# engine_sample_sequencer

engine_sample_sequencer, supply network:
Drawn at 2 px/um. Pins as bars on the die edge.
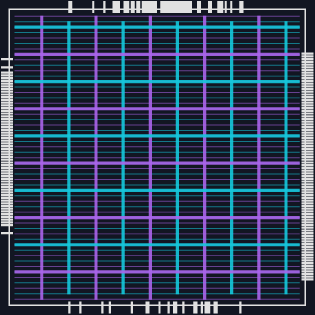

`config.mk`:
```
export PLATFORM = sky130hd
export DESIGN_NAME = engine_sample_sequencer
export DESIGN_NICKNAME = d
export VERILOG_FILES = /design/src/rtl/engine_sample_sequencer_pkg.sv /design/src/rtl/engine_sample_sequencer_seq_watchdog.sv /design/src/rtl/engine_sample_sequencer.sv
export SDC_FILE = /design/constraint.sdc
export NUM_CORES = 1
export LEC_CHECK = 0
export CAP_MARGIN = 0
export CORE_MARGIN = 2
export CORE_UTILIZATION = 40
export DETAILED_ROUTE_END_ITERATION = 8
export PLACE_DENSITY = 0.68
export REMOVE_ABC_BUFFERS = 1
export SLEW_MARGIN = 10
export SYNTH_ARGS = -nofsm -noshare
export SYNTH_HDL_FRONTEND = slang
export SYNTH_SLANG_ARGS = --single-unit
```
`constraint.sdc`:
```
create_clock -name clk -period 14.7 [get_ports clk]
set_clock_uncertainty 0.2 [all_clocks]
set_input_delay 1.47 -clock clk [delete_from_list [all_inputs] [get_ports clk]]
set_output_delay 1.47 -clock clk [all_outputs]
set_load 0.05 [all_outputs]
```
`src/rtl/engine_sample_sequencer_pkg.sv`:
```
// engine_sample_sequencer_pkg
// Shared definitions for the engine sample sequencer:
//   - state_t   : sequencer state encodings (IDLE, GAIN, SETTLE, PROCESS, MIX)
//   - sat_inc8  : saturating 8-bit increment used by the dropped-frame counter
package engine_sample_sequencer_pkg;

  typedef enum logic [2:0] {
    ST_IDLE    = 3'd0,
    ST_GAIN    = 3'd1,
    ST_SETTLE  = 3'd2,
    ST_PROCESS = 3'd3,
    ST_MIX     = 3'd4
  } state_t;

  // Increment that sticks at 255 instead of wrapping.
  function automatic logic [7:0] sat_inc8(input logic [7:0] value);
    return (value == 8'hFF) ? 8'hFF : value + 8'd1;
  endfunction

endpackage

```
`src/rtl/engine_sample_sequencer_seq_watchdog.sv`:
```
// seq_watchdog
// Per-state watchdog. The counter restarts whenever the sequencer enters a
// new state and saturates at limit-1; expire flags the cycle in which the
// current state has been resident for limit cycles.
// Ports:
//   clk    : clock, rising edge
//   reset  : asynchronous, active-high
//   clear  : high in the first cycle of a new state
//   expire : combinational, high when the residency limit is reached
module seq_watchdog #(
  parameter int unsigned limit = 4096
) (
  input  logic clk,
  input  logic reset,
  input  logic clear,
  output logic expire
);

  localparam int unsigned CW = $clog2(limit);
  localparam logic [CW-1:0] LAST = CW'(limit - 1);

  logic [CW-1:0] count;

  // Residency counter. The entry cycle itself counts as 0 (masked through
  // clear below), so the register restarts at 1 for the following cycle.
  always_ff @(posedge clk or posedge reset) begin
    if (reset) begin
      count <= '0;
    end else if (clear) begin
      count <= CW'(1);
    end else if (count != LAST) begin
      count <= count + CW'(1);
    end else begin
      count <= count;
    end
  end

  assign expire = !clear && (count == LAST);

endmodule

```
`src/rtl/engine_sample_sequencer.sv`:
```
// engine_sample_sequencer
// Walks one frame of samples channel by channel through an external gain
// stage, a set of pipelines and a mixer, then publishes the mixed frame.
// Ports:
//   clk, reset                   : clock and asynchronous active-high reset
//   in_samples, sample_ready     : input frame (ch0 at LSBs) and strobe
//   ready                        : high while idle
//   chan_sel                     : channel currently in flight
//   gain_sample/gain_valid       : request to the gain stage
//   gain_done/gain_result        : gain stage response
//   pipe_sample/pipe_tick        : gained sample and start pulse to pipelines
//   pipe_ready                   : per-pipeline idle flags
//   mix_valid, mix_done/result   : mixer request and response
//   out_samples/out_valid        : completed frame and its update pulse
//   clear_errors                 : clears overrun, timeout, overrun_count
//   overrun/overrun_count        : sticky dropped-frame flag, saturating count
//   timeout                      : sticky watchdog-abort flag
//   sample_ctr                   : accepted-frame count (wraps)
module engine_sample_sequencer
  import engine_sample_sequencer_pkg::*;
#(
  parameter int unsigned data_width     = 16,
  parameter int unsigned n_io_channels  = 2,
  parameter int unsigned n_pipelines    = 2,
  parameter int unsigned timeout_cycles = 4096,
  localparam int unsigned CW = (n_io_channels > 1) ? $clog2(n_io_channels) : 1
) (
  input  logic                                 clk,
  input  logic                                 reset,
  input  logic [n_io_channels*data_width-1:0]  in_samples,
  input  logic                                 sample_ready,
  output logic                                 ready,
  output logic [CW-1:0]                        chan_sel,
  output logic [data_width-1:0]                gain_sample,
  output logic                                 gain_valid,
  input  logic                                 gain_done,
  input  logic [data_width-1:0]                gain_result,
  output logic [data_width-1:0]                pipe_sample,
  output logic                                 pipe_tick,
  input  logic [n_pipelines-1:0]               pipe_ready,
  output logic                                 mix_valid,
  input  logic                                 mix_done,
  input  logic [data_width-1:0]                mix_result,
  output logic [n_io_channels*data_width-1:0]  out_samples,
  output logic                                 out_valid,
  input  logic                                 clear_errors,
  output logic                                 overrun,
  output logic                                 timeout,
  output logic [7:0]                           overrun_count,
  output logic [63:0]                          sample_ctr
);

  localparam logic [CW-1:0] LAST_CH = CW'(n_io_channels - 1);

  state_t                  state;
  logic                    state_entry;
  logic                    wd_expire;
  logic [data_width-1:0]   frame [n_io_channels];
  logic [data_width-1:0]   slots [n_io_channels];
  logic [CW-1:0]           chan_next;
  logic [n_io_channels*data_width-1:0] frame_out;

  assign chan_next = chan_sel + CW'(1);

  seq_watchdog #(.limit(timeout_cycles)) u_watchdog (
    .clk    (clk),
    .reset  (reset),
    .clear  (state_entry),
    .expire (wd_expire)
  );

  // Completed frame: earlier channels from the slots, the last channel taken
  // straight from the mixer so out_samples updates in the same cycle.
  always_comb begin
    frame_out = '0;
    for (int i = 0; i < int'(n_io_channels); i++) begin
      frame_out[i*data_width +: data_width] =
        (CW'(i) == chan_sel) ? mix_result : slots[i];
    end
  end

  // Sequencer FSM with registered strobes, error flags and counters.
  always_ff @(posedge clk or posedge reset) begin
    if (reset) begin
      state         <= ST_IDLE;
      state_entry   <= 1'b0;
      ready         <= 1'b1;
      chan_sel      <= '0;
      gain_sample   <= '0;
      gain_valid    <= 1'b0;
      pipe_sample   <= '0;
      pipe_tick     <= 1'b0;
      mix_valid     <= 1'b0;
      out_samples   <= '0;
      out_valid     <= 1'b0;
      overrun       <= 1'b0;
      timeout       <= 1'b0;
      overrun_count <= 8'd0;
      sample_ctr    <= 64'd0;
      for (int i = 0; i < int'(n_io_channels); i++) begin
        frame[i] <= '0;
        slots[i] <= '0;
      end
    end else begin
      gain_valid  <= 1'b0;
      pipe_tick   <= 1'b0;
      mix_valid   <= 1'b0;
      out_valid   <= 1'b0;
      state_entry <= 1'b0;

      // A new error in the same cycle as clear_errors wins: the later
      // assignments below override the clear.
      if (clear_errors) begin
        overrun       <= 1'b0;
        timeout       <= 1'b0;
        overrun_count <= 8'd0;
      end else begin
        overrun       <= overrun;
        timeout       <= timeout;
        overrun_count <= overrun_count;
      end
      if (sample_ready && (state != ST_IDLE)) begin
        overrun       <= 1'b1;
        overrun_count <= clear_errors ? 8'd1 : sat_inc8(overrun_count);
      end else begin
        overrun       <= clear_errors ? 1'b0 : overrun;
      end

      case (state)
        ST_IDLE: begin
          if (sample_ready) begin
            for (int i = 0; i < int'(n_io_channels); i++) begin
              frame[i] <= in_samples[i*data_width +: data_width];
            end
            chan_sel    <= '0;
            gain_sample <= in_samples[data_width-1:0];
            gain_valid  <= 1'b1;
            sample_ctr  <= sample_ctr + 64'd1;
            ready       <= 1'b0;
            state       <= ST_GAIN;
            state_entry <= 1'b1;
          end else begin
            ready <= 1'b1;
          end
        end
        ST_GAIN: begin
          if (wd_expire) begin
            timeout     <= 1'b1;
            ready       <= 1'b1;
            state       <= ST_IDLE;
            state_entry <= 1'b1;
          end else if (gain_done) begin
            pipe_sample <= gain_result;
            pipe_tick   <= 1'b1;
            state       <= ST_SETTLE;
            state_entry <= 1'b1;
          end else begin
            state <= ST_GAIN;
          end
        end
        // Gives the pipelines a cycle to drop ready after the tick.
        ST_SETTLE: begin
          state       <= ST_PROCESS;
          state_entry <= 1'b1;
        end
        ST_PROCESS: begin
          if (wd_expire) begin
            timeout     <= 1'b1;
            ready       <= 1'b1;
            state       <= ST_IDLE;
            state_entry <= 1'b1;
          end else if (&pipe_ready) begin
            mix_valid   <= 1'b1;
            state       <= ST_MIX;
            state_entry <= 1'b1;
          end else begin
            state <= ST_PROCESS;
          end
        end
        ST_MIX: begin
          if (wd_expire) begin
            timeout     <= 1'b1;
            ready       <= 1'b1;
            state       <= ST_IDLE;
            state_entry <= 1'b1;
          end else if (mix_done) begin
            slots[chan_sel] <= mix_result;
            state_entry     <= 1'b1;
            if (chan_sel != LAST_CH) begin
              chan_sel    <= chan_next;
              gain_sample <= frame[chan_next];
              gain_valid  <= 1'b1;
              state       <= ST_GAIN;
            end else begin
              out_samples <= frame_out;
              out_valid   <= 1'b1;
              ready       <= 1'b1;
              state       <= ST_IDLE;
            end
          end else begin
            state <= ST_MIX;
          end
        end
        default: begin
          ready       <= 1'b1;
          state       <= ST_IDLE;
          state_entry <= 1'b1;
        end
      endcase
    end
  end

endmodule
```
# serial_adder

--- src/rtl/serial_adder_pkg.sv ---
// Shared types and helpers for the bit-serial adder.
// The adder runs its operands one bit per clock through a full-adder cell.
package serial_adder_pkg;

    typedef enum logic [1:0] {IDLE, RUN, DONE} sa_state_t;

    // The counter is wide enough to hold WIDTH, so WIDTH=1 never needs a zero-width counter.
    function automatic int cnt_width(input int width);
        return $clog2(width + 1);
    endfunction

endpackage

--- src/rtl/serial_adder_fulladder.sv ---
// One-bit combinational full-adder cell.
// The serial adder steps this cell once per clock.
module fulladder (
    input  logic A,
    input  logic B,
    input  logic Cin,
    output logic Cout,
    output logic S
);

    assign S    = A ^ B ^ Cin;
    assign Cout = (A & B) | (Cin & (A ^ B));

endmodule

--- src/rtl/serial_adder.sv ---
// Bit-serial WIDTH-bit adder. Operands are shifted LSB-first through the fulladder cell.
// A start/busy/done handshake controls each operation, and the result is held until the next one completes.
//
//   state | meaning
//   IDLE  | waiting for start; operands captured on an accepted start
//   RUN   | one operand bit per clock through the cell, WIDTH clocks
//   DONE  | one-cycle done pulse; sum/cout already valid
module serial_adder
    import serial_adder_pkg::*;
#(
    parameter int WIDTH = 8
) (
    input  logic             clk,
    input  logic             rst_n,
    input  logic             start,
    input  logic [WIDTH-1:0] a,
    input  logic [WIDTH-1:0] b,
    input  logic             cin,
    output logic             busy,
    output logic             done,
    output logic [WIDTH-1:0] sum,
    output logic             cout
);

    localparam int CW = cnt_width(WIDTH);
    localparam logic [CW-1:0] LAST = CW'(WIDTH - 1);

    sa_state_t        state_q;
    logic [WIDTH-1:0] a_sh_q;
    logic [WIDTH-1:0] b_sh_q;
    logic             carry_q;
    logic [CW-1:0]    cnt_q;
    logic [WIDTH-1:0] sum_q;
    logic             cout_q;

    logic             fa_s;
    logic             fa_cout;
    logic [WIDTH-1:0] s_sh_d;

    fulladder u_fa (
        .A    (a_sh_q[0]),
        .B    (b_sh_q[0]),
        .Cin  (carry_q),
        .Cout (fa_cout),
        .S    (fa_s)
    );

    // The bit that would shift out of the partial-sum register is never read,
    // so only the upper WIDTH-1 bits are stored.
    generate
        if (WIDTH > 1) begin : g_sh
            logic [WIDTH-2:0] s_sh_q;

            always_ff @(posedge clk or negedge rst_n) begin
                if (!rst_n) begin
                    s_sh_q <= '0;
                end else if (state_q == RUN) begin
                    s_sh_q <= s_sh_d[WIDTH-1:1];
                end
            end

            assign s_sh_d = {fa_s, s_sh_q};
        end else begin : g_sh1
            assign s_sh_d = fa_s;
        end
    endgenerate

    always_ff @(posedge clk or negedge rst_n) begin
        if (!rst_n) begin
            state_q <= IDLE;
            a_sh_q  <= '0;
            b_sh_q  <= '0;
            carry_q <= 1'b0;
            cnt_q   <= '0;
            sum_q   <= '0;
            cout_q  <= 1'b0;
        end else begin
            case (state_q)
                IDLE: begin
                    if (start) begin
                        a_sh_q  <= a;
                        b_sh_q  <= b;
                        carry_q <= cin;
                        cnt_q   <= '0;
                        state_q <= RUN;
                    end
                end
                RUN: begin
                    a_sh_q  <= a_sh_q >> 1;
                    b_sh_q  <= b_sh_q >> 1;
                    carry_q <= fa_cout;
                    cnt_q   <= cnt_q + CW'(1);
                    if (cnt_q == LAST) begin
                        sum_q   <= s_sh_d;
                        cout_q  <= fa_cout;
                        state_q <= DONE;
                    end
                end
                DONE: begin
                    state_q <= IDLE;
                end
                default: begin
                    state_q <= IDLE;
                end
            endcase
        end
    end

    assign busy = (state_q != IDLE);
    assign done = (state_q == DONE);
    assign sum  = sum_q;
    assign cout = cout_q;

endmodule

--- config.mk ---
export PLATFORM = sky130hd
export DESIGN_NAME = serial_adder
export DESIGN_NICKNAME = d
export VERILOG_FILES = /design/src/rtl/serial_adder_pkg.sv /design/src/rtl/serial_adder_fulladder.sv /design/src/rtl/serial_adder.sv
export SDC_FILE = /design/constraint.sdc
export NUM_CORES = 1
export LEC_CHECK = 0
export CORE_UTILIZATION = 42
export CTS_BUF_LIST = sky130_fd_sc_hd__clkbuf_2
export CTS_CLUSTER_SIZE = 30
export DETAILED_ROUTE_END_ITERATION = 10
export GPL_ROUTABILITY_DRIVEN = 0
export PLACE_DENSITY = 0.69
export SYNTH_ARGS = -nofsm -noshare
export SYNTH_HDL_FRONTEND = slang
export SYNTH_SLANG_ARGS = --single-unit
--- constraint.sdc ---
create_clock -name clk -period 1.4 [get_ports clk]
set_input_delay 0.21 -clock clk [delete_from_list [all_inputs] [get_ports clk]]
set_output_delay 0.21 -clock clk [all_outputs]
set_load 0.05 [all_outputs]
serial_adder, clock routing:
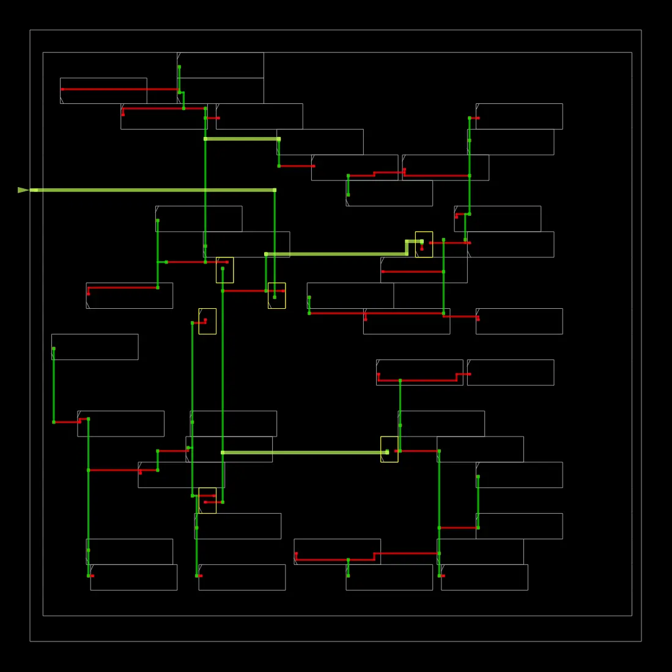
CTS buffer count: 5
num sequential: 39

serial_adder, selected gate families:
Drawn at 4 px/um.
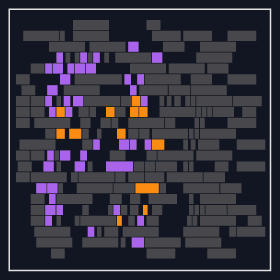
| colour | family | cells |
|---|---|---|
| purple | inverting AOI/OAI gates | 41 |
| orange | NOR gates | 12 |

==> flow_metrics.tcl, serial_adder <==
# yosys + openroad results
set metrics [dict create \
    nNonClkInverters 1 \
    nMultiInputCombCells 108 \
    fillers 294 \
    status "finished, violations left" \
    finalSetupViolCount 11 \
    lay_top_count "dfrtp_1" \
    synth_top_cell_by_area "dfrtp_1" \
    ys_types 22 \
    sh_seq_area 0.4002 \
    wl_per_cell_um 13.63 \
    detail-route-antenna-nets 0 \
    synth_warnings 0 \
    violations "setup timing" \
    antenna_found_initial 0 \
    buf_share 0.2668 \
    grt_pass1_wl_mm 6.065 \
    vdd_drop_max_mv 0.8465 \
    rows 22 \
    fp_nets 178 \
    p_int_uw 3192 \
    finalWorstSetupSlack_ns -0.1084 \
    max-slew-margin-rel 0.8390 \
]
serial_adder: registers in the layout, indices dropped and copies added, names as in the netlist:
register / count
cout: 1
a_sh_q: 8
cnt_q: 4
b_sh_q: 8
carry_q: 1
state_q: 2
g_sh.s_sh_q: 7
sum: 8
serial_adder: worst max-delay path, cell delays in order (launching register included):
cell and delay [ns]:
dfrtp_1 0.44, buf_4 0.17, nor2b_2 0.18, buf_12 0.16
serial_adder: timing repair:
action,in CTS,in global routing
endpoints found under the hold margin,39,0
hold buffers,1,0
gates cloned,1,1
resized,13,8
endpoints found under the setup margin,11,26
setup buffers,3,0
engine_sample_sequencer, clock routing:
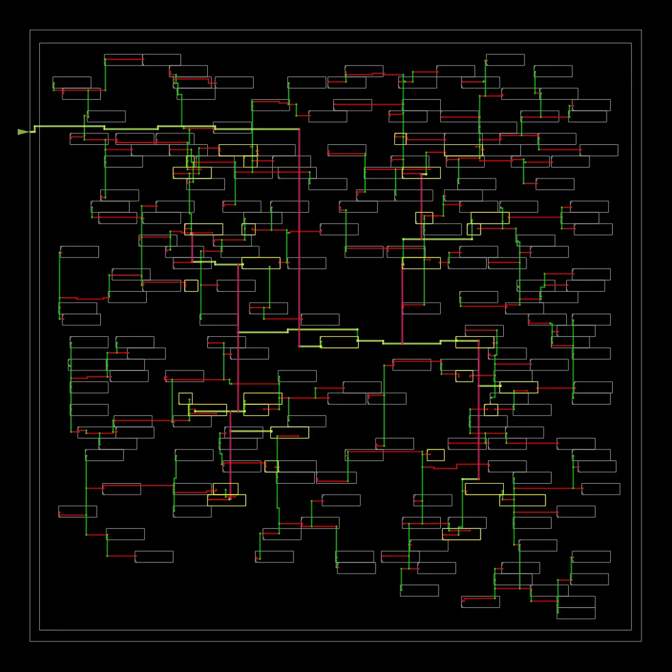
CTS buffer count: 17
Clock group: 464 uW

About 'supply network' of engine_sample_sequencer:
| colour | net |
|---|---|
| purple | VSS |
| cyan | VDD |
rows: 52
signal pins: 216
met5 straps: 10
met4 straps: 10
met1 rails: 53
Die W: 147.3 um
die height: 147.3 um
Core Area: 0.02017 mm2

==> flow_metrics.tcl, engine_sample_sequencer <==
# yosys + openroad results
set metrics [dict create \
    status "completed" \
    use_met1 0.2485 \
    finalWorstSetupSlack_ns 10.66 \
    holdBufCountCts 0 \
    logic_family "simple AND/OR/NAND/NOR gates" \
    num_vias 6064 \
    async_reset_ff_frac 1.000 \
    comb_area_mm2 0.003212 \
    finalSetupTns_ns 0 \
    top_area_frac 0.5819 \
    area_growth_syn_to_layout_pct 36.76 \
    worstSetupPathType "in2reg" \
    path_buffers 2 \
    use_met3 0.06149 \
    comb_area_frac 0.2859 \
    clk_share 0.05302 \
    sh_seq_area 0.4278 \
    wl_met3_mm 1.491 \
    tap_cells 270 \
    wl_per_cell_um 15.98 \
    route.detailed.drc 0 \
    htree_levels 4 \
    path_cells "clkdlybuf4s50_1, nor4b_4, buf_4, nand3_1, or4b_1, nand3b_1, nor3_1, xor2_1" \
    ys_seq_frac 0.5851 \
]
[engine_sample_sequencer: state kept, by name (all words and copies together) (netlist names), 3 cells and up]
signal,cells
sample_ctr,64
out_samples,32
pipe_sample,16
gain_sample,16
slots,16
u_watchdog.count,12
state,3
frame,16
overrun_count,8
[engine_sample_sequencer: report_power, final]
part	internal, uW	switching (uW)	total (uW)
registers	642	74.7	716
clock network	243	221	464
logic	217	367	585
total	1100	663	1760

# apb_reg_bank

$ cat src/rtl/apb_reg_bank_pkg.sv
// Shared definitions for the APB register bank and its transfer controller.
// Holds the controller FSM encoding and the APB word-address shift.
package apb_reg_bank_pkg;

  typedef enum logic [1:0] {
    ST_IDLE = 2'd0,
    ST_WAIT = 2'd1,
    ST_DONE = 2'd2
  } apb_state_e;

  localparam int APB_WORD_SHIFT = 2;

endpackage

$ cat src/rtl/apb_wait_ctrl.sv
// APB slave transfer sequencer: setup capture, programmable wait states, one-cycle pready.
// Ports: clk/rst_n, setup_i/psel_i in; capture_o (setup accepted), commit_o (edge entering DONE), pready_o.
module apb_wait_ctrl
  import apb_reg_bank_pkg::*;
#(
  parameter int WAIT_STATES = 0
) (
  input  logic clk,
  input  logic rst_n,
  input  logic setup_i,
  input  logic psel_i,
  output logic capture_o,
  output logic commit_o,
  output logic pready_o
);

  localparam logic [3:0] WS_INIT =
    4'(WAIT_STATES > 0 ? WAIT_STATES - 1 : 0);

  apb_state_e state_q, state_d;
  logic [3:0] cnt_q, cnt_d;

  always_ff @(posedge clk or negedge rst_n) begin
    if (!rst_n) begin
      state_q <= ST_IDLE;
      cnt_q   <= '0;
    end else begin
      state_q <= state_d;
      cnt_q   <= cnt_d;
    end
  end

  always_comb begin
    state_d   = state_q;
    cnt_d     = cnt_q;
    capture_o = 1'b0;
    commit_o  = 1'b0;
    unique case (state_q)
      ST_IDLE: begin
        if (setup_i) begin
          capture_o = 1'b1;
          if (WAIT_STATES == 0) begin
            state_d  = ST_DONE;
            commit_o = 1'b1;
          end else begin
            state_d = ST_WAIT;
            cnt_d   = WS_INIT;
          end
        end
      end
      ST_WAIT: begin
        // Master dropping psel mid-transfer abandons it silently.
        if (!psel_i) begin
          state_d = ST_IDLE;
        end else if (cnt_q == 4'd0) begin
          state_d  = ST_DONE;
          commit_o = 1'b1;
        end else begin
          cnt_d = cnt_q - 4'd1;
        end
      end
      ST_DONE: state_d = ST_IDLE;
      default: state_d = ST_IDLE;
    endcase
  end

  assign pready_o = (state_q == ST_DONE);

endmodule

$ cat src/rtl/apb_reg_bank.sv
// Generic APB control/status block: NUM_REGS 32-bit R/W or read-only registers.
// Ports: APB slave (pclk..pslverr), reg_out/reg_in fabric bus, wr_pulse per-register write strobes.
module apb_reg_bank
  import apb_reg_bank_pkg::*;
#(
  parameter int              NUM_REGS    = 4,
  parameter int              ADDR_WIDTH  = 8,
  parameter int              WAIT_STATES = 0,
  parameter logic [NUM_REGS-1:0] RO_MASK = '0,
  parameter logic [31:0]     RESET_VAL   = 32'h0,
  parameter bit              PRIV_ONLY   = 1'b0
) (
  input  logic                     pclk,
  input  logic                     preset_n,
  input  logic                     psel,
  input  logic                     penable,
  input  logic [ADDR_WIDTH-1:0]    paddr,
  input  logic                     pwrite,
  input  logic [31:0]              pwdata,
  input  logic [3:0]               pstrb,
  input  logic [2:0]               pprot,
  output logic [31:0]              prdata,
  output logic                     pready,
  output logic                     pslverr,
  output logic [32*NUM_REGS-1:0]   reg_out,
  input  logic [32*NUM_REGS-1:0]   reg_in,
  output logic [NUM_REGS-1:0]      wr_pulse
);

  localparam int IW = ADDR_WIDTH - APB_WORD_SHIFT;

  logic          capture, commit;
  logic [IW-1:0] idx_in, idx_q, idx_c;
  logic          we_q, we_c;
  logic [31:0]   wdata_q, wdata_c;
  logic [3:0]    strb_q, strb_c;
  logic          err_in, err_q, err_c;
  logic          ro_in, range_err, wr_en;
  logic [31:0]   rd_val;
  logic [31:0]   prdata_q;
  logic          pslverr_q;
  logic [NUM_REGS-1:0] wr_pulse_q, wr_pulse_d;
  logic [NUM_REGS-1:0][31:0] rval;
  logic          unused_ok;

  assign unused_ok = ^{pprot[2:1], reg_in};

  apb_wait_ctrl #(
    .WAIT_STATES(WAIT_STATES)
  ) u_ctrl (
    .clk      (pclk),
    .rst_n    (preset_n),
    .setup_i  (psel & ~penable),
    .psel_i   (psel),
    .capture_o(capture),
    .commit_o (commit),
    .pready_o (pready)
  );

  assign idx_in = paddr[ADDR_WIDTH-1:APB_WORD_SHIFT];

  always_comb begin
    ro_in = 1'b0;
    for (int i = 0; i < NUM_REGS; i++) begin
      if (idx_in == IW'(i)) ro_in = RO_MASK[i];
    end
  end

  assign range_err = {1'b0, idx_in} >= (IW+1)'(NUM_REGS);
  assign err_in = range_err
                | (paddr[1:0] != 2'b00)
                | (pwrite & ro_in)
                | (PRIV_ONLY & ~pprot[0]);

  // Zero-wait transfers commit in the capture cycle, so bypass the latches.
  assign idx_c   = capture ? idx_in : idx_q;
  assign we_c    = capture ? pwrite : we_q;
  assign wdata_c = capture ? pwdata : wdata_q;
  assign strb_c  = capture ? pstrb  : strb_q;
  assign err_c   = capture ? err_in : err_q;

  always_ff @(posedge pclk or negedge preset_n) begin
    if (!preset_n) begin
      idx_q   <= '0;
      we_q    <= 1'b0;
      wdata_q <= '0;
      strb_q  <= '0;
      err_q   <= 1'b0;
    end else if (capture) begin
      idx_q   <= idx_in;
      we_q    <= pwrite;
      wdata_q <= pwdata;
      strb_q  <= pstrb;
      err_q   <= err_in;
    end
  end

  assign wr_en = commit & we_c & ~err_c;

  for (genvar g = 0; g < NUM_REGS; g++) begin : g_reg
    if (RO_MASK[g]) begin : g_ro
      assign rval[g] = reg_in[32*g +: 32];
    end else begin : g_rw
      logic [31:0] val_q;
      always_ff @(posedge pclk or negedge preset_n) begin
        if (!preset_n) begin
          val_q <= RESET_VAL;
        end else if (wr_en && idx_c == IW'(g)) begin
          for (int k = 0; k < 4; k++) begin
            if (strb_c[k]) val_q[8*k +: 8] <= wdata_c[8*k +: 8];
          end
        end
      end
      assign rval[g] = val_q;
    end
  end

  always_comb begin
    rd_val     = '0;
    wr_pulse_d = '0;
    for (int i = 0; i < NUM_REGS; i++) begin
      if (idx_c == IW'(i)) begin
        rd_val        = rval[i];
        wr_pulse_d[i] = wr_en;
      end
    end
  end

  always_ff @(posedge pclk or negedge preset_n) begin
    if (!preset_n) begin
      prdata_q   <= '0;
      pslverr_q  <= 1'b0;
      wr_pulse_q <= '0;
    end else begin
      pslverr_q  <= commit & err_c;
      wr_pulse_q <= wr_pulse_d;
      if (commit && !we_c) prdata_q <= err_c ? 32'h0 : rd_val;
    end
  end

  assign prdata   = prdata_q;
  assign pslverr  = pslverr_q;
  assign wr_pulse = wr_pulse_q;
  assign reg_out  = rval;

endmodule

$ cat config.mk
export PLATFORM = sky130hd
export DESIGN_NAME = apb_reg_bank
export DESIGN_NICKNAME = d
export VERILOG_FILES = /design/src/rtl/apb_reg_bank_pkg.sv /design/src/rtl/apb_wait_ctrl.sv /design/src/rtl/apb_reg_bank.sv
export SDC_FILE = /design/constraint.sdc
export NUM_CORES = 1
export LEC_CHECK = 0
export ABC_AREA = 0
export CAP_MARGIN = 0
export CORE_MARGIN = 3
export CORE_UTILIZATION = 44
export DETAILED_ROUTE_END_ITERATION = 8
export HOLD_SLACK_MARGIN = 0.1
export PLACE_DENSITY = 0.8
export RECOVER_POWER = 25
export SYNTH_ARGS = -nofsm -noshare
export SYNTH_HDL_FRONTEND = slang
export SYNTH_SLANG_ARGS = --single-unit
$ cat constraint.sdc
create_clock -name pclk -period 3.1 [get_ports pclk]
set_input_delay 0.465 -clock pclk [delete_from_list [all_inputs] [get_ports pclk]]
set_output_delay 0.465 -clock pclk [all_outputs]
set_load 0.01 [all_outputs]
# mine_adjacency

==> src/rtl/mine_adjacency.sv <==
// mine_adjacency: latches a mine map and walks the board one cell per clock.
// Each cell gets either MINE_CODE or its count of on-board neighbouring mines.
// The packed counts and the mine total are held until the next accepted start.
module mine_adjacency #(
  parameter int ROWS      = 5,
  parameter int COLS      = 5,
  parameter int CW        = 4,
  parameter int MINE_CODE = 9
) (
  input  logic                      in_clka,
  input  logic                      in_reset,
  input  logic                      in_start,
  input  logic [ROWS*COLS-1:0]      in_mines,
  output logic [ROWS*COLS*CW-1:0]   out_counts,
  output logic [4:0]                out_mine_total,
  output logic                      out_busy,
  output logic                      out_done
);

  localparam int N   = ROWS * COLS;
  localparam int IW  = (N > 1) ? $clog2(N) : 1;
  localparam int RW  = (ROWS > 1) ? $clog2(ROWS) : 1;
  localparam int CLW = (COLS > 1) ? $clog2(COLS) : 1;

  typedef enum logic [1:0] {
    ST_IDLE,
    ST_SCAN,
    ST_DONE
  } state_t;

  state_t              r_state;
  state_t              w_next;
  logic [N-1:0]        r_map;
  logic [IW-1:0]       r_idx;
  logic [RW-1:0]       r_row;
  logic [CLW-1:0]      r_col;
  logic [N*CW-1:0]     r_counts;
  logic [4:0]          r_total;
  logic                r_busy;
  logic                r_done;

  logic                w_last;
  logic [CW-1:0]       w_sum;
  logic [CW-1:0]       w_cell;
  logic [IW-1:0]       w_nidx;
  logic                w_row_ok;
  logic                w_col_ok;

  assign w_last = (r_idx == IW'(N - 1));

  // State register.
  always_ff @(posedge in_clka) begin
    if (in_reset) begin
      r_state <= ST_IDLE;
    end else begin
      r_state <= w_next;
    end
  end

  // Next-state logic: IDLE -> SCAN -> DONE -> IDLE.
  always_comb begin
    w_next = r_state;
    case (r_state)
      ST_IDLE: if (in_start) w_next = ST_SCAN;
      ST_SCAN: if (w_last)   w_next = ST_DONE;
      ST_DONE:               w_next = ST_IDLE;
      default:               w_next = ST_IDLE;
    endcase
  end

  // Neighbour sum of the current cell. Row/col counters only gate the board
  // edges; the neighbour index is idx offset by (dr-1)*COLS + (dc-1), which is
  // in range whenever both edge gates pass, so no divide/modulo is needed.
  always_comb begin
    w_sum    = '0;
    w_nidx   = '0;
    w_row_ok = 1'b0;
    w_col_ok = 1'b0;
    for (int unsigned dr = 0; dr < 3; dr++) begin
      for (int unsigned dc = 0; dc < 3; dc++) begin
        w_row_ok = !((dr == 0 && r_row == '0) ||
                     (dr == 2 && r_row == RW'(ROWS - 1)));
        w_col_ok = !((dc == 0 && r_col == '0) ||
                     (dc == 2 && r_col == CLW'(COLS - 1)));
        if (!(dr == 1 && dc == 1) && w_row_ok && w_col_ok) begin
          w_nidx = IW'(32'(r_idx) + dr * COLS + dc - COLS - 1);
          w_sum  = w_sum + CW'(r_map[w_nidx]);
        end
      end
    end
    w_cell = r_map[r_idx] ? CW'(MINE_CODE) : w_sum;
  end

  // Datapath: latch on accepted start, write one cell per SCAN cycle.
  always_ff @(posedge in_clka) begin
    if (in_reset) begin
      r_map    <= '0;
      r_idx    <= '0;
      r_row    <= '0;
      r_col    <= '0;
      r_counts <= '0;
      r_total  <= '0;
      r_busy   <= 1'b0;
      r_done   <= 1'b0;
    end else begin
      case (r_state)
        ST_IDLE: begin
          if (in_start) begin
            r_map    <= in_mines;
            r_counts <= '0;
            r_total  <= '0;
            r_idx    <= '0;
            r_row    <= '0;
            r_col    <= '0;
            r_busy   <= 1'b1;
          end
        end
        ST_SCAN: begin
          for (int unsigned i = 0; i < N; i++) begin
            if (r_idx == IW'(i)) r_counts[i*CW +: CW] <= w_cell;
          end
          r_total <= r_total + 5'(r_map[r_idx]);
          if (w_last) begin
            r_done <= 1'b1;
          end else begin
            r_idx <= r_idx + 1'b1;
            if (r_col == CLW'(COLS - 1)) begin
              r_col <= '0;
              r_row <= r_row + 1'b1;
            end else begin
              r_col <= r_col + 1'b1;
            end
          end
        end
        ST_DONE: begin
          r_done <= 1'b0;
          r_busy <= 1'b0;
        end
        default: ;
      endcase
    end
  end

  assign out_counts     = r_counts;
  assign out_mine_total = r_total;
  assign out_busy       = r_busy;
  assign out_done       = r_done;

endmodule

==> config.mk <==
export PLATFORM = sky130hd
export DESIGN_NAME = mine_adjacency
export DESIGN_NICKNAME = d
export VERILOG_FILES = /design/src/rtl/mine_adjacency.sv
export SDC_FILE = /design/constraint.sdc
export NUM_CORES = 1
export LEC_CHECK = 0
export CORE_ASPECT_RATIO = 0.6
export CORE_MARGIN = 3
export CORE_UTILIZATION = 58
export DETAILED_ROUTE_END_ITERATION = 12
export DONT_BUFFER_PORTS = 1
export GPL_TIMING_DRIVEN = 0
export PLACE_DENSITY = 0.74
export REMOVE_ABC_BUFFERS = 1
export SETUP_SLACK_MARGIN = 0.1
export SYNTH_ARGS = -nofsm -noshare
export SYNTH_HDL_FRONTEND = slang
export SYNTH_SLANG_ARGS = --single-unit
==> constraint.sdc <==
create_clock -name in_clka -period 11.7 [get_ports in_clka]
set_input_delay 2.925 -clock in_clka [delete_from_list [all_inputs] [get_ports in_clka]]
set_output_delay 2.925 -clock in_clka [all_outputs]
set_load 0.005 [all_outputs]
# transmissor_ps2_flat

`config.mk`:
```
export PLATFORM = sky130hd
export DESIGN_NAME = transmissor_ps2_flat
export DESIGN_NICKNAME = d
export VERILOG_FILES = /design/src/rtl/transmissor_ps2_pkg.sv /design/src/rtl/transmissor_ps2_if.sv /design/src/rtl/sincronizador_ps2.sv /design/src/rtl/transmissor_ps2.sv /design/src/flat_wrapper.sv
export SDC_FILE = /design/constraint.sdc
export NUM_CORES = 1
export LEC_CHECK = 0
export CAP_MARGIN = 30
export CORE_ASPECT_RATIO = 0.9
export CORE_UTILIZATION = 53
export CTS_CLUSTER_DIAMETER = 100
export DETAILED_ROUTE_END_ITERATION = 8
export GPL_TIMING_DRIVEN = 0
export HOLD_SLACK_MARGIN = 0.12
export PLACE_DENSITY = 0.82
export SYNTH_ARGS = -nofsm -noshare
export SYNTH_HDL_FRONTEND = slang
export SYNTH_HIERARCHICAL = 1
export SYNTH_SLANG_ARGS = --single-unit
export TNS_END_PERCENT = 5
```
`constraint.sdc`:
```
create_clock -name clk -period 2.1 [get_ports clk]
set_clock_uncertainty 0.15 [all_clocks]
set_input_delay 0.63 -clock clk [delete_from_list [all_inputs] [get_ports clk]]
set_output_delay 0.63 -clock clk [all_outputs]
set_load 0.01 [all_outputs]
```
`src/rtl/transmissor_ps2_pkg.sv`:
```
// Shared PS/2 definitions: FSM states, frame length and parity helper.
// Also used by the PS/2 receiver on the same pins.
package ps2_pkg;

   typedef enum logic [2:0] {
      IDLE,
      INHIBIT,
      RTS,
      SHIFT,
      WAIT_IDLE
   } estado_t;

   localparam int PS2_FRAME_EDGES = 11;

   function automatic logic paridade_impar(input logic [7:0] b);
      return ~^b;
   endfunction

endpackage

```
`src/rtl/transmissor_ps2_if.sv`:
```
// Command handshake between the upper layer and the PS/2 transmitter.
// master = upper layer, slave = transmitter.
interface transmissor_ps2_if;

   logic       send;
   logic [7:0] cmd;
   logic       ready;
   logic       busy;
   logic       done;
   logic       err;

   modport master (
      output send, cmd,
      input  ready, busy, done, err
   );

   modport slave (
      input  send, cmd,
      output ready, busy, done, err
   );

endinterface

```
`src/rtl/sincronizador_ps2.sv`:
```
// Two-flop synchronizer for one PS/2 pin plus a falling-edge pulse.
// Resets to 1, the idle level of the open-drain bus.
module sincronizador_ps2 (
   input  logic clk,
   input  logic reset,
   input  logic pin,
   output logic sync,
   output logic fall
);

   logic meta;
   logic prev;

   always_ff @(posedge clk or negedge reset) begin
      if (!reset) begin
         meta <= 1'b1;
         sync <= 1'b1;
         prev <= 1'b1;
      end else begin
         meta <= pin;
         sync <= meta;
         prev <= sync;
      end
   end

   assign fall = prev & ~sync;

endmodule

```
`src/rtl/transmissor_ps2.sv`:
```
// Host-to-device PS/2 transmitter: inhibit, request-to-send,
// shift on device clock edges and ACK check.
module transmissor_ps2
   import ps2_pkg::*;
#(
   parameter int INHIBIT_CYCLES = 5000,
   parameter int RTS_CYCLES     = 16,
   parameter int TIMEOUT_CYCLES = 750000
) (
   input  logic                clk,
   input  logic                reset,
   transmissor_ps2_if.slave    bus,
   input  logic                clk_ps2_in,
   input  logic                data_in,
   output logic                clk_ps2_oe,
   output logic                data_oe
);

   localparam int MAX_A = (INHIBIT_CYCLES > RTS_CYCLES) ?
                          INHIBIT_CYCLES : RTS_CYCLES;
   localparam int MAXC  = (TIMEOUT_CYCLES > MAX_A) ?
                          TIMEOUT_CYCLES : MAX_A;
   localparam int CW    = $clog2(MAXC + 1);

   localparam logic [CW-1:0] INH_LAST = CW'(INHIBIT_CYCLES - 1);
   localparam logic [CW-1:0] RTS_LAST = CW'(RTS_CYCLES - 1);
   localparam logic [CW-1:0] TMO_LAST = CW'(TIMEOUT_CYCLES - 1);
   localparam logic [3:0]    ACK_EDGE = 4'(PS2_FRAME_EDGES - 1);

   estado_t       state, state_n;
   logic [CW-1:0] cnt, cnt_n;
   logic [3:0]    nbit, nbit_n;
   logic [7:0]    byte_q, byte_n;
   logic          par, par_n;
   logic          ack, ack_n;
   logic          clk_oe_n, data_oe_n;
   logic          done_q, done_n;
   logic          err_q, err_n;
   logic          clk_sync, clk_fall;
   logic          data_sync;
   logic          rdy;
   logic          tmo;

   sincronizador_ps2 u_sync_clk (
      .clk   (clk),
      .reset (reset),
      .pin   (clk_ps2_in),
      .sync  (clk_sync),
      .fall  (clk_fall)
   );

   sincronizador_ps2 u_sync_data (
      .clk   (clk),
      .reset (reset),
      .pin   (data_in),
      .sync  (data_sync),
      .fall  ()
   );

   // done holds ready low for one more cycle
   assign rdy       = (state == IDLE) & ~done_q;
   assign bus.ready = rdy;
   assign bus.busy  = ~rdy;
   assign bus.done  = done_q;
   assign bus.err   = err_q;
   assign tmo       = (cnt >= TMO_LAST);

   always_ff @(posedge clk or negedge reset) begin
      if (!reset) begin
         state      <= IDLE;
         cnt        <= '0;
         nbit       <= '0;
         byte_q     <= '0;
         par        <= 1'b0;
         ack        <= 1'b0;
         clk_ps2_oe <= 1'b0;
         data_oe    <= 1'b0;
         done_q     <= 1'b0;
         err_q      <= 1'b0;
      end else begin
         state      <= state_n;
         cnt        <= cnt_n;
         nbit       <= nbit_n;
         byte_q     <= byte_n;
         par        <= par_n;
         ack        <= ack_n;
         clk_ps2_oe <= clk_oe_n;
         data_oe    <= data_oe_n;
         done_q     <= done_n;
         err_q      <= err_n;
      end
   end

   always_comb begin
      state_n   = state;
      cnt_n     = cnt;
      nbit_n    = nbit;
      byte_n    = byte_q;
      par_n     = par;
      ack_n     = ack;
      clk_oe_n  = clk_ps2_oe;
      data_oe_n = data_oe;
      done_n    = 1'b0;
      err_n     = 1'b0;

      unique case (state)
         IDLE: begin
            clk_oe_n  = 1'b0;
            data_oe_n = 1'b0;
            if (bus.send && !done_q) begin
               state_n  = INHIBIT;
               cnt_n    = '0;
               byte_n   = bus.cmd;
               par_n    = paridade_impar(bus.cmd);
               clk_oe_n = 1'b1;
            end
         end

         INHIBIT: begin
            if (cnt >= INH_LAST) begin
               state_n   = RTS;
               cnt_n     = '0;
               data_oe_n = 1'b1;
            end else begin
               cnt_n = cnt + 1'b1;
            end
         end

         RTS: begin
            if (cnt >= RTS_LAST) begin
               state_n  = SHIFT;
               cnt_n    = '0;
               nbit_n   = '0;
               clk_oe_n = 1'b0;
            end else begin
               cnt_n = cnt + 1'b1;
            end
         end

         SHIFT: begin
            cnt_n = cnt + 1'b1;
            if (clk_fall) begin
               nbit_n = nbit + 4'd1;
               unique case (1'b1)
                  (nbit < 4'd8): data_oe_n = ~byte_q[nbit[2:0]];
                  (nbit == 4'd8): data_oe_n = ~par;
                  (nbit == 4'd9): data_oe_n = 1'b0;
                  (nbit == ACK_EDGE): begin
                     ack_n   = ~data_sync;
                     state_n = WAIT_IDLE;
                     cnt_n   = '0;
                  end
                  default: ;
               endcase
            end else if (tmo) begin
               state_n   = IDLE;
               data_oe_n = 1'b0;
               done_n    = 1'b1;
               err_n     = 1'b1;
            end
         end

         WAIT_IDLE: begin
            cnt_n = cnt + 1'b1;
            if (clk_sync && data_sync) begin
               state_n = IDLE;
               done_n  = 1'b1;
               err_n   = ~ack;
            end else if (tmo) begin
               state_n   = IDLE;
               data_oe_n = 1'b0;
               done_n    = 1'b1;
               err_n     = 1'b1;
            end
         end

         default: state_n = IDLE;
      endcase
   end

endmodule
```
`src/flat_wrapper.sv`:
```
// flat-port wrapper written by rule: the top's interface ports become plain ports
module transmissor_ps2_flat import ps2_pkg::*;
#(
   parameter int INHIBIT_CYCLES = 5000,
   parameter int RTS_CYCLES     = 16,
   parameter int TIMEOUT_CYCLES = 750000
)
  (clk, reset, clk_ps2_in, data_in, clk_ps2_oe, data_oe, bus_send, bus_cmd, bus_ready, bus_busy, bus_done, bus_err);
  transmissor_ps2_if bus_i ();
  input  logic clk;
  input  logic reset;
  input  logic clk_ps2_in;
  input  logic data_in;
  output logic clk_ps2_oe;
  output logic data_oe;
  input wire logic [$bits(bus_i.send)-1:0] bus_send;
  input wire logic [$bits(bus_i.cmd)-1:0] bus_cmd;
  output wire logic [$bits(bus_i.ready)-1:0] bus_ready;
  output wire logic [$bits(bus_i.busy)-1:0] bus_busy;
  output wire logic [$bits(bus_i.done)-1:0] bus_done;
  output wire logic [$bits(bus_i.err)-1:0] bus_err;
  assign bus_i.send = bus_send;
  assign bus_i.cmd = bus_cmd;
  assign bus_ready = bus_i.ready;
  assign bus_busy = bus_i.busy;
  assign bus_done = bus_i.done;
  assign bus_err = bus_i.err;
  transmissor_ps2 #(.INHIBIT_CYCLES(INHIBIT_CYCLES), .RTS_CYCLES(RTS_CYCLES), .TIMEOUT_CYCLES(TIMEOUT_CYCLES)) u_core (.clk(clk), .reset(reset), .bus(bus_i), .clk_ps2_in(clk_ps2_in), .data_in(data_in), .clk_ps2_oe(clk_ps2_oe), .data_oe(data_oe));
endmodule
```
# decode_4_16

**src/rtl/decode_4_16.sv**
```systemverilog
// Registered 4-to-16 one-hot decoder with selectable output polarity.
// in[0] is the LSB of the index; out[k] is the line for index k.
module decode_4_16 #(
  parameter bit ACTIVE_HIGH = 1'b1
) (
  input  logic        clk,
  input  logic        rst,
  input  logic        en,
  input  logic [0:3]  in,
  output logic [0:15] out,
  output logic        valid
);

  logic [3:0]  w_index;
  logic [0:15] w_onehot;
  logic [0:15] w_decoded;
  logic [0:15] r_out;
  logic        r_valid;

  // Rebuild the index with in[0] as the least-significant bit.
  assign w_index = {in[3], in[2], in[1], in[0]};

  always_comb begin
    w_onehot          = '0;
    w_onehot[w_index] = 1'b1;
  end

  assign w_decoded = ACTIVE_HIGH ? w_onehot : ~w_onehot;

  always_ff @(posedge clk) begin
    if (rst) begin
      r_out   <= ACTIVE_HIGH ? 16'h0000 : 16'hFFFF;
      r_valid <= 1'b0;
    end else if (en) begin
      r_out   <= w_decoded;
      r_valid <= 1'b1;
    end
  end

  assign out   = r_out;
  assign valid = r_valid;

endmodule

```
**config.mk**
```make
export PLATFORM = sky130hd
export DESIGN_NAME = decode_4_16
export DESIGN_NICKNAME = d
export VERILOG_FILES = /design/src/rtl/decode_4_16.sv
export SDC_FILE = /design/constraint.sdc
export NUM_CORES = 1
export LEC_CHECK = 0
export ABC_AREA = 1
export CORE_MARGIN = 10
export CORE_UTILIZATION = 40
export DETAILED_ROUTE_END_ITERATION = 12
export HOLD_SLACK_MARGIN = 0.02
export PLACE_DENSITY = 0.76
export SLEW_MARGIN = 15
export SYNTH_ARGS = -nofsm -noshare
export SYNTH_HDL_FRONTEND = slang
export SYNTH_SLANG_ARGS = --single-unit
```
**constraint.sdc**
```tcl
create_clock -name clk -period 1.1 [get_ports clk]
set_input_delay 0.33 -clock clk [delete_from_list [all_inputs] [get_ports clk]]
set_output_delay 0.33 -clock clk [all_outputs]
set_load 0.01 [all_outputs]
```
# mode_select

<file path="src/rtl/mode_pkg.sv">
// Shared constants for the LED animation mode selector:
// mode range/width, named modes, long-press FSM encoding.
package mode_pkg;

  localparam int NUM_MODES = 4;
  localparam int MODE_W    = 2;

  localparam logic [MODE_W-1:0] MODE_0 = 2'd0;
  localparam logic [MODE_W-1:0] MODE_1 = 2'd1;
  localparam logic [MODE_W-1:0] MODE_2 = 2'd2;
  localparam logic [MODE_W-1:0] MODE_3 = 2'd3;

  localparam logic [MODE_W-1:0] MODE_LAST =
    MODE_W'(NUM_MODES - 1);

  localparam logic [1:0] IDLE = 2'd0;
  localparam logic [1:0] HOLD = 2'd1;
  localparam logic [1:0] DONE = 2'd2;

endpackage

</file>
<file path="src/rtl/btn_debounce.sv">
// Raw button -> 2-flop sync -> debounced level + 1-cycle rise pulse.
// Ports: clk, rst (async active-low), btn (raw), level, rise.
module btn_debounce #(
  parameter int DEBOUNCE_CYCLES = 1_000_000
) (
  input  logic clk,
  input  logic rst,
  input  logic btn,
  output logic level,
  output logic rise
);

  localparam int CW =
    (DEBOUNCE_CYCLES > 1) ? $clog2(DEBOUNCE_CYCLES) : 1;
  localparam logic [CW-1:0] CNT_LAST =
    CW'(DEBOUNCE_CYCLES - 1);

  logic          s1;
  logic          s2;
  logic          level_q;
  logic [CW-1:0] cnt;

  always_ff @(posedge clk or negedge rst) begin
    if (!rst) begin
      s1      <= 1'b0;
      s2      <= 1'b0;
      level   <= 1'b0;
      level_q <= 1'b0;
      cnt     <= '0;
    end else begin
      s1      <= btn;
      s2      <= s1;
      level_q <= level;
      if (s2 == level) begin
        cnt <= '0;
      end else if (cnt == CNT_LAST) begin
        level <= s2;
        cnt   <= '0;
      end else begin
        cnt <= cnt + 1'b1;
      end
    end
  end

  assign rise = level & ~level_q;

endmodule

</file>
<file path="src/rtl/mode_select.sv">
// Button-driven animation mode register with wrap, long-press home.
// Ports: clk, rst (async active-low), btn_next, btn_prev, mode, mode_changed.
module mode_select
  import mode_pkg::*;
#(
  parameter int DEBOUNCE_CYCLES   = 1_000_000,
  parameter int LONG_PRESS_CYCLES = 50_000_000
) (
  input  logic              clk,
  input  logic              rst,
  input  logic              btn_next,
  input  logic              btn_prev,
  output logic [MODE_W-1:0] mode,
  output logic              mode_changed
);

  localparam int HW =
    (LONG_PRESS_CYCLES > 1) ? $clog2(LONG_PRESS_CYCLES) : 1;
  localparam logic [HW-1:0] HOLD_LAST =
    HW'(LONG_PRESS_CYCLES - 1);

  logic nxt_lvl;
  logic nxt_rise;
  logic prv_lvl;
  logic prv_rise;
  logic unused_prv_lvl;

  btn_debounce #(
    .DEBOUNCE_CYCLES(DEBOUNCE_CYCLES)
  ) u_next (
    .clk  (clk),
    .rst  (rst),
    .btn  (btn_next),
    .level(nxt_lvl),
    .rise (nxt_rise)
  );

  btn_debounce #(
    .DEBOUNCE_CYCLES(DEBOUNCE_CYCLES)
  ) u_prev (
    .clk  (clk),
    .rst  (rst),
    .btn  (btn_prev),
    .level(prv_lvl),
    .rise (prv_rise)
  );

  // prev long press has no function
  assign unused_prv_lvl = prv_lvl;

  logic [1:0]        st;
  logic [HW-1:0]     hold;
  logic              long_ev;
  logic [MODE_W-1:0] mode_nxt;

  // fires once per hold; DONE blocks repeats until release
  assign long_ev = (st == HOLD) && nxt_lvl &&
                   (hold == HOLD_LAST);

  always_ff @(posedge clk or negedge rst) begin
    if (!rst) begin
      st   <= IDLE;
      hold <= '0;
    end else begin
      case (st)
        IDLE: begin
          if (nxt_rise) begin
            st   <= HOLD;
            hold <= '0;
          end
        end
        HOLD: begin
          if (!nxt_lvl) begin
            st <= IDLE;
          end else if (long_ev) begin
            st <= DONE;
          end else if (hold != HOLD_LAST) begin
            hold <= hold + 1'b1;
          end
        end
        DONE: begin
          if (!nxt_lvl) st <= IDLE;
        end
        default: st <= IDLE;
      endcase
    end
  end

  always_comb begin
    mode_nxt = mode;
    priority case (1'b1)
      long_ev:
        mode_nxt = MODE_0;
      nxt_rise && prv_rise:
        mode_nxt = mode;
      nxt_rise:
        mode_nxt = (mode == MODE_LAST) ? MODE_0
                                       : mode + 1'b1;
      prv_rise:
        mode_nxt = (mode == MODE_0) ? MODE_LAST
                                    : mode - 1'b1;
      default:
        mode_nxt = mode;
    endcase
  end

  always_ff @(posedge clk or negedge rst) begin
    if (!rst) begin
      mode         <= MODE_0;
      mode_changed <= 1'b0;
    end else begin
      mode         <= mode_nxt;
      mode_changed <= (mode_nxt != mode);
    end
  end

endmodule

</file>
<file path="config.mk">
export PLATFORM = sky130hd
export DESIGN_NAME = mode_select
export DESIGN_NICKNAME = d
export VERILOG_FILES = /design/src/rtl/mode_pkg.sv /design/src/rtl/btn_debounce.sv /design/src/rtl/mode_select.sv
export SDC_FILE = /design/constraint.sdc
export NUM_CORES = 1
export LEC_CHECK = 0
export CORE_ASPECT_RATIO = 0.8
export CORE_MARGIN = 3
export CORE_UTILIZATION = 50
export DETAILED_ROUTE_END_ITERATION = 12
export GPL_TIMING_DRIVEN = 0
export PLACE_DENSITY = 0.66
export SLEW_MARGIN = 20
export SYNTH_ARGS = -nofsm -noshare
export SYNTH_HDL_FRONTEND = slang
export SYNTH_SLANG_ARGS = --single-unit
</file>
<file path="constraint.sdc">
create_clock -name clk -period 2.3 [get_ports clk]
set_clock_uncertainty 0.2 [all_clocks]
set_input_delay 0.46 -clock clk [delete_from_list [all_inputs] [get_ports clk]]
set_output_delay 0.46 -clock clk [all_outputs]
set_load 0.005 [all_outputs]
</file>
decode_4_16, clock wires, drivers and flops:
Drawn at 4 px/um.
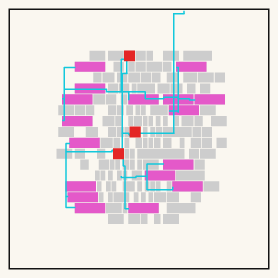
[cyan] clock wires | length: 227 um
[red] clock drivers | count: 3
[magenta] flip-flops | count: 17
routed clock nets: 4
clk latency of the worst-skew pair: 0.29 ns
Max Clock Skew: 0 ns
Clock group: 342 uW

==> flow_metrics.tcl, decode_4_16 <==
# yosys + openroad results
set metrics [dict create \
    status "completed" \
    rows 16 \
    clock-sinks 17 \
    die_y_um 64.50 \
    path_cells "buf_6" \
    path_buffers 1 \
    p_comb_uw 214 \
    antenna_found_initial 0 \
    endpoint "out[7]" \
    slowest_stage "dfxtp_2" \
    instances_no_fill 175 \
    reg2regPathDepth 4 \
    synth_top_cell_by_area "dfxtp_1" \
    use_met1 0.09594 \
    clkSlewWorstSetupHoldPaths_ns 0.10 \
    grt_use_met2 0.1921 \
]
decode_4_16: cells by family (layout without fill, tap and decap cells):
| group | after synthesis | in the layout | synth area share |
|---|---|---|---|
| simple gates | 55 | 55 | 0.3144 |
| compound gates | 12 | 12 | 0.1232 |
| buf+inv | 16 | 64 | 0.1327 |
| flops | 17 | 17 | 0.4297 |
decode_4_16: repair_timing:
action,4_1_cts,5_1_grt
gates resized,89,20
setup buffers,5,5
setup endpoints to repair,23,31
cloned,1,0
decode_4_16: registers in the layout (all words and copies together), names as in the netlist:
name and count:
valid 1, out 16
transmissor_ps2_flat, clock routing:
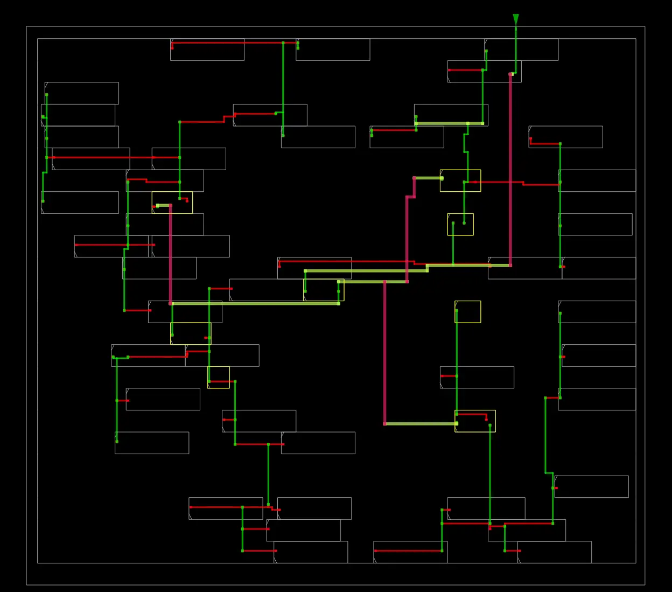
# clk buffers: 5
num sequential: 46
CTS Sinks: 46

==> flow_metrics.tcl, transmissor_ps2_flat <==
# yosys + openroad results
set metrics [dict create \
    nets 328 \
    grt_setup_unrepaired "true" \
    crit_cells 8 \
    die_area_mm2 0.005355 \
    endpoint "u_core/cnt[17]$_DFFE_PN0P_" \
    antenna_found_initial 0 \
    finalWorstSetupSlack_ns -0.08678 \
    nNonClkBuffers 48 \
    status "finished, violations left" \
    comb_area_frac 0.4731 \
    finalSetupViolCount 10 \
    rrSetupSlack_ns -0.09 \
    finalHoldViolCount 0 \
    use_met1 0.3843 \
    area_growth_syn_to_layout_pct 25.77 \
    fp_nets 290 \
    io_buffers 18 \
    initCoreUtil 0.5520 \
    violations "setup timing" \
    firstDrtPassIters 6 \
    p_leak_uw 0.001372 \
    avgViaCountPerCell 6.646 \
]
[transmissor_ps2_flat: where the power goes]
part	internal [uW]	total [uW]	switching (uW)
Clock	241	578	337
Sequential	1090	1240	148
Combinational	853	1920	1060
Total	2190	3730	1550
[transmissor_ps2_flat: timing repair]
item / CTS / global route
endpoints found under the hold margin: 13 / 0
hold buffers: 1 / 0
setup endpoints to repair: 25 / 27
pin swaps: 8 / 4
resized: 43 / 25
buffers inserted: 11 / 2
[transmissor_ps2_flat: registers in the layout (all words and copies together), names as in the netlist, 3 cells and up]
name and count:
u_core/cnt 20, u_core/byte_q 8, u_core/nbit 4, u_core/state 3
mode_select, clock routing:
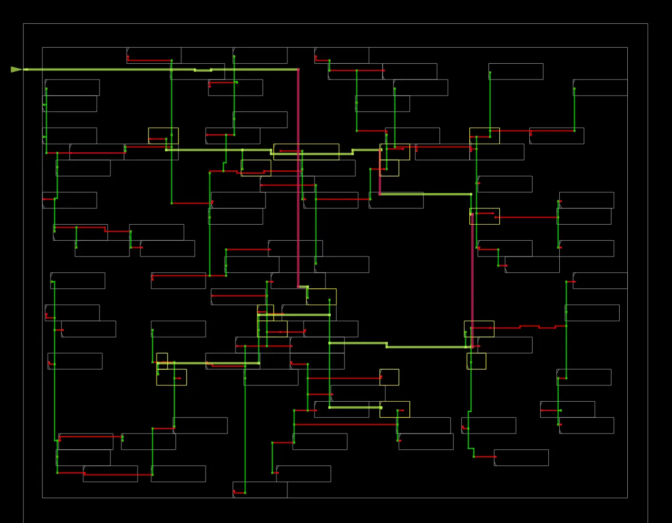
CTS Sinks: 79
# clk buffers: 10
clk latency of the worst-skew pair: 0.35 ns
CTS buffer count: 9
num sequential: 79

mode_select, clock wires, drivers and flops:
Drawn at 2 px/um.
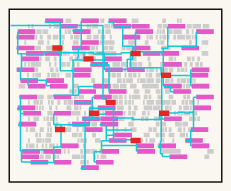
[red] clock drivers | count: 9
[cyan] clock wires | length: 999 um
[magenta] flip-flops | count: 79
flops lie: spread over the die
routed clock nets: 10
Clock group: 1060 uW
clock share of power: 0.416

==> flow_metrics.tcl, mode_select <==
# yosys + openroad results
set metrics [dict create \
    worst_ep_required_time_ns 2.33 \
    synth-compound-area-share 0.04735 \
    path_cells "or4b_1, nor3_2, o211a_1, buf_6, or3_1, a21oi_1" \
    synthSimpleGateAreaFrac 0.2891 \
    avgViaCountPerCell 5.380 \
    htree_levels 3 \
    top_register "hold" \
    use_met1 0.2418 \
    instances_no_fill 537 \
    finalSetupTns_ns 0 \
    route.met2.wl_mm 3.230 \
    grt_setup_unrepaired "true" \
    nets 436 \
    hp-start "u_prev.s1$_DFF_PN0_" \
    worstSetupPathType "reg2reg" \
    synth_area_mm2 0.003964 \
    cts_buffer_depth 2 \
    period_minus_slack_ns 2.272 \
    ys_types 46 \
    top_power_group "sequential cells" \
    hold_depth 0 \
    status "completed" \
    max_stage_delay_ns 0.59 \
    synth-main-ff-cell "dfrtp_1" \
    hold_end "u_prev.s2$_DFF_PN0_" \
    r2r_start "hold[16]$_DFFE_PN0P_" \
]
[mode_select: layout by cell type, fill, tap and decap left out, drive strengths merged, types with 5 or more instances in the layout]
master,Yosys,layout
dfrtp,79,79
nor2,62,62
nand2,31,31
xnor2,27,27
nand3,25,25
xor2,24,24
clkbuf,8,19
nand4,14,14
inv,11,12
nor4,12,12
nor3,11,11
or3,10,10
a21oi,10,10
buf,4,9
o21ai,8,8
and4,8,8
nand3b,6,6
and3,6,6
clkdlybuf4s50,0,5
o211ai,5,5
or4,5,5
ha,5,5
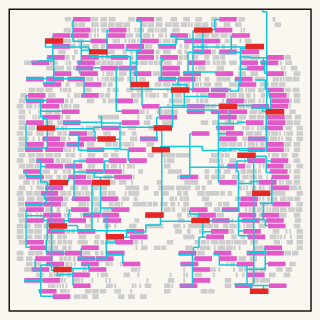
apb_reg_bank: clock wires, drivers and flops
Drawn at 2 px/um.
[magenta] flip-flops | count: 204
[cyan] clock wires | length: 2440 um
[red] clock drivers | count: 22
routed clock nets: 23
flops lie: spread over the die

==> flow_metrics.tcl, apb_reg_bank <==
# yosys + openroad results
set metrics [dict create \
    status "finished, violations left" \
    violations "capacitance limit, slew limit" \
    top_power_group "sequential cells" \
    reg2reg_to "g_reg[3].g_rw.val_q[2]$_DFFE_PN0P_" \
    grt_overflow_total 0 \
    clk_share 0.05877 \
    wl_per_cell_um 21.55 \
    hp-start "idx_q[3]$_DFF_PN0_" \
    max_cap_viol_count 1 \
    slowest_stage "or3b_2" \
    io_buffers 214 \
    crit_family "buffers and inverters" \
    placed_area_mm2 0.01200 \
    grt_pass1_wl_mm 43.98 \
    tritoncts "built" \
    post-route-util 0.6282 \
    period_minus_slack_ns 2.605 \
    synth-adder-area-share 0 \
    die_area_mm2 0.02254 \
    edf_count 0 \
    drv_slew 84 \
    power.share.clock 0.434 \
    clock_buffers 36 \
    htree_levels 1 \
    avgSynthCellArea_um2 11.56 \
    p_leak_uw 0.005834 \
    most_common_cell "dfrtp_1" \
    die_y_um 150.1 \
]
-- apb_reg_bank: placed cells by master, fill, tap and decap left out, types with 19 or more instances in the layout --
| master | synthesis | layout |
|---|---|---|
| clkdlybuf4s50_1 | 0 | 212 |
| dfrtp_1 | 204 | 203 |
| nand2_1 | 159 | 158 |
| mux2_2 | 120 | 120 |
| a22oi_1 | 51 | 51 |
| nor2_1 | 52 | 50 |
| buf_4 | 0 | 39 |
| o31ai_1 | 32 | 32 |
| clkbuf_16 | 0 | 23 |
| nand2b_1 | 21 | 20 |
| o22ai_1 | 19 | 19 |
| a21oi_1 | 19 | 19 |
mine_adjacency, routed metal, one colour a layer:
Drawn at 4 px/um.
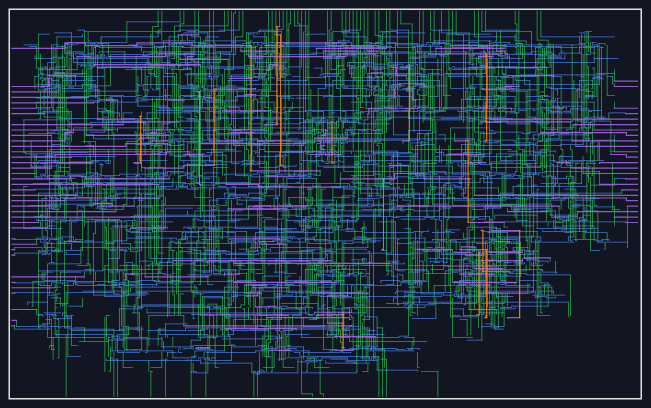
| colour | layer | wire length |
|---|---|---|
| orange | metal 4 | 304 um |
| blue | metal 1 | 9530 um |
| green | metal 2 | 9860 um |
| purple | metal 3 | 2270 um |
final wirelength: 21.97 mm
global-route usage over all layers: 0.2867
routed wire length per instance: 20.52 um
DR vias: 6985

==> flow_metrics.tcl, mine_adjacency <==
# yosys + openroad results
set metrics [dict create \
    cp.arrival_ns 9.46 \
    max_stage_delay_ns 1.02 \
    hp-start "out_counts[11]$_SDFFE_PP0P_" \
    swShare 0.3021 \
    grt_use_met2 0.4188 \
    use_met3 0.08359 \
    route.met2.wl_mm 9.861 \
    worst_ep_required_time_ns 12.05 \
    power.share.clock 0.438 \
    p_per_area_mw_per_mm2 143.2 \
    clk_share 0.06833 \
    synth-adder-area-share 0.06099 \
    worstSetupPathType "reg2reg" \
    status "completed" \
    grt_pass1_wl_mm 35.60 \
    cts_made_buffers 17 \
    hold_depth 2 \
    sh_seq_area 0.3411 \
    yosys_cells 935 \
    finalSetupViolCount 0 \
    first_global_vias 6888 \
    clock_latency_ns 0.43 \
    area_growth_syn_to_layout_pct 6.411 \
    synth-main-ff-cell "dfxtp_1" \
    hp-class "reg2reg" \
    top_area_frac 0.3628 \
]
-- mine_adjacency: through the flow --
| stage | instances | power (uW) | worst slack, ns | cell area (um2) |
|---|---|---|---|---|
| floorplan | 866 | 641.2 | 3.711 | 7649 |
| CTS | 1071 | 1216 | 2.659 | 8512 |
| finish | 1071 | 1220 | 2.596 | 8514 |
| detailed placement | 1039 | 690.7 | 2.738 | 7930 |
| global placement | 1036 | 680.0 | 2.526 | 7861 |
| global route | 1071 | 1258 | 2.072 | 8514 |

==> layout pictures side by side <==
Selected gate families.
picture 1
Drawn at 4 px/um.
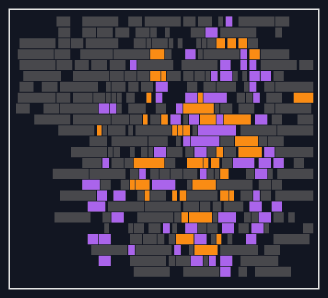
picture 2
Drawn at 2 px/um.
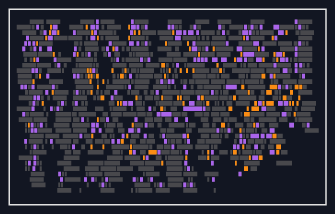
picture 3
Drawn at 2 px/um.
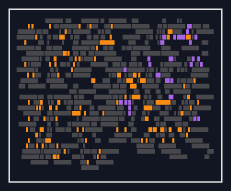
picture 4
Drawn at 2 px/um.
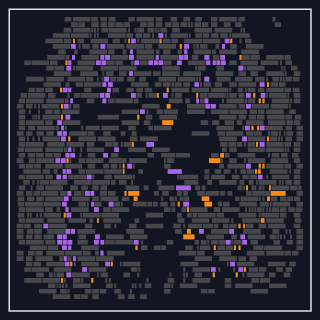
picture 5
Drawn at 4 px/um.
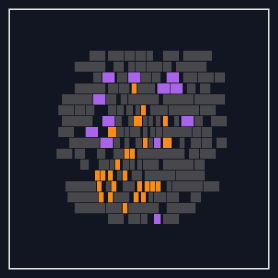
apb_reg_bank: picture 4
mode_select: picture 3
mine_adjacency: picture 2
transmissor_ps2_flat: picture 1
decode_4_16: picture 5
The one with the largest die is picture 4.
The one with the fewest cells is picture 5.


# regs_wb_arbiter

regs_wb_arbiter, clock wires, drivers and flops:
Drawn at 3 px/um.
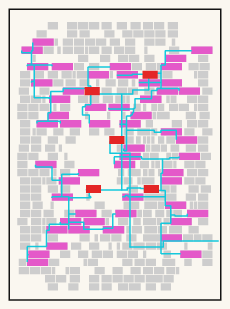

[config.mk]
export PLATFORM = sky130hd
export DESIGN_NAME = regs_wb_arbiter
export DESIGN_NICKNAME = d
export VERILOG_FILES = /design/src/rtl/regs_wb_arbiter.sv
export SDC_FILE = /design/constraint.sdc
export NUM_CORES = 1
export LEC_CHECK = 0
export CORE_ASPECT_RATIO = 1.4
export CORE_MARGIN = 2
export CORE_UTILIZATION = 43
export DETAILED_ROUTE_END_ITERATION = 12
export PLACE_DENSITY = 0.84
export REMOVE_ABC_BUFFERS = 1
export SYNTH_ARGS = -nofsm -noshare
export SYNTH_HDL_FRONTEND = slang
export SYNTH_SLANG_ARGS = --single-unit
[constraint.sdc]
create_clock -name clk -period 3.1 [get_ports clk]
set_input_delay 0.31 -clock clk [delete_from_list [all_inputs] [get_ports clk]]
set_output_delay 0.31 -clock clk [all_outputs]
set_load 0.005 [all_outputs]
[src/rtl/regs_wb_arbiter.sv]
// Write-back arbiter: grants one of two requesters per cycle into a registered register-file write port.
// Optional feature: define WB_ARB_RR_EN for round-robin arbitration (default build is fixed priority, requester 0 first).
module regs_wb_arbiter (
    input  logic        clk,
    input  logic        rst,
    input  logic        wb_hold,
    input  logic        v0,
    input  logic [4:0]  addr0,
    input  logic [31:0] data0,
    output logic        rdy0,
    input  logic        v1,
    input  logic [4:0]  addr1,
    input  logic [31:0] data1,
    output logic        rdy1,
    output logic        L_S,
    output logic [4:0]  Wt_addr,
    output logic [31:0] Wt_data,
    output logic [15:0] wb_cnt
);

    logic        grant_ok;
    logic        gnt0;
    logic        gnt1;
    logic        xfer;
    logic [4:0]  sel_addr;
    logic [31:0] sel_data;

    // Reset is folded in combinationally so no handshake can complete on a reset edge.
    assign grant_ok = rst & ~wb_hold;

`ifdef WB_ARB_RR_EN
    logic rr_ptr;   // 0: requester 0 favoured on a tie, 1: requester 1 favoured

    always_comb begin
        gnt0 = grant_ok & v0 & (~v1 | ~rr_ptr);
        gnt1 = grant_ok & v1 & (~v0 | rr_ptr);
    end

    always_ff @(posedge clk) begin
        if (!rst) begin
            rr_ptr <= 1'b0;
        end else if (gnt0) begin
            rr_ptr <= 1'b1;
        end else if (gnt1) begin
            rr_ptr <= 1'b0;
        end
    end
`else
    always_comb begin
        gnt0 = grant_ok & v0;
        gnt1 = grant_ok & v1 & ~v0;
    end
`endif

    assign rdy0     = gnt0;
    assign rdy1     = gnt1;
    assign xfer     = gnt0 | gnt1;
    assign sel_addr = gnt1 ? addr1 : addr0;
    assign sel_data = gnt1 ? data1 : data0;

    // Register 0 is hard-wired: the handshake completes but no write is enabled or counted.
    always_ff @(posedge clk) begin
        if (!rst) begin
            L_S     <= 1'b0;
            Wt_addr <= 5'd0;
            Wt_data <= 32'd0;
            wb_cnt  <= 16'd0;
        end else if (xfer) begin
            L_S     <= (sel_addr != 5'd0);
            Wt_addr <= sel_addr;
            Wt_data <= sel_data;
            if (sel_addr != 5'd0) begin
                wb_cnt <= wb_cnt + 16'd1;
            end
        end else begin
            L_S <= 1'b0;
        end
    end

endmodule

# fifo_wr_arbiter

--- src/rtl/fifo_pkg.sv ---
// Shared types and default sizing for the FIFO write-port arbiter.
package fifo_pkg;

  typedef enum logic {
    ARB_IDLE = 1'b0,
    ARB_BUSY = 1'b1
  } arb_state_t;

  localparam int unsigned NumReqDef    = 4;
  localparam int unsigned DataWidthDef = 8;
  localparam int unsigned MaxBurstDef  = 4;
  localparam int unsigned IdWidthDef   = 2;

endpackage

--- src/rtl/rr_pick.sv ---
// Round-robin pick: first set bit of req_i searching start_i, start_i+1, ... (mod NUM_REQ).
module rr_pick #(
  parameter int unsigned NUM_REQ  = fifo_pkg::NumReqDef,
  parameter int unsigned ID_WIDTH = fifo_pkg::IdWidthDef
) (
  input  logic [NUM_REQ-1:0]  req_i,
  input  logic [ID_WIDTH-1:0] start_i,
  output logic                found_o,
  output logic [ID_WIDTH-1:0] idx_o
);

  // Walk the circular order once; the first hit wins.
  always_comb begin : p_search
    int unsigned k;
    found_o = 1'b0;
    idx_o   = '0;
    k       = 0;
    for (int unsigned i = 0; i < NUM_REQ; i++) begin
      k = (32'(start_i) + i) % NUM_REQ;
      if (!found_o && (|(req_i & (NUM_REQ'(1) << k)))) begin
        found_o = 1'b1;
        idx_o   = ID_WIDTH'(k);
      end
    end
  end

endmodule

--- src/rtl/fifo_wr_arbiter.sv ---
// Round-robin arbiter sharing one FIFO write port among NUM_REQ valid/ready/last producers.
module fifo_wr_arbiter
  import fifo_pkg::*;
#(
  parameter int unsigned NUM_REQ    = NumReqDef,
  parameter int unsigned DATA_WIDTH = DataWidthDef,
  parameter int unsigned MAX_BURST  = MaxBurstDef,
  parameter int unsigned ID_WIDTH   = IdWidthDef
) (
  input  logic                          i_clk,
  input  logic                          i_rst_n,
  input  logic [NUM_REQ-1:0]            i_req_valid,
  input  logic [NUM_REQ-1:0]            i_req_last,
  input  logic [NUM_REQ*DATA_WIDTH-1:0] i_req_data,
  output logic [NUM_REQ-1:0]            o_req_ready,
  input  logic                          i_fifo_full,
  output logic                          o_fifo_wr_en,
  output logic [DATA_WIDTH-1:0]         o_fifo_wr_data,
  output logic                          o_grant_valid,
  output logic [ID_WIDTH-1:0]           o_grant_id
);

  localparam int unsigned BeatW = (MAX_BURST > 1) ? $clog2(MAX_BURST) : 1;
  localparam logic [BeatW-1:0] BeatLast = BeatW'(MAX_BURST - 1);
  localparam logic [BeatW-1:0] BeatOne  = BeatW'(1);
  localparam logic [ID_WIDTH-1:0] IdMax = ID_WIDTH'(NUM_REQ - 1);
  localparam logic [ID_WIDTH-1:0] IdOne = ID_WIDTH'(1);

  arb_state_t          state_q, state_d;
  logic [ID_WIDTH-1:0] grant_q, grant_d;
  logic [ID_WIDTH-1:0] rr_ptr_q, rr_ptr_d;
  logic [BeatW-1:0]    beat_cnt_q, beat_cnt_d;

  logic                busy;
  logic [NUM_REQ-1:0]  owner_mask;
  logic                owner_valid;
  logic                owner_last;
  logic                accept;
  logic                release_grant;
  logic [ID_WIDTH-1:0] ptr_after;
  logic [ID_WIDTH-1:0] pick_start;
  logic                pick_found;
  logic [ID_WIDTH-1:0] pick_idx;

  // Owner decode and the accept/release conditions for the current burst.
  always_comb begin
    busy          = (state_q == ARB_BUSY);
    owner_mask    = NUM_REQ'(1) << grant_q;
    owner_valid   = |(i_req_valid & owner_mask);
    owner_last    = |(i_req_last & owner_mask);
    accept        = busy && owner_valid && !i_fifo_full;
    // Full only stalls; an idle owner or a finished burst hands the port on.
    release_grant = busy && (!owner_valid ||
                             (accept && (owner_last || (beat_cnt_q == BeatLast))));
    ptr_after     = (grant_q == IdMax) ? '0 : grant_q + IdOne;
    // Release re-arbitration starts after the owner, so the owner is checked last.
    pick_start    = busy ? ptr_after : rr_ptr_q;
  end

  rr_pick #(
    .NUM_REQ  (NUM_REQ),
    .ID_WIDTH (ID_WIDTH)
  ) u_rr_pick (
    .req_i   (i_req_valid),
    .start_i (pick_start),
    .found_o (pick_found),
    .idx_o   (pick_idx)
  );

  // Next-state: grant from idle, count beats, rotate on release without a bubble.
  always_comb begin
    state_d    = state_q;
    grant_d    = grant_q;
    rr_ptr_d   = rr_ptr_q;
    beat_cnt_d = beat_cnt_q;
    unique case (state_q)
      ARB_IDLE: begin
        if (pick_found) begin
          state_d    = ARB_BUSY;
          grant_d    = pick_idx;
          beat_cnt_d = '0;
        end
      end
      ARB_BUSY: begin
        if (release_grant) begin
          rr_ptr_d   = ptr_after;
          beat_cnt_d = '0;
          if (pick_found) begin
            grant_d = pick_idx;
          end else begin
            state_d = ARB_IDLE;
            grant_d = '0;
          end
        end else if (accept) begin
          beat_cnt_d = beat_cnt_q + BeatOne;
        end
      end
      default: begin
        state_d = ARB_IDLE;
        grant_d = '0;
      end
    endcase
  end

  // Arbiter state registers.
  always_ff @(posedge i_clk or negedge i_rst_n) begin
    if (!i_rst_n) begin
      state_q    <= ARB_IDLE;
      grant_q    <= '0;
      rr_ptr_q   <= '0;
      beat_cnt_q <= '0;
    end else begin
      state_q    <= state_d;
      grant_q    <= grant_d;
      rr_ptr_q   <= rr_ptr_d;
      beat_cnt_q <= beat_cnt_d;
    end
  end

  // Zero-latency pass-through of the owner onto the FIFO write port.
  always_comb begin
    o_grant_valid  = busy;
    o_grant_id     = busy ? grant_q : '0;
    o_req_ready    = (busy && !i_fifo_full) ? owner_mask : '0;
    o_fifo_wr_en   = accept;
    o_fifo_wr_data = busy ? DATA_WIDTH'(i_req_data >> (32'(grant_q) * DATA_WIDTH)) : '0;
  end

endmodule

--- config.mk ---
export PLATFORM = sky130hd
export DESIGN_NAME = fifo_wr_arbiter
export DESIGN_NICKNAME = d
export VERILOG_FILES = /design/src/rtl/fifo_pkg.sv /design/src/rtl/rr_pick.sv /design/src/rtl/fifo_wr_arbiter.sv
export SDC_FILE = /design/constraint.sdc
export NUM_CORES = 1
export LEC_CHECK = 0
export ABC_CLOCK_PERIOD_IN_PS = 5700
export CAP_MARGIN = 5
export CORE_MARGIN = 3
export CORE_UTILIZATION = 39
export DETAILED_ROUTE_END_ITERATION = 8
export GPL_ROUTABILITY_DRIVEN = 0
export PLACE_DENSITY = 0.85
export SYNTH_ARGS = -nofsm -noshare
export SYNTH_HDL_FRONTEND = slang
export SYNTH_SLANG_ARGS = --single-unit
--- constraint.sdc ---
create_clock -name i_clk -period 5.7 [get_ports i_clk]
set_clock_uncertainty 0.15 [all_clocks]
set_input_delay 1.71 -clock i_clk [delete_from_list [all_inputs] [get_ports i_clk]]
set_output_delay 1.71 -clock i_clk [all_outputs]
set_load 0.02 [all_outputs]
# fetch_sequencer

==> src/rtl/fetch_sequencer.sv <==
// rtl/fetch_sequencer.sv - instruction fetch sequencer feeding the execution controller
// Fetches 16-bit words, latches IR, pulses start, retires on waiting; detects HALT and exec timeout.
module fetch_sequencer #(
  parameter int PC_W         = 8,
  parameter int RESET_PC     = 0,
  parameter int EXEC_TIMEOUT = 16
) (
  input  logic            clk,
  input  logic            rst,
  input  logic            run,
  output logic            mem_rd,
  output logic [PC_W-1:0] mem_addr,
  input  logic            mem_rdy,
  input  logic [15:0]     mem_rdata,
  output logic [15:0]     ir,
  output logic            start,
  input  logic            waiting,
  output logic [PC_W-1:0] pc,
  output logic [15:0]     instr_count,
  output logic            halted,
  output logic            err
);

  localparam int CNT_W = $clog2(EXEC_TIMEOUT + 1);

  typedef enum logic [2:0] {
    S_IDLE,
    S_FETCH,
    S_DECODE,
    S_START,
    S_EXEC,
    S_HALT
  } state_t;

  state_t            r_state;
  state_t            w_next;
  logic [PC_W-1:0]   r_pc;
  logic [15:0]       r_ir;
  logic [15:0]       r_count;
  logic              r_err;
  logic [CNT_W-1:0]  r_exec_cnt;
  logic              w_retire;
  logic              w_timeout;
  logic              w_mem_rd;
  logic              w_start;
  logic              w_halted;

  // r_exec_cnt holds the number of EXEC cycles already completed, so zero marks
  // the first EXEC cycle, where the controller has not yet dropped waiting.
  assign w_retire  = (r_state == S_EXEC) && (r_exec_cnt != '0) && waiting;
  assign w_timeout = (r_state == S_EXEC) && !w_retire &&
                     (r_exec_cnt == CNT_W'(EXEC_TIMEOUT - 1));

  always_comb begin
    w_next   = r_state;
    w_mem_rd = 1'b0;
    w_start  = 1'b0;
    w_halted = 1'b0;
    case (r_state)
      S_IDLE: begin
        if (run) w_next = S_FETCH;
      end
      S_FETCH: begin
        w_mem_rd = 1'b1;
        if (mem_rdy) w_next = S_DECODE;
      end
      S_DECODE: begin
        w_next = (r_ir[15:13] == 3'b111) ? S_HALT : S_START;
      end
      S_START: begin
        w_start = 1'b1;
        w_next  = S_EXEC;
      end
      S_EXEC: begin
        if (w_retire)       w_next = run ? S_FETCH : S_IDLE;
        else if (w_timeout) w_next = S_HALT;
      end
      S_HALT: begin
        w_halted = 1'b1;
      end
      default: w_next = S_IDLE;
    endcase
  end

  always_ff @(posedge clk) begin
    if (rst) begin
      r_state    <= S_IDLE;
      r_pc       <= PC_W'(RESET_PC);
      r_ir       <= 16'h0000;
      r_count    <= 16'h0000;
      r_err      <= 1'b0;
      r_exec_cnt <= '0;
    end else begin
      r_state <= w_next;
      if (r_state == S_FETCH && mem_rdy) begin
        r_ir <= mem_rdata;
        r_pc <= r_pc + PC_W'(1);
      end
      if (r_state == S_START) r_exec_cnt <= '0;
      else if (r_state == S_EXEC) r_exec_cnt <= r_exec_cnt + CNT_W'(1);
      if (w_retire && r_count != 16'hFFFF) r_count <= r_count + 16'd1;
      if (w_timeout) r_err <= 1'b1;
    end
  end

  assign mem_rd      = w_mem_rd;
  assign mem_addr    = r_pc;
  assign pc          = r_pc;
  assign ir          = r_ir;
  assign start       = w_start;
  assign halted      = w_halted;
  assign instr_count = r_count;
  assign err         = r_err;

endmodule

==> config.mk <==
export PLATFORM = sky130hd
export DESIGN_NAME = fetch_sequencer
export DESIGN_NICKNAME = d
export VERILOG_FILES = /design/src/rtl/fetch_sequencer.sv
export SDC_FILE = /design/constraint.sdc
export NUM_CORES = 1
export LEC_CHECK = 0
export ABC_AREA = 1
export CORE_MARGIN = 5
export CORE_UTILIZATION = 40
export CTS_CLUSTER_SIZE = 28
export DETAILED_ROUTE_END_ITERATION = 7
export PLACE_DENSITY_LB_ADDON = 0.25
export SYNTH_ARGS = -nofsm -noshare
export SYNTH_HDL_FRONTEND = slang
export SYNTH_SLANG_ARGS = --single-unit
==> constraint.sdc <==
create_clock -name clk -period 3.8 [get_ports clk]
set_clock_uncertainty 0.2 [all_clocks]
set_input_delay 0.76 -clock clk [delete_from_list [all_inputs] [get_ports clk]]
set_output_delay 0.76 -clock clk [all_outputs]
set_load 0.01 [all_outputs]

==> layout pictures side by side <==
Selected gate families.
Plate I
Drawn at 3 px/um.
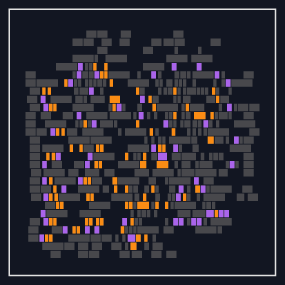
Plate II
Drawn at 4 px/um.
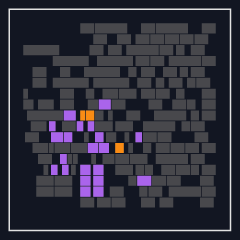
Plate III
Drawn at 3 px/um.
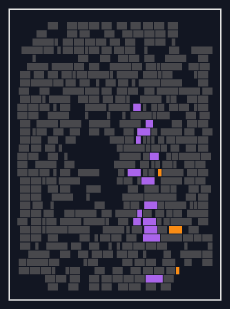
Plate II -> fifo_wr_arbiter
Plate I -> fetch_sequencer
Plate III -> regs_wb_arbiter

fetch_sequencer, clock routing:
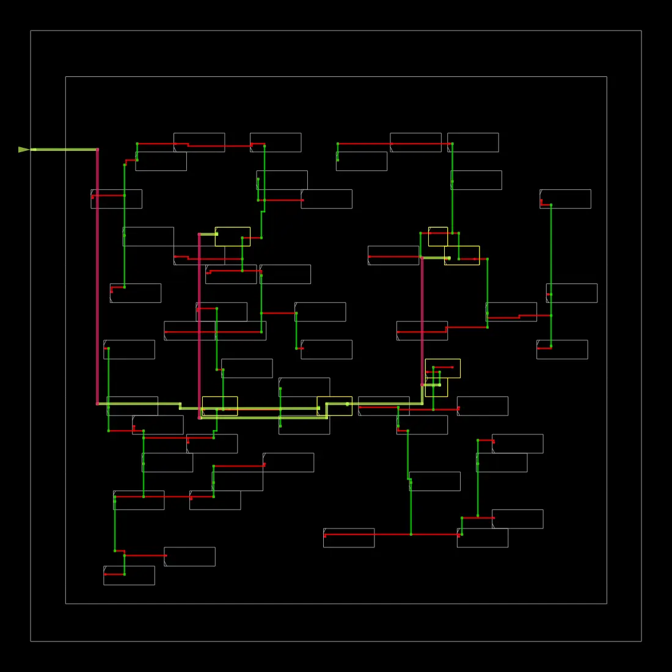
CTS Sinks: 49
# clk buffers: 5
num sequential: 49
Clock group: 306 uW
CTS buffer count: 5

fetch_sequencer, clock wires, drivers and flops:
Drawn at 3 px/um.
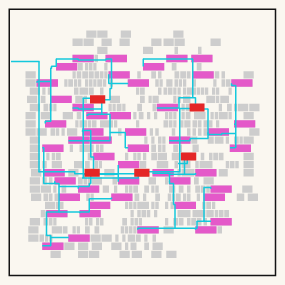
[red] clock drivers | count: 5
[magenta] flip-flops | count: 49
[cyan] clock wires | length: 632 um
routed clock nets: 6

==> flow_metrics.tcl, fetch_sequencer <==
# yosys + openroad results
set metrics [dict create \
    htree_levels 2 \
    max-slew-margin-rel 0.4997 \
    crit_path_start "r_state[0]$_SDFFE_PP0P_" \
    drt-met1-wl_mm 2.587 \
    grt_max_degree 30 \
    avgViaCountPerCell 4.830 \
    critPathCaptureType "output pin" \
    ys_types 27 \
    ys.flops 49 \
    synth_cells 358 \
    synth_area_mm2 0.002450 \
    clock_latency_ns 0.31 \
    hp-class "reg2reg" \
    worstPathMaxFanout 4 \
    finalHoldViolCount 0 \
    warning_count 27 \
    route.met2.wl_mm 2.588 \
    status "completed" \
    synth_warnings 0 \
    yosys_cells 358 \
]
==> fetch_sequencer: where the power goes <==
part	leakage [uW]	internal [uW]	total, uW	switching (uW)
Combinational	0.000767	228	484	256
Sequential	0.000398	592	656	64.0
Clock	0.0000402	127	306	178
Total	0.00120	947	1450	498
==> fetch_sequencer: worst max-delay path, stage by stage, from the launching register on <==
cell	delay, ns
dfxtp_1	0.43
inv_1	0.09
nor2_2	0.12
nand2_1	0.08
inv_1	0.08
clkdlybuf4s50_1	0.54
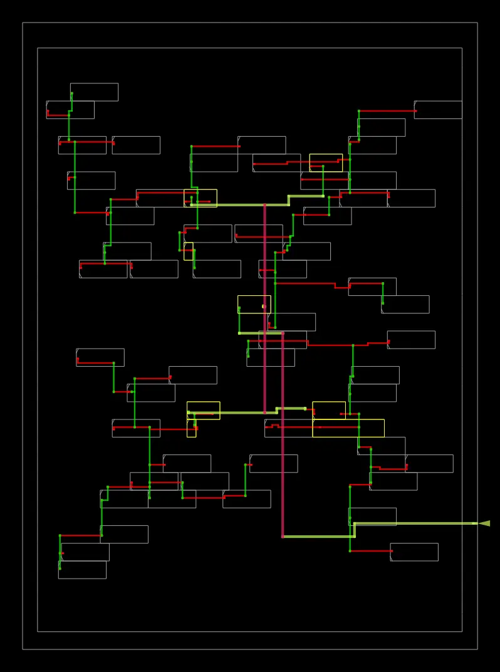
regs_wb_arbiter: clock routing
# clk buffers: 7
CTS buffer count: 5

Notes on 'clock wires, drivers and flops' of regs_wb_arbiter above:
[red] clock drivers | count: 5
[magenta] flip-flops | count: 54
[cyan] clock wires | length: 586 um
routed clock nets: 6
Clock group: 453 uW
clock share of power: 0.307
clk latency of the worst-skew pair: 0.30 ns

==> flow_metrics.tcl, regs_wb_arbiter <==
# yosys + openroad results
set metrics [dict create \
    status "completed" \
    holdBufCountCts 0 \
    most-common-layout-cells "clkdlybuf4s50_1, dfxtp_1, nand2_1" \
    gp_congestion 0.7984 \
    reg2regPathDepth 6 \
    period_minus_slack_ns 2.046 \
    async_reset_ff_frac 0 \
    route.met2.wl_mm 3.463 \
    ys.flops 54 \
    top_area_frac 0.4124 \
    rows 33 \
    endpoint "rdy1" \
    ys_types 29 \
    hold_end "Wt_addr[3]$_SDFFE_PN0N_" \
    hold_ws_ns 0.3486 \
    max-slew-margin-rel 0.5483 \
    pwr-share-comb 0.189 \
    swShare 0.2173 \
    max_stage_delay_ns 0.57 \
    p_leak_uw 0.001845 \
    p_seq_frac 0.504 \
    total_power_uw 1476 \
    grt_setup_unrepaired "false" \
    totalWireLength_mm 6.447 \
]
-- regs_wb_arbiter: area by class of cell --
cell class              count  area, um2
inverters                   1      3.754
flip-flops and latches     54       1081
clock buffers               7      76.32
well taps                  70      87.58
multi-input cells         183       1431
fillers                   478       1787
clock inverters             1      30.03
repair buffers            138       1366
-- regs_wb_arbiter: power by group through the flow --
| stage | sequential (uW) | combinational, uW | clock [uW] |
|---|---|---|---|
| final | 745 | 279 | 453 |
| after global routing | 749 | 305 | 501 |
| after detailed placement | 761 | 282 | 0 |
| after CTS | 745 | 284 | 465 |
| after global placement | 759 | 278 | 0 |
| after floorplan | 763 | 85.2 | 0 |
fifo_wr_arbiter, clock wires, drivers and flops:
Drawn at 4 px/um.
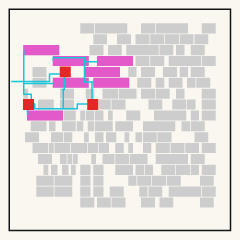
[red] clock drivers | count: 3
[cyan] clock wires | length: 91.6 um
[magenta] flip-flops | count: 7
routed clock nets: 4

fifo_wr_arbiter, clock routing:
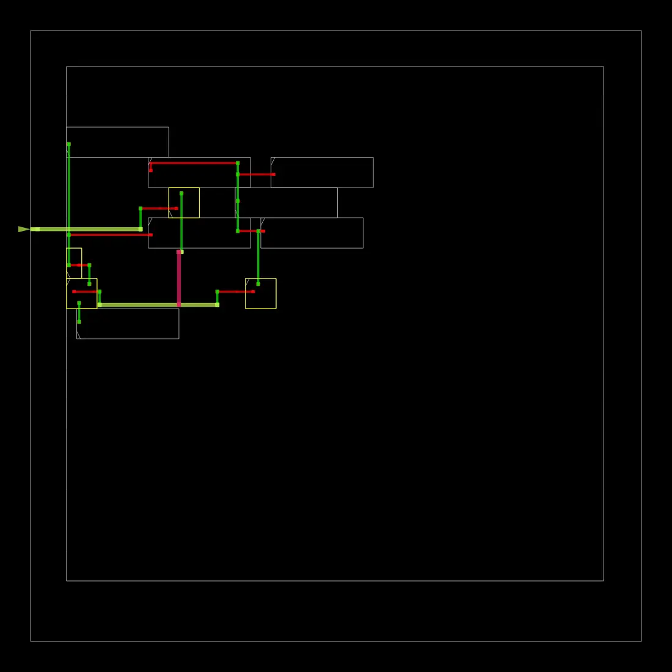
num sequential: 7
clk latency of the worst-skew pair: 0.25 ns
CTS Sinks: 7
# clk buffers: 4
Clock group: 44.1 uW

==> flow_metrics.tcl, fifo_wr_arbiter <==
# yosys + openroad results
set metrics [dict create \
    final_cell_area_mm2 0.001558 \
    synth-main-ff-cell "dfrtp_1" \
    nNonClkInverters 4 \
    most-common-layout-cells "clkdlybuf4s50_1, and2_1, ha_1" \
    die_area_mm2 0.003016 \
    max_clock_freq_mhz 189.6 \
    path_buffers 2 \
    nNonClkBuffers 58 \
    p_per_area_mw_per_mm2 553.4 \
    io_buffers 58 \
    mux_area_frac 0.2627 \
    drtIter0Drc 21 \
    comb_area_um2 725.7 \
    hp-start "rr_ptr_q[1]$_DFFE_PN0P_" \
    buf_share 0.3727 \
    die_y_um 54.92 \
    r2r_start "grant_q[0]$_DFFE_PN0P_" \
    synth_area_um2 933.4 \
    core-area_mm2 0.002233 \
    logic_family "multiplexers" \
    clk_share 0.01687 \
    instances_no_fill 179 \
    status "completed" \
    grt_max_degree 19 \
]
==> fifo_wr_arbiter: worst register-to-register path, stage by stage (launching register included) <==
cell and delay (ns):
dfrtp_1 0.76, ha_1 0.35, nor2_1 0.08, mux2i_1 0.39
inv_1 0.12, ha_1 0.27, a22oi_1 0.32, nand2_1 0.14
or4_4 0.57, o21ai_2 0.15, a32o_1 0.15
==> fifo_wr_arbiter: routing by layer <==
layer  vias to the layer above  global-route usage
met3                         4             0.06434
li1                        479                   -
met5                         -                   0
met2                        60              0.3091
met4                         0             0.02429
met1                       476              0.2053

# txd_arbiter

txd_arbiter, clock wires, drivers and flops:
Drawn at 4 px/um.
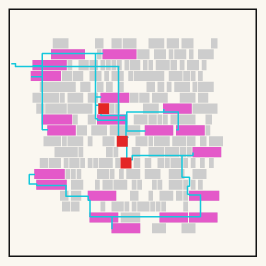

File: src/rtl/txd_arb_pkg.sv
// txd_arb_pkg: shared constants, state type and helpers for the TX pin arbiter.
//   Source indices : SRC_TAPE=0, SRC_MIDI=1, SRC_UART=2 (bit positions in src_in/src_en)
//   Grant encoding : GRANT_NONE=0, GRANT_TAPE=1, GRANT_MIDI=2, GRANT_UART=3
//   State type     : txd_arb_state_t {ST_IDLE, ST_OWNED}
package txd_arb_pkg;

   localparam int unsigned SRC_TAPE = 0;
   localparam int unsigned SRC_MIDI = 1;
   localparam int unsigned SRC_UART = 2;

   localparam logic [1:0] GRANT_NONE = 2'd0;
   localparam logic [1:0] GRANT_TAPE = 2'd1;
   localparam logic [1:0] GRANT_MIDI = 2'd2;
   localparam logic [1:0] GRANT_UART = 2'd3;

   typedef enum logic {ST_IDLE, ST_OWNED} txd_arb_state_t;

   // Fixed priority uart > midi > tape.
   function automatic logic [1:0] pick_grant(input logic [2:0] cand);
      logic [1:0] g;
      if (cand[SRC_UART])      g = GRANT_UART;
      else if (cand[SRC_MIDI]) g = GRANT_MIDI;
      else if (cand[SRC_TAPE]) g = GRANT_TAPE;
      else                     g = GRANT_NONE;
      return g;
   endfunction

   // One-hot source mask for a grant code; GRANT_NONE selects nothing.
   function automatic logic [2:0] grant_mask(input logic [1:0] g);
      logic [2:0] m;
      case (g)
         GRANT_TAPE: m = 3'b001;
         GRANT_MIDI: m = 3'b010;
         GRANT_UART: m = 3'b100;
         default:    m = 3'b000;
      endcase
      return m;
   endfunction

endpackage

File: src/rtl/txd_idle_timer.sv
// txd_idle_timer: counts consecutive high cycles of the current owner's level.
//   clk_sys  in  : system clock (rising edge)
//   reset    in  : synchronous, active-high
//   i_level  in  : owner's serial level (idle high)
//   i_clear  in  : hold the counter at zero (no owner / forced release)
//   o_expire out : high in the cycle that completes IDLE_CYCLES consecutive high cycles
module txd_idle_timer
   import txd_arb_pkg::*;
#(
   parameter int unsigned IDLE_CYCLES = 4266,
   parameter int unsigned IDLE_W      = 16
) (
   input  logic clk_sys,
   input  logic reset,
   input  logic i_level,
   input  logic i_clear,
   output logic o_expire
);

   localparam logic [IDLE_W-1:0] LastCnt = IDLE_W'(IDLE_CYCLES - 1);

   logic [IDLE_W-1:0] r_cnt;
   logic              w_at_last;

   assign w_at_last = (r_cnt == LastCnt);
   assign o_expire  = i_level & w_at_last & ~i_clear;

   // A low level restarts the hold window; expiry also wraps back to zero.
   always_ff @(posedge clk_sys) begin
      if (reset) begin
         r_cnt <= '0;
      end else if (i_clear || !i_level || w_at_last) begin
         r_cnt <= '0;
      end else begin
         r_cnt <= r_cnt + 1'b1;
      end
   end

endmodule

File: src/rtl/txd_arbiter.sv
// txd_arbiter: shares one serial TX pin between tape, MIDI and UART outputs.
// A source claims the line by going low (priority uart > midi > tape) and keeps it
// until it has been high for IDLE_CYCLES consecutive cycles or its enable drops.
//   clk_sys   in  1 : system clock
//   reset     in  1 : synchronous, active-high
//   src_in    in  3 : serial levels, idle high (0 tape, 1 midi, 2 uart)
//   src_en    in  3 : per-source enable
//   txd       out 1 : registered arbitrated output
//   grant     out 2 : owner (0 none, 1 tape, 2 midi, 3 uart)
//   busy      out 1 : grant != 0
//   stats_clr in  1 : zero the drop counters           (TXD_ARB_STATS_EN only)
//   drop_cnt* out 8 : saturating per-source drop counts (TXD_ARB_STATS_EN only)
// Optional feature macro: TXD_ARB_STATS_EN enables the drop counters.
module txd_arbiter
   import txd_arb_pkg::*;
#(
   parameter int unsigned IDLE_CYCLES = 4266,
   parameter int unsigned IDLE_W      = 16
) (
   input  logic       clk_sys,
   input  logic       reset,
   input  logic [2:0] src_in,
   input  logic [2:0] src_en,
   output logic       txd,
   output logic [1:0] grant,
   output logic       busy
`ifdef TXD_ARB_STATS_EN
   ,
   input  logic       stats_clr,
   output logic [7:0] drop_cnt0,
   output logic [7:0] drop_cnt1,
   output logic [7:0] drop_cnt2
`endif
);

   txd_arb_state_t r_state, w_next_state;
   logic [1:0]     r_grant, w_next_grant;
   logic           r_txd, w_next_txd;

   logic [2:0] w_cand;
   logic [1:0] w_win;
   logic [2:0] w_own_mask;
   logic       w_own_level;
   logic       w_own_en;
   logic       w_timer_clear;
   logic       w_expire;

   assign w_cand      = src_en & ~src_in;
   assign w_win       = pick_grant(w_cand);
   assign w_own_mask  = grant_mask(r_grant);
   assign w_own_level = |(src_in & w_own_mask);
   assign w_own_en    = |(src_en & w_own_mask);

   txd_idle_timer #(
      .IDLE_CYCLES (IDLE_CYCLES),
      .IDLE_W      (IDLE_W)
   ) u_idle_timer (
      .clk_sys  (clk_sys),
      .reset    (reset),
      .i_level  (w_own_level),
      .i_clear  (w_timer_clear),
      .o_expire (w_expire)
   );

   always_comb begin
      w_next_state  = r_state;
      w_next_grant  = r_grant;
      w_next_txd    = 1'b1;
      w_timer_clear = 1'b1;
      case (r_state)
         ST_IDLE: begin
            if (|w_cand) begin
               w_next_state = ST_OWNED;
               w_next_grant = w_win;
               w_next_txd   = |(src_in & grant_mask(w_win));
            end
         end
         ST_OWNED: begin
            w_timer_clear = ~w_own_en;
            if (!w_own_en) begin
               // Forced release drives the pin idle rather than the owner's level.
               w_next_state = ST_IDLE;
               w_next_grant = GRANT_NONE;
               w_next_txd   = 1'b1;
            end else if (w_expire) begin
               // No re-arbitration on the release cycle; next IDLE cycle decides.
               w_next_state = ST_IDLE;
               w_next_grant = GRANT_NONE;
               w_next_txd   = w_own_level;
            end else begin
               w_next_txd = w_own_level;
            end
         end
         default: begin
            w_next_state = ST_IDLE;
            w_next_grant = GRANT_NONE;
         end
      endcase
   end

   always_ff @(posedge clk_sys) begin
      if (reset) begin
         r_state <= ST_IDLE;
         r_grant <= GRANT_NONE;
         r_txd   <= 1'b1;
      end else begin
         r_state <= w_next_state;
         r_grant <= w_next_grant;
         r_txd   <= w_next_txd;
      end
   end

   assign txd   = r_txd;
   assign grant = r_grant;
   assign busy  = (r_grant != GRANT_NONE);

`ifdef TXD_ARB_STATS_EN
   logic [2:0] r_src_q;
   logic [2:0] w_eff_mask;
   logic [2:0] w_drop;
   logic [7:0] r_drop_cnt [3];

   // Owner in effect this cycle, including a source winning right now.
   assign w_eff_mask = (r_state == ST_IDLE) ? grant_mask(w_win) : w_own_mask;
   assign w_drop     = r_src_q & ~src_in & src_en & ~w_eff_mask;

   always_ff @(posedge clk_sys) begin
      if (reset) begin
         r_src_q <= 3'b111;
      end else begin
         r_src_q <= src_in;
      end
   end

   always_ff @(posedge clk_sys) begin
      if (reset || stats_clr) begin
         for (int i = 0; i < 3; i++) r_drop_cnt[i] <= 8'd0;
      end else begin
         for (int i = 0; i < 3; i++) begin
            if (w_drop[i] && (r_drop_cnt[i] != 8'hFF)) begin
               r_drop_cnt[i] <= r_drop_cnt[i] + 8'd1;
            end
         end
      end
   end

   assign drop_cnt0 = r_drop_cnt[SRC_TAPE];
   assign drop_cnt1 = r_drop_cnt[SRC_MIDI];
   assign drop_cnt2 = r_drop_cnt[SRC_UART];
`endif

endmodule

File: config.mk
export PLATFORM = sky130hd
export DESIGN_NAME = txd_arbiter
export DESIGN_NICKNAME = d
export VERILOG_FILES = /design/src/rtl/txd_arb_pkg.sv /design/src/rtl/txd_idle_timer.sv /design/src/rtl/txd_arbiter.sv
export SDC_FILE = /design/constraint.sdc
export NUM_CORES = 1
export LEC_CHECK = 0
export ABC_AREA = 1
export CORE_MARGIN = 5
export CORE_UTILIZATION = 40
export DETAILED_ROUTE_END_ITERATION = 8
export PLACE_DENSITY = 0.56
export SETUP_SLACK_MARGIN = 0.3
export SYNTH_ARGS = -nofsm -noshare
export SYNTH_HDL_FRONTEND = slang
export SYNTH_SLANG_ARGS = --single-unit
File: constraint.sdc
create_clock -name clk_sys -period 1.6 [get_ports clk_sys]
set_input_delay 0.4 -clock clk_sys [delete_from_list [all_inputs] [get_ports clk_sys]]
set_output_delay 0.4 -clock clk_sys [all_outputs]
set_load 0.01 [all_outputs]
# ser_arbiter

**src/rtl/ser_arbiter.sv**
```systemverilog
// Round-robin scheduler sharing one serializer among N parallel-word requesters.
// Latches the winner's word, pulses start, waits for done (with watchdog) and acks the owner.
module ser_arbiter #(
    parameter int N       = 4,
    parameter int W       = 8,
    parameter int TIMEOUT = 64
) (
    input  logic           clk_i,
    input  logic           rst_i,
    input  logic [N-1:0]   req_i,
    input  logic [N*W-1:0] data_i,
    output logic [N-1:0]   ack_o,
    output logic           err_o,
    output logic [N-1:0]   grant_o,
    output logic           busy_o,
    output logic           ser_start_o,
    output logic [W-1:0]   ser_data_o,
    input  logic           ser_done_i
);
    localparam int IW = $clog2(N);
    localparam int CW = $clog2(TIMEOUT);
    localparam logic [CW-1:0] CNT_LAST = CW'(TIMEOUT - 1);

    // S_ERR holds the one-cycle abort pulse so busy_o still covers it before IDLE.
    typedef enum logic [2:0] {
        S_IDLE,
        S_START,
        S_WAIT,
        S_ACK,
        S_ERR
    } state_t;

    state_t        state;
    logic [IW-1:0] last;
    logic [IW-1:0] owner;
    logic [IW-1:0] win_idx;
    logic [CW-1:0] cnt;
    logic [W-1:0]  words [N];

    for (genvar k = 0; k < N; k++) begin : g_words
        assign words[k] = data_i[k*W +: W];
    end

    // Search last+1, last+2, ... modulo N; the nearest requester after last wins.
    function automatic logic [IW-1:0] rr_pick(input logic [N-1:0] req, input logic [IW-1:0] from);
        logic [IW-1:0] pick;
        logic [IW-1:0] j;
        pick = from;
        for (int i = N; i >= 1; i--) begin
            j = IW'((int'(from) + i) % N);
            if (req[j]) pick = j;
        end
        return pick;
    endfunction

    assign win_idx = rr_pick(req_i, last);
    assign busy_o  = (state != S_IDLE);

    always_ff @(posedge clk_i or posedge rst_i) begin
        if (rst_i) begin
            state       <= S_IDLE;
            last        <= IW'(N - 1);
            owner       <= '0;
            cnt         <= '0;
            ack_o       <= '0;
            err_o       <= 1'b0;
            grant_o     <= '0;
            ser_start_o <= 1'b0;
            ser_data_o  <= '0;
        end else begin
            case (state)
                S_IDLE: begin
                    if (|req_i) begin
                        owner       <= win_idx;
                        grant_o     <= N'(1) << win_idx;
                        ser_data_o  <= words[win_idx];
                        ser_start_o <= 1'b1;
                        state       <= S_START;
                    end
                end
                S_START: begin
                    ser_start_o <= 1'b0;
                    cnt         <= '0;
                    state       <= S_WAIT;
                end
                S_WAIT: begin
                    // done takes precedence over an expiring watchdog
                    if (ser_done_i) begin
                        ack_o <= grant_o;
                        last  <= owner;
                        state <= S_ACK;
                    end else if (cnt == CNT_LAST) begin
                        err_o   <= 1'b1;
                        grant_o <= '0;
                        last    <= owner;
                        state   <= S_ERR;
                    end else begin
                        cnt <= cnt + 1'b1;
                    end
                end
                S_ACK: begin
                    ack_o   <= '0;
                    grant_o <= '0;
                    state   <= S_IDLE;
                end
                S_ERR: begin
                    err_o <= 1'b0;
                    state <= S_IDLE;
                end
                default: state <= S_IDLE;
            endcase
        end
    end
endmodule

```
**config.mk**
```make
export PLATFORM = sky130hd
export DESIGN_NAME = ser_arbiter
export DESIGN_NICKNAME = d
export VERILOG_FILES = /design/src/rtl/ser_arbiter.sv
export SDC_FILE = /design/constraint.sdc
export NUM_CORES = 1
export LEC_CHECK = 0
export ABC_AREA = 1
export CAP_MARGIN = 5
export CELL_PAD_IN_SITES_DETAIL_PLACEMENT = 1
export CELL_PAD_IN_SITES_GLOBAL_PLACEMENT = 2
export CORE_MARGIN = 3
export CORE_UTILIZATION = 27
export CTS_CLUSTER_DIAMETER = 150
export DETAILED_ROUTE_END_ITERATION = 7
export GPL_TIMING_DRIVEN = 0
export PLACE_DENSITY = 0.83
export SYNTH_ARGS = -nofsm -noshare
export SYNTH_HDL_FRONTEND = slang
export SYNTH_SLANG_ARGS = --single-unit
```
**constraint.sdc**
```tcl
create_clock -name clk_i -period 4.9 [get_ports clk_i]
set_input_delay 0.49 -clock clk_i [delete_from_list [all_inputs] [get_ports clk_i]]
set_output_delay 0.49 -clock clk_i [all_outputs]
set_load 0.005 [all_outputs]
```
# imem_loader

[src/rtl/imem_loader.sv]
`default_nettype none
// ============================================================================
//  Module   : imem_loader
//  Purpose  : Streams machine-code words into instruction memory from address 0
//             and sequences the CPU core's reset around load / run / halt.
//  Revision : 1.0 - initial release
// ============================================================================
module imem_loader #(
    parameter int D = 12,
    parameter int W = 9
) (
    input  logic         clk,
    input  logic         reset,
    input  logic         loadStart,
    input  logic         inValid,
    input  logic [W-1:0] inData,
    input  logic         inLast,
    output logic         inReady,
    input  logic         cpuDone,
    output logic         wrEn,
    output logic [D-1:0] wrAddr,
    output logic [W-1:0] wrData,
    output logic         cpuReset,
    output logic [D:0]   loadCount,
    output logic         errOverflow,
    output logic [2:0]   state
);

    typedef enum logic [2:0] {
        S_IDLE   = 3'b000,
        S_LOAD   = 3'b001,
        S_SETTLE = 3'b010,
        S_RUN    = 3'b011,
        S_HALT   = 3'b100
    } state_t;

    localparam logic [D:0] c_LAST_PTR = {1'b0, {D{1'b1}}};

    state_t         r_state;
    state_t         w_nextState;
    logic           r_wrEn;
    logic [D-1:0]   r_wrAddr;
    logic [W-1:0]   r_wrData;
    logic [D:0]     r_loadCount;
    logic           r_errOverflow;

    logic           w_transfer;
    logic           w_startLoad;
    logic           w_atLimit;

    // loadCount doubles as the write pointer; it never exceeds DEPTH.
    assign w_transfer  = inValid & (r_state == S_LOAD);
    assign w_startLoad = loadStart & ((r_state == S_IDLE) | (r_state == S_HALT));
    assign w_atLimit   = (r_loadCount == c_LAST_PTR);

    always_ff @(posedge clk) begin
        if (reset) begin
            r_state <= S_IDLE;
        end else begin
            r_state <= w_nextState;
        end
    end

    always_comb begin
        w_nextState = r_state;
        case (r_state)
            S_IDLE, S_HALT: begin
                if (loadStart) begin
                    w_nextState = S_LOAD;
                end
            end
            S_LOAD: begin
                if (w_transfer) begin
                    if (inLast) begin
                        w_nextState = S_SETTLE;
                    end else if (w_atLimit) begin
                        w_nextState = S_IDLE;
                    end
                end
            end
            S_SETTLE: w_nextState = S_RUN;
            S_RUN: begin
                if (cpuDone) begin
                    w_nextState = S_HALT;
                end
            end
            default: w_nextState = S_IDLE;
        endcase
    end

    always_ff @(posedge clk) begin
        if (reset) begin
            r_wrEn        <= 1'b0;
            r_wrAddr      <= '0;
            r_wrData      <= '0;
            r_loadCount   <= '0;
            r_errOverflow <= 1'b0;
        end else begin
            r_wrEn <= w_transfer;
            if (w_startLoad) begin
                r_loadCount   <= '0;
                r_errOverflow <= 1'b0;
            end
            if (w_transfer) begin
                r_wrAddr    <= r_loadCount[D-1:0];
                r_wrData    <= inData;
                r_loadCount <= r_loadCount + (D+1)'(1);
                if (!inLast && w_atLimit) begin
                    r_errOverflow <= 1'b1;
                end
            end
        end
    end

    assign inReady     = (r_state == S_LOAD);
    assign cpuReset    = (r_state != S_RUN);
    assign state       = r_state;
    assign wrEn        = r_wrEn;
    assign wrAddr      = r_wrAddr;
    assign wrData      = r_wrData;
    assign loadCount   = r_loadCount;
    assign errOverflow = r_errOverflow;

endmodule
`default_nettype wire

[config.mk]
export PLATFORM = sky130hd
export DESIGN_NAME = imem_loader
export DESIGN_NICKNAME = d
export VERILOG_FILES = /design/src/rtl/imem_loader.sv
export SDC_FILE = /design/constraint.sdc
export NUM_CORES = 1
export LEC_CHECK = 0
export CAP_MARGIN = 10
export CORE_AREA = 2 2 62 64
export DETAILED_ROUTE_END_ITERATION = 8
export DIE_AREA = 0 0 64 66
export PLACE_DENSITY_LB_ADDON = 0.25
export SLEW_MARGIN = 20
export SYNTH_ARGS = -nofsm -noshare
export SYNTH_HDL_FRONTEND = slang
export SYNTH_SLANG_ARGS = --single-unit
[constraint.sdc]
create_clock -name clk -period 2.6 [get_ports clk]
set_input_delay 0.52 -clock clk [delete_from_list [all_inputs] [get_ports clk]]
set_output_delay 0.52 -clock clk [all_outputs]
set_load 0.1 [all_outputs]

==> layout pictures side by side <==
Selected gate families.
shot_01.png
Drawn at 3 px/um.
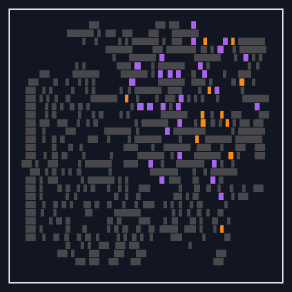
shot_02.png
Drawn at 4 px/um.
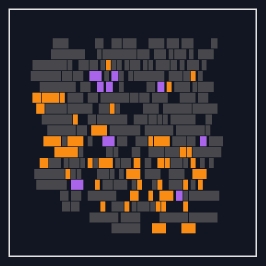
shot_03.png
Drawn at 4 px/um.
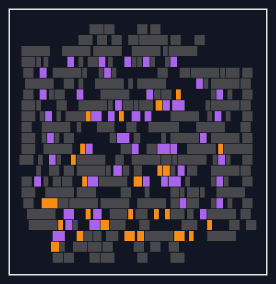
shot_03.png is imem_loader.
shot_01.png is ser_arbiter.
shot_02.png is txd_arbiter.
The one with the fewest cells is shot_02.png.
The one with the largest die is shot_01.png.

imem_loader, clock routing:
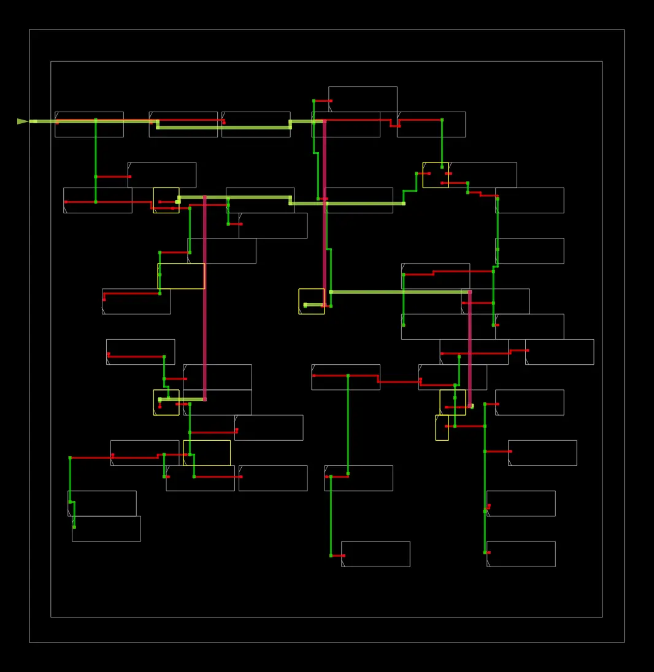
CTS Sinks: 39
# clk buffers: 8

==> flow_metrics.tcl, imem_loader <==
# yosys + openroad results
set metrics [dict create \
    status "completed" \
    sequentialPower_uw 621 \
    num_io_pins 56 \
    ys_types 38 \
    period_minus_slack_ns 1.945 \
    ys.flops 39 \
    reg2regPathDepth 5 \
    clock_latency_ns 0.35 \
    avgSynthCellArea_um2 8.139 \
    synth_area_mm2 0.001628 \
    track_usage 0.1829 \
    drtIter0Drc 70 \
    most_common_cell "nand2_1" \
    first_global_vias 1363 \
    swShare 0.2994 \
    synth_cells 200 \
    synth_top_cell_by_area "dfxtp_1" \
    area_growth_syn_to_layout_pct 34.28 \
    p_comb_uw 208 \
    gp_congestion 0.7708 \
    p_leak_uw 0.0008405 \
    yosys_cells 200 \
]
imem_loader: cell type report:
type / count / area, um2
Fill cell: 338 / 1365
Multi-Input combinational cell: 147 / 790.8
Clock buffer: 8 / 68.82
Tap cell: 48 / 60.06
Timing Repair Buffer: 60 / 485.5
Sequential cell: 39 / 780.7
imem_loader: cell families after synthesis:
family / synth area share
compound gates: 0.1668
xor+xnor: 0.005381
fa+ha+maj: 0.007685
buf+inv: 0.03919
flops: 0.4796
mux: 0.01307
simple gates: 0.2882
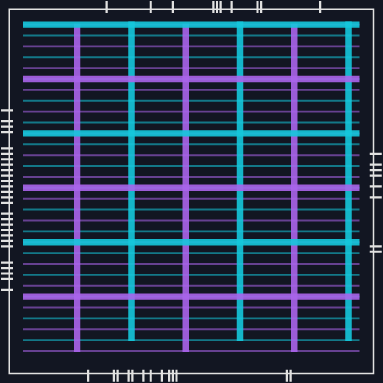
ser_arbiter: supply network
Drawn at 4 px/um. Pins as bars on the die edge.
| colour | net |
|---|---|
| purple | VSS |
| cyan | VDD |
met4 straps: 6
rows: 30

==> flow_metrics.tcl, ser_arbiter <==
# yosys + openroad results
set metrics [dict create \
    hpwlAfterDp_mm 4.118 \
    wl_met3_um 298 \
    placed_cells 433 \
    route.met2.wl_mm 2.522 \
    pwr-share-comb 0.615 \
    most-common-layout-cells "nand2_1, clkdlybuf4s50_1, inv_1" \
    cts_resized 0 \
    top_layer "met3" \
    route.detailed.drc 0 \
    yosys.area_share.xor_xnor 0 \
    synthSimpleGateAreaFrac 0.3663 \
    reg2regPathDepth 15 \
    buf_share 0.2365 \
    synth_area_mm2 0.001937 \
    period_minus_slack_ns 2.031 \
    rrSetupSlack_ns 2.96 \
    status "completed" \
    mux_area_frac 0 \
    vdd_drop_max_mv 0.1844 \
    top_area_frac 0.3747 \
    synth-main-ff-cell "dfrtp_1" \
    slowest_stage "clkdlybuf4s50_1" \
    io_buffers 57 \
    clock_latency_ns 0.28 \
    nNonClkInverters 58 \
    path_cells "nor3_1, inv_1, clkdlybuf4s50_1" \
    num_io_pins 58 \
]
[ser_arbiter: per-stage QoR]
step	setup slack [ns]	hold WS, ns
final	2.869	0.4433
after global placement	2.579	0.4622
after global routing	2.708	0.4548
after CTS	2.846	0.4798
after detailed placement	2.572	0.4678
after floorplan	3.195	0.4403
[ser_arbiter: sequential cells by signal, summed over array words and instances, names as in the netlist]
| register | count |
|---|---|
| owner | 2 |
| grant_o | 4 |
| last | 2 |
| ser_start_o | 1 |
| err_o | 1 |
| ack_o | 4 |
| state | 3 |
| ser_data_o | 8 |
| cnt | 6 |
txd_arbiter, routed metal, one colour a layer:
Drawn at 8 px/um.
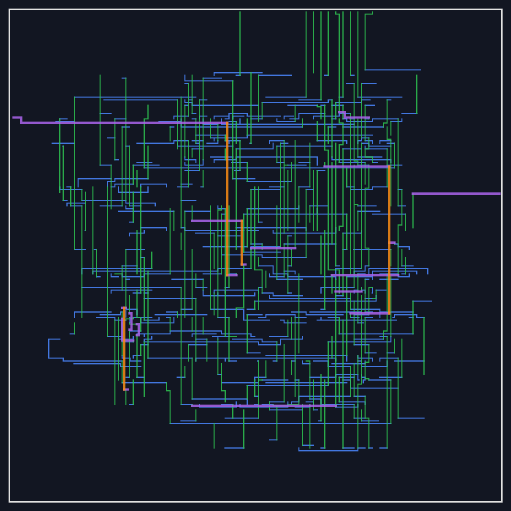
| colour | layer | wire length |
|---|---|---|
| orange | metal 4 | 53.0 um |
| green | metal 2 | 1420 um |
| purple | metal 3 | 108 um |
| blue | metal 1 | 1230 um |

txd_arbiter, supply network:
Drawn at 6 px/um. Pins as bars on the die edge.
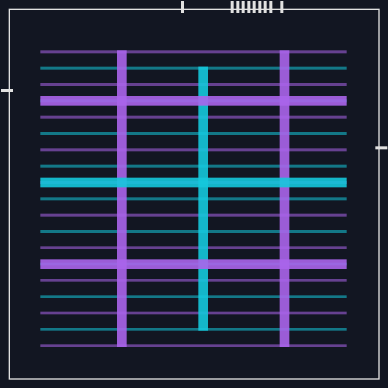
| colour | net |
|---|---|
| cyan | VDD |
| purple | VSS |
rows: 18
met1 rails: 19
met4 straps: 3

About 'clock wires, drivers and flops' of txd_arbiter:
[magenta] flip-flops | count: 20
[cyan] clock wires | length: 263 um
[red] clock drivers | count: 3
routed clock nets: 4
flops lie: spread over the die
Clock group: 298 uW
clock share of power: 0.311
Max Clock Skew: 0.002645 ns
clk latency of the worst-skew pair: 0.30 ns

==> flow_metrics.tcl, txd_arbiter <==
# yosys + openroad results
set metrics [dict create \
    status "completed" \
    rows 18 \
    swShare 0.2537 \
    avgSynthCellArea_um2 6.902 \
    pre_cts_slack_ns -0.1882 \
    crit_path_start "grant[1]$_SDFFE_PP0P_" \
    r2r_start "grant[1]$_SDFFE_PP0P_" \
    gp_congestion 0.8140 \
    avgViaCountPerCell 5.083 \
    cts-root-buf "clkbuf_4" \
    crit_cells 3 \
    endpoint "busy" \
    grt_setup_unrepaired "true" \
    die_x_um 61.38 \
    async_reset_ff_frac 0 \
    route.detailed.drc 0 \
    slowest_stage "dfxtp_4" \
    sh_seq_area 0.2565 \
    comb_area_frac 0.4855 \
    drv_slew 0 \
    comb_area_um2 793.3 \
    top_area_frac 0.3791 \
    top_cells_by_area "dfxtp_1, nand2_1, nor2_1, nand3_1, inv_1" \
    nets 199 \
]
txd_arbiter: registers in the layout, indices dropped and copies added, names as in the netlist:
name,count
u_idle_timer.r_cnt,16
grant,2
txd,1
r_state,1
txd_arbiter: cell families after synthesis:
family | after synthesis
and+or+nand+nor | 96
buffers and inverters | 20
DFF | 20
AOI/OAI and AO/OA | 9
xor gates and xnor gates | 6
adders and majority gates | 2
txd_arbiter: routing by layer:
metal	GRT usage	share of wire
met1	0.2092	0.44
met2	0.2659	0.50
met3	0.02516	0.038
met4	0.03636	0.019
met5	0	0

# rs_syndrome_sched

rs_syndrome_sched, supply network:
Drawn at 4 px/um. Pins as bars on the die edge.
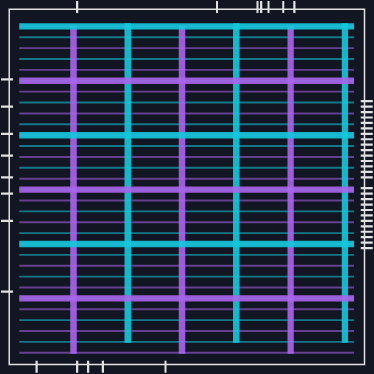
rs_syndrome_sched, clock routing:
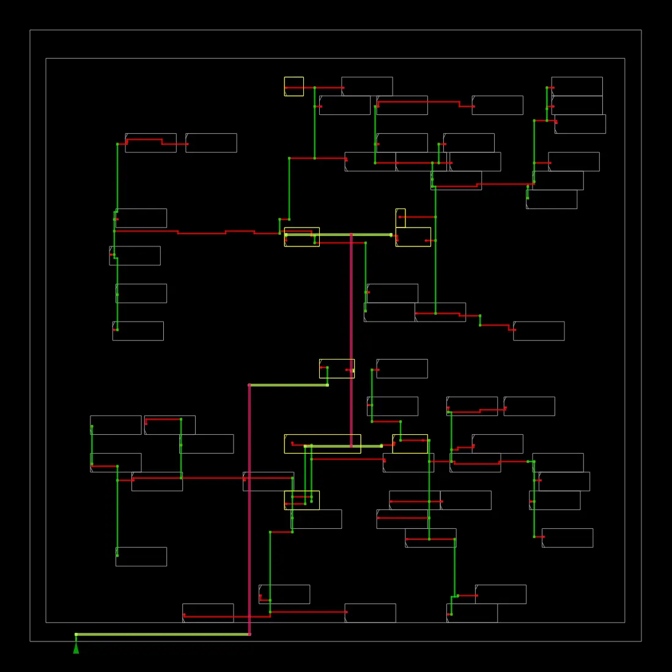
===== src/rtl/rs_pkg.sv =====
// +----------------------------------------------------------------------------+
// | rs_pkg : shared GF(2^8) constants and FSM state type for the RS syndrome  |
// | Revision: 1.0                                                              |
// +----------------------------------------------------------------------------+
`default_nettype none

package rs_pkg;

  localparam int N_SYND = 4;
  localparam int GF_W   = 8;

  localparam logic [GF_W:0] PRIM_POLY = 9'h11D;

  // alpha^j for j = 0..3, packed with alpha^0 in the low byte
  localparam logic [N_SYND*GF_W-1:0] ALPHA_POW = {8'h08, 8'h04, 8'h02, 8'h01};

  typedef enum logic [1:0] {
    IDLE = 2'd0,
    MAC  = 2'd1,
    DONE = 2'd2
  } state_t;

  function automatic logic [GF_W-1:0] alpha_pow(input logic [1:0] j);
    return ALPHA_POW[j*GF_W +: GF_W];
  endfunction

endpackage

`default_nettype wire


===== src/rtl/gf256_mult.sv =====
// +----------------------------------------------------------------------------+
// | gf256_mult : combinational GF(2^8) multiplier, X = A * B mod PRIM_POLY     |
// | Revision: 1.0                                                              |
// +----------------------------------------------------------------------------+
`default_nettype none

module gf256_mult
  import rs_pkg::*;
(
  input  logic [GF_W-1:0] A,
  input  logic [GF_W-1:0] B,
  output logic [GF_W-1:0] X
);

  logic [GF_W-1:0] w_acc;
  logic [GF_W-1:0] w_a_sh;

  // shift-and-add: A is multiplied by alpha each step, reducing on overflow
  always_comb begin
    w_acc  = '0;
    w_a_sh = A;
    for (int i = 0; i < GF_W; i++) begin
      if (B[i]) w_acc = w_acc ^ w_a_sh;
      w_a_sh = {w_a_sh[GF_W-2:0], 1'b0} ^
               (w_a_sh[GF_W-1] ? PRIM_POLY[GF_W-1:0] : {GF_W{1'b0}});
    end
    X = w_acc;
  end

endmodule

`default_nettype wire


===== src/rtl/rs_syndrome_sched.sv =====
// +----------------------------------------------------------------------------+
// | rs_syndrome_sched : byte-serial S0..S3 syndrome engine, one shared GF mult |
// | Revision: 1.0                                                              |
// +----------------------------------------------------------------------------+
`default_nettype none

module rs_syndrome_sched
  import rs_pkg::*;
#(
  parameter int N_BYTES = 32
) (
  input  logic                     clk,
  input  logic                     rst,
  input  logic                     in_valid,
  input  logic [GF_W-1:0]          in_data,
  output logic                     in_ready,
  output logic                     out_valid,
  output logic [N_SYND*GF_W-1:0]   out_synd,
  output logic                     out_err,
  input  logic                     out_ready
);

  localparam logic [7:0] C_LAST_IDX = 8'(N_BYTES - 1);

  state_t                       r_state;
  logic [1:0]                   r_j;
  logic [7:0]                   r_byte_cnt;
  logic [GF_W-1:0]              r_byte;
  logic [N_SYND-1:0][GF_W-1:0]  r_synd;

  logic [GF_W-1:0] w_mult_a;
  logic [GF_W-1:0] w_mult_b;
  logic [GF_W-1:0] w_mult_x;

  assign w_mult_a = r_synd[r_j];
  assign w_mult_b = alpha_pow(r_j);

  gf256_mult u_mult (
    .A (w_mult_a),
    .B (w_mult_b),
    .X (w_mult_x)
  );

  always_ff @(posedge clk) begin
    if (rst) begin
      r_state    <= IDLE;
      r_j        <= 2'd0;
      r_byte_cnt <= 8'd0;
      r_byte     <= '0;
      r_synd     <= '0;
      in_ready   <= 1'b1;
      out_valid  <= 1'b0;
    end else begin
      case (r_state)
        IDLE: begin
          if (in_valid && in_ready) begin
            r_byte   <= in_data;
            r_j      <= 2'd0;
            in_ready <= 1'b0;
            r_state  <= MAC;
          end
        end
        MAC: begin
          r_synd[r_j] <= w_mult_x ^ r_byte;
          r_j         <= r_j + 2'd1;
          if (r_j == 2'd3) begin
            if (r_byte_cnt == C_LAST_IDX) begin
              out_valid <= 1'b1;
              r_state   <= DONE;
            end else begin
              r_byte_cnt <= r_byte_cnt + 8'd1;
              in_ready   <= 1'b1;
              r_state    <= IDLE;
            end
          end
        end
        DONE: begin
          // syndromes stay frozen until the consumer takes them
          if (out_ready) begin
            r_synd     <= '0;
            r_byte_cnt <= 8'd0;
            out_valid  <= 1'b0;
            in_ready   <= 1'b1;
            r_state    <= IDLE;
          end
        end
        default: begin
          r_state  <= IDLE;
          in_ready <= 1'b1;
        end
      endcase
    end
  end

  assign out_synd = r_synd;
  assign out_err  = |r_synd;

endmodule

`default_nettype wire


===== config.mk =====
export PLATFORM = sky130hd
export DESIGN_NAME = rs_syndrome_sched
export DESIGN_NICKNAME = d
export VERILOG_FILES = /design/src/rtl/rs_pkg.sv /design/src/rtl/gf256_mult.sv /design/src/rtl/rs_syndrome_sched.sv
export SDC_FILE = /design/constraint.sdc
export NUM_CORES = 1
export LEC_CHECK = 0
export CAP_MARGIN = 20
export CORE_MARGIN = 2
export CORE_UTILIZATION = 40
export CTS_BUF_LIST = sky130_fd_sc_hd__clkbuf_8
export DETAILED_ROUTE_END_ITERATION = 10
export GPL_TIMING_DRIVEN = 0
export PLACE_DENSITY = 0.65
export SYNTH_ARGS = -nofsm -noshare
export SYNTH_HDL_FRONTEND = slang
export SYNTH_SLANG_ARGS = --single-unit

===== constraint.sdc =====
create_clock -name clk -period 2.35 [get_ports clk]
set_input_delay 0.47 -clock clk [delete_from_list [all_inputs] [get_ports clk]]
set_output_delay 0.47 -clock clk [all_outputs]
set_load 0.03 [all_outputs]

==> flow_metrics.tcl <==
# yosys + openroad results
set metrics [dict create \
    hold_ws_ns 0.4718 \
    synth_top_cell_by_area "dfxtp_1" \
    crit_family "XOR/XNOR gates" \
    htree_levels 2 \
    finalSetupTns_ns 0 \
    cts_made_buffers 5 \
    wl_met3_um 421 \
    tap_cells 96 \
    clock_net_power_uw 627 \
    top_cells_by_area "dfxtp_1, nand2_1, xnor2_1, xor2_1, mux4_2" \
    finalHoldViolCount 0 \
    edf_count 0 \
    initCoreUtil 0.4172 \
    status "completed" \
    sh_seq_area 0.2880 \
    drt-met1-wl_mm 3.358 \
    hp-class "reg2reg" \
    holdBufCountCts 0 \
    period_minus_slack_ns 2.314 \
    path_buffers 2 \
    largest_reg_flops 32 \
    wl_per_cell_um 15.15 \
    grt_pass1_wl_mm 11.37 \
    synth_warnings 0 \
    start_kind "flop" \
    async_reset_ff_frac 0 \
    grt_overflow_total 0 \
]
## Picture notes: 'supply network' of rs_syndrome_sched
| colour | net |
|---|---|
| cyan | VDD |
| purple | VSS |
met1 rails: 31
rows: 30

## Picture notes: 'clock routing' of rs_syndrome_sched
# clk buffers: 5
CTS Sinks: 54

logic make-up after synthesis:
group | synth area share
buffers and inverters | 0.02985
adder cells (fa/ha/maj) | 0.02634
multiplexers | 0.08165
AND-OR/OR-AND | 0.1295
XOR/XNOR | 0.1677
AND/OR/NAND/NOR | 0.1857
flip-flops | 0.3793
cell usage in the layout (no fill, tap or decap), drive strengths merged, types with 6 or more instances in the layout:
master and n:
nor2 13, a21oi 18, xnor2 22, a22o 16
nand3 6, xor2 21, nand2 71, clkbuf 13
clkdlybuf4s50 44, nor4 8, o21ai 19, dfxtp 54
mux4 8, ha 6, buf 22


==> layout pictures side by side <==
Clock wires, drivers and flops.
panel A
Drawn at 2 px/um.
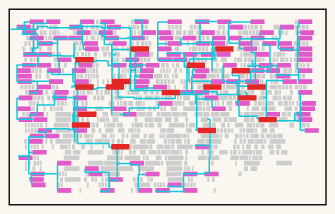
panel B
Drawn at 3 px/um.
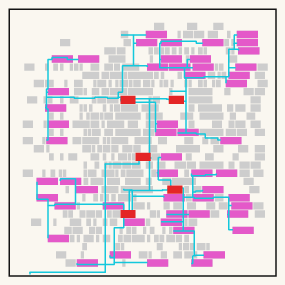
panel C
Drawn at 4 px/um.
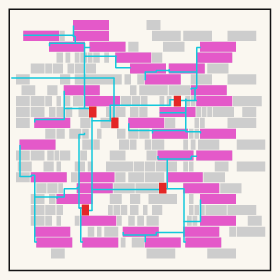
panel D
Drawn at 3 px/um.
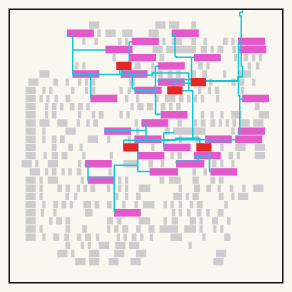
panel E
Drawn at 4 px/um.
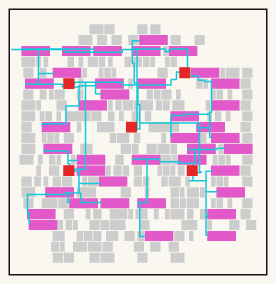
panel F
Drawn at 4 px/um.
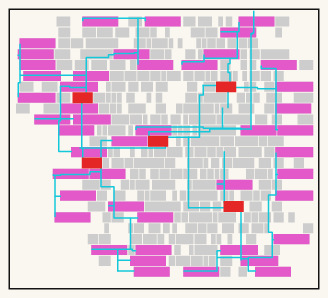
panel C -> serial_adder
panel E -> imem_loader
panel D -> ser_arbiter
panel F -> transmissor_ps2_flat
panel B -> rs_syndrome_sched
panel A -> mine_adjacency
Of these, largest die: panel A
Of these, fewest sequential cells: panel D

Key to panel B:
[magenta] flip-flops | count: 54
[cyan] clock wires | length: 663 um
[red] clock drivers | count: 5
flops lie: spread over the die
routed clock nets: 6


==> layout pictures side by side <==
Clock routing.
image #1
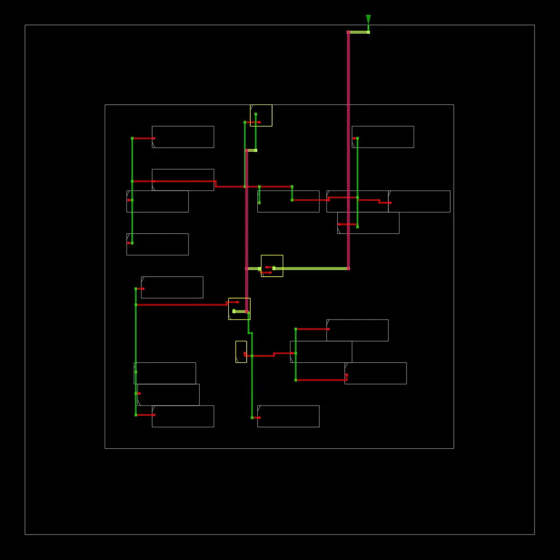
image #2
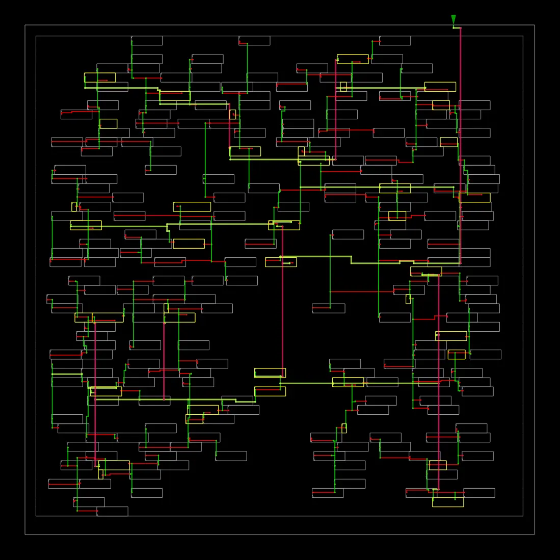
image #3
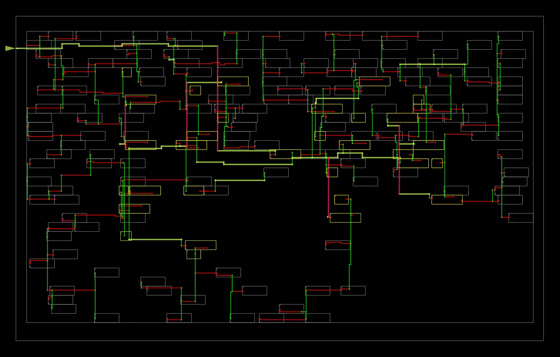
image #4
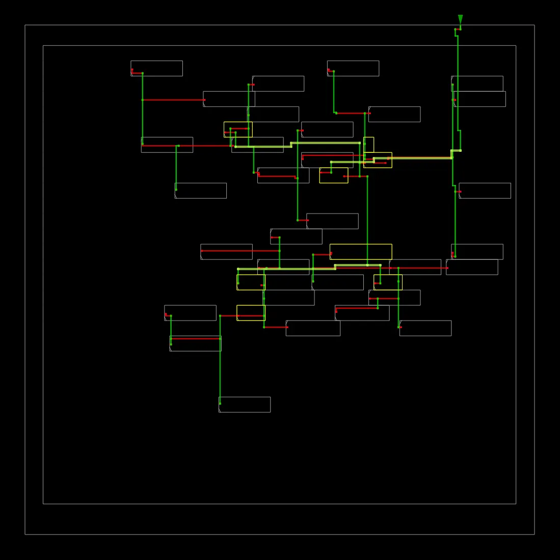
| from | picture |
|---|---|
| ser_arbiter | image #4 |
| decode_4_16 | image #1 |
| mine_adjacency | image #3 |
| apb_reg_bank | image #2 |
The one with the most sequential cells is image #2.
The one with the most clock buffers is image #2.

Power is estimated from default activity; no workload was simulated.
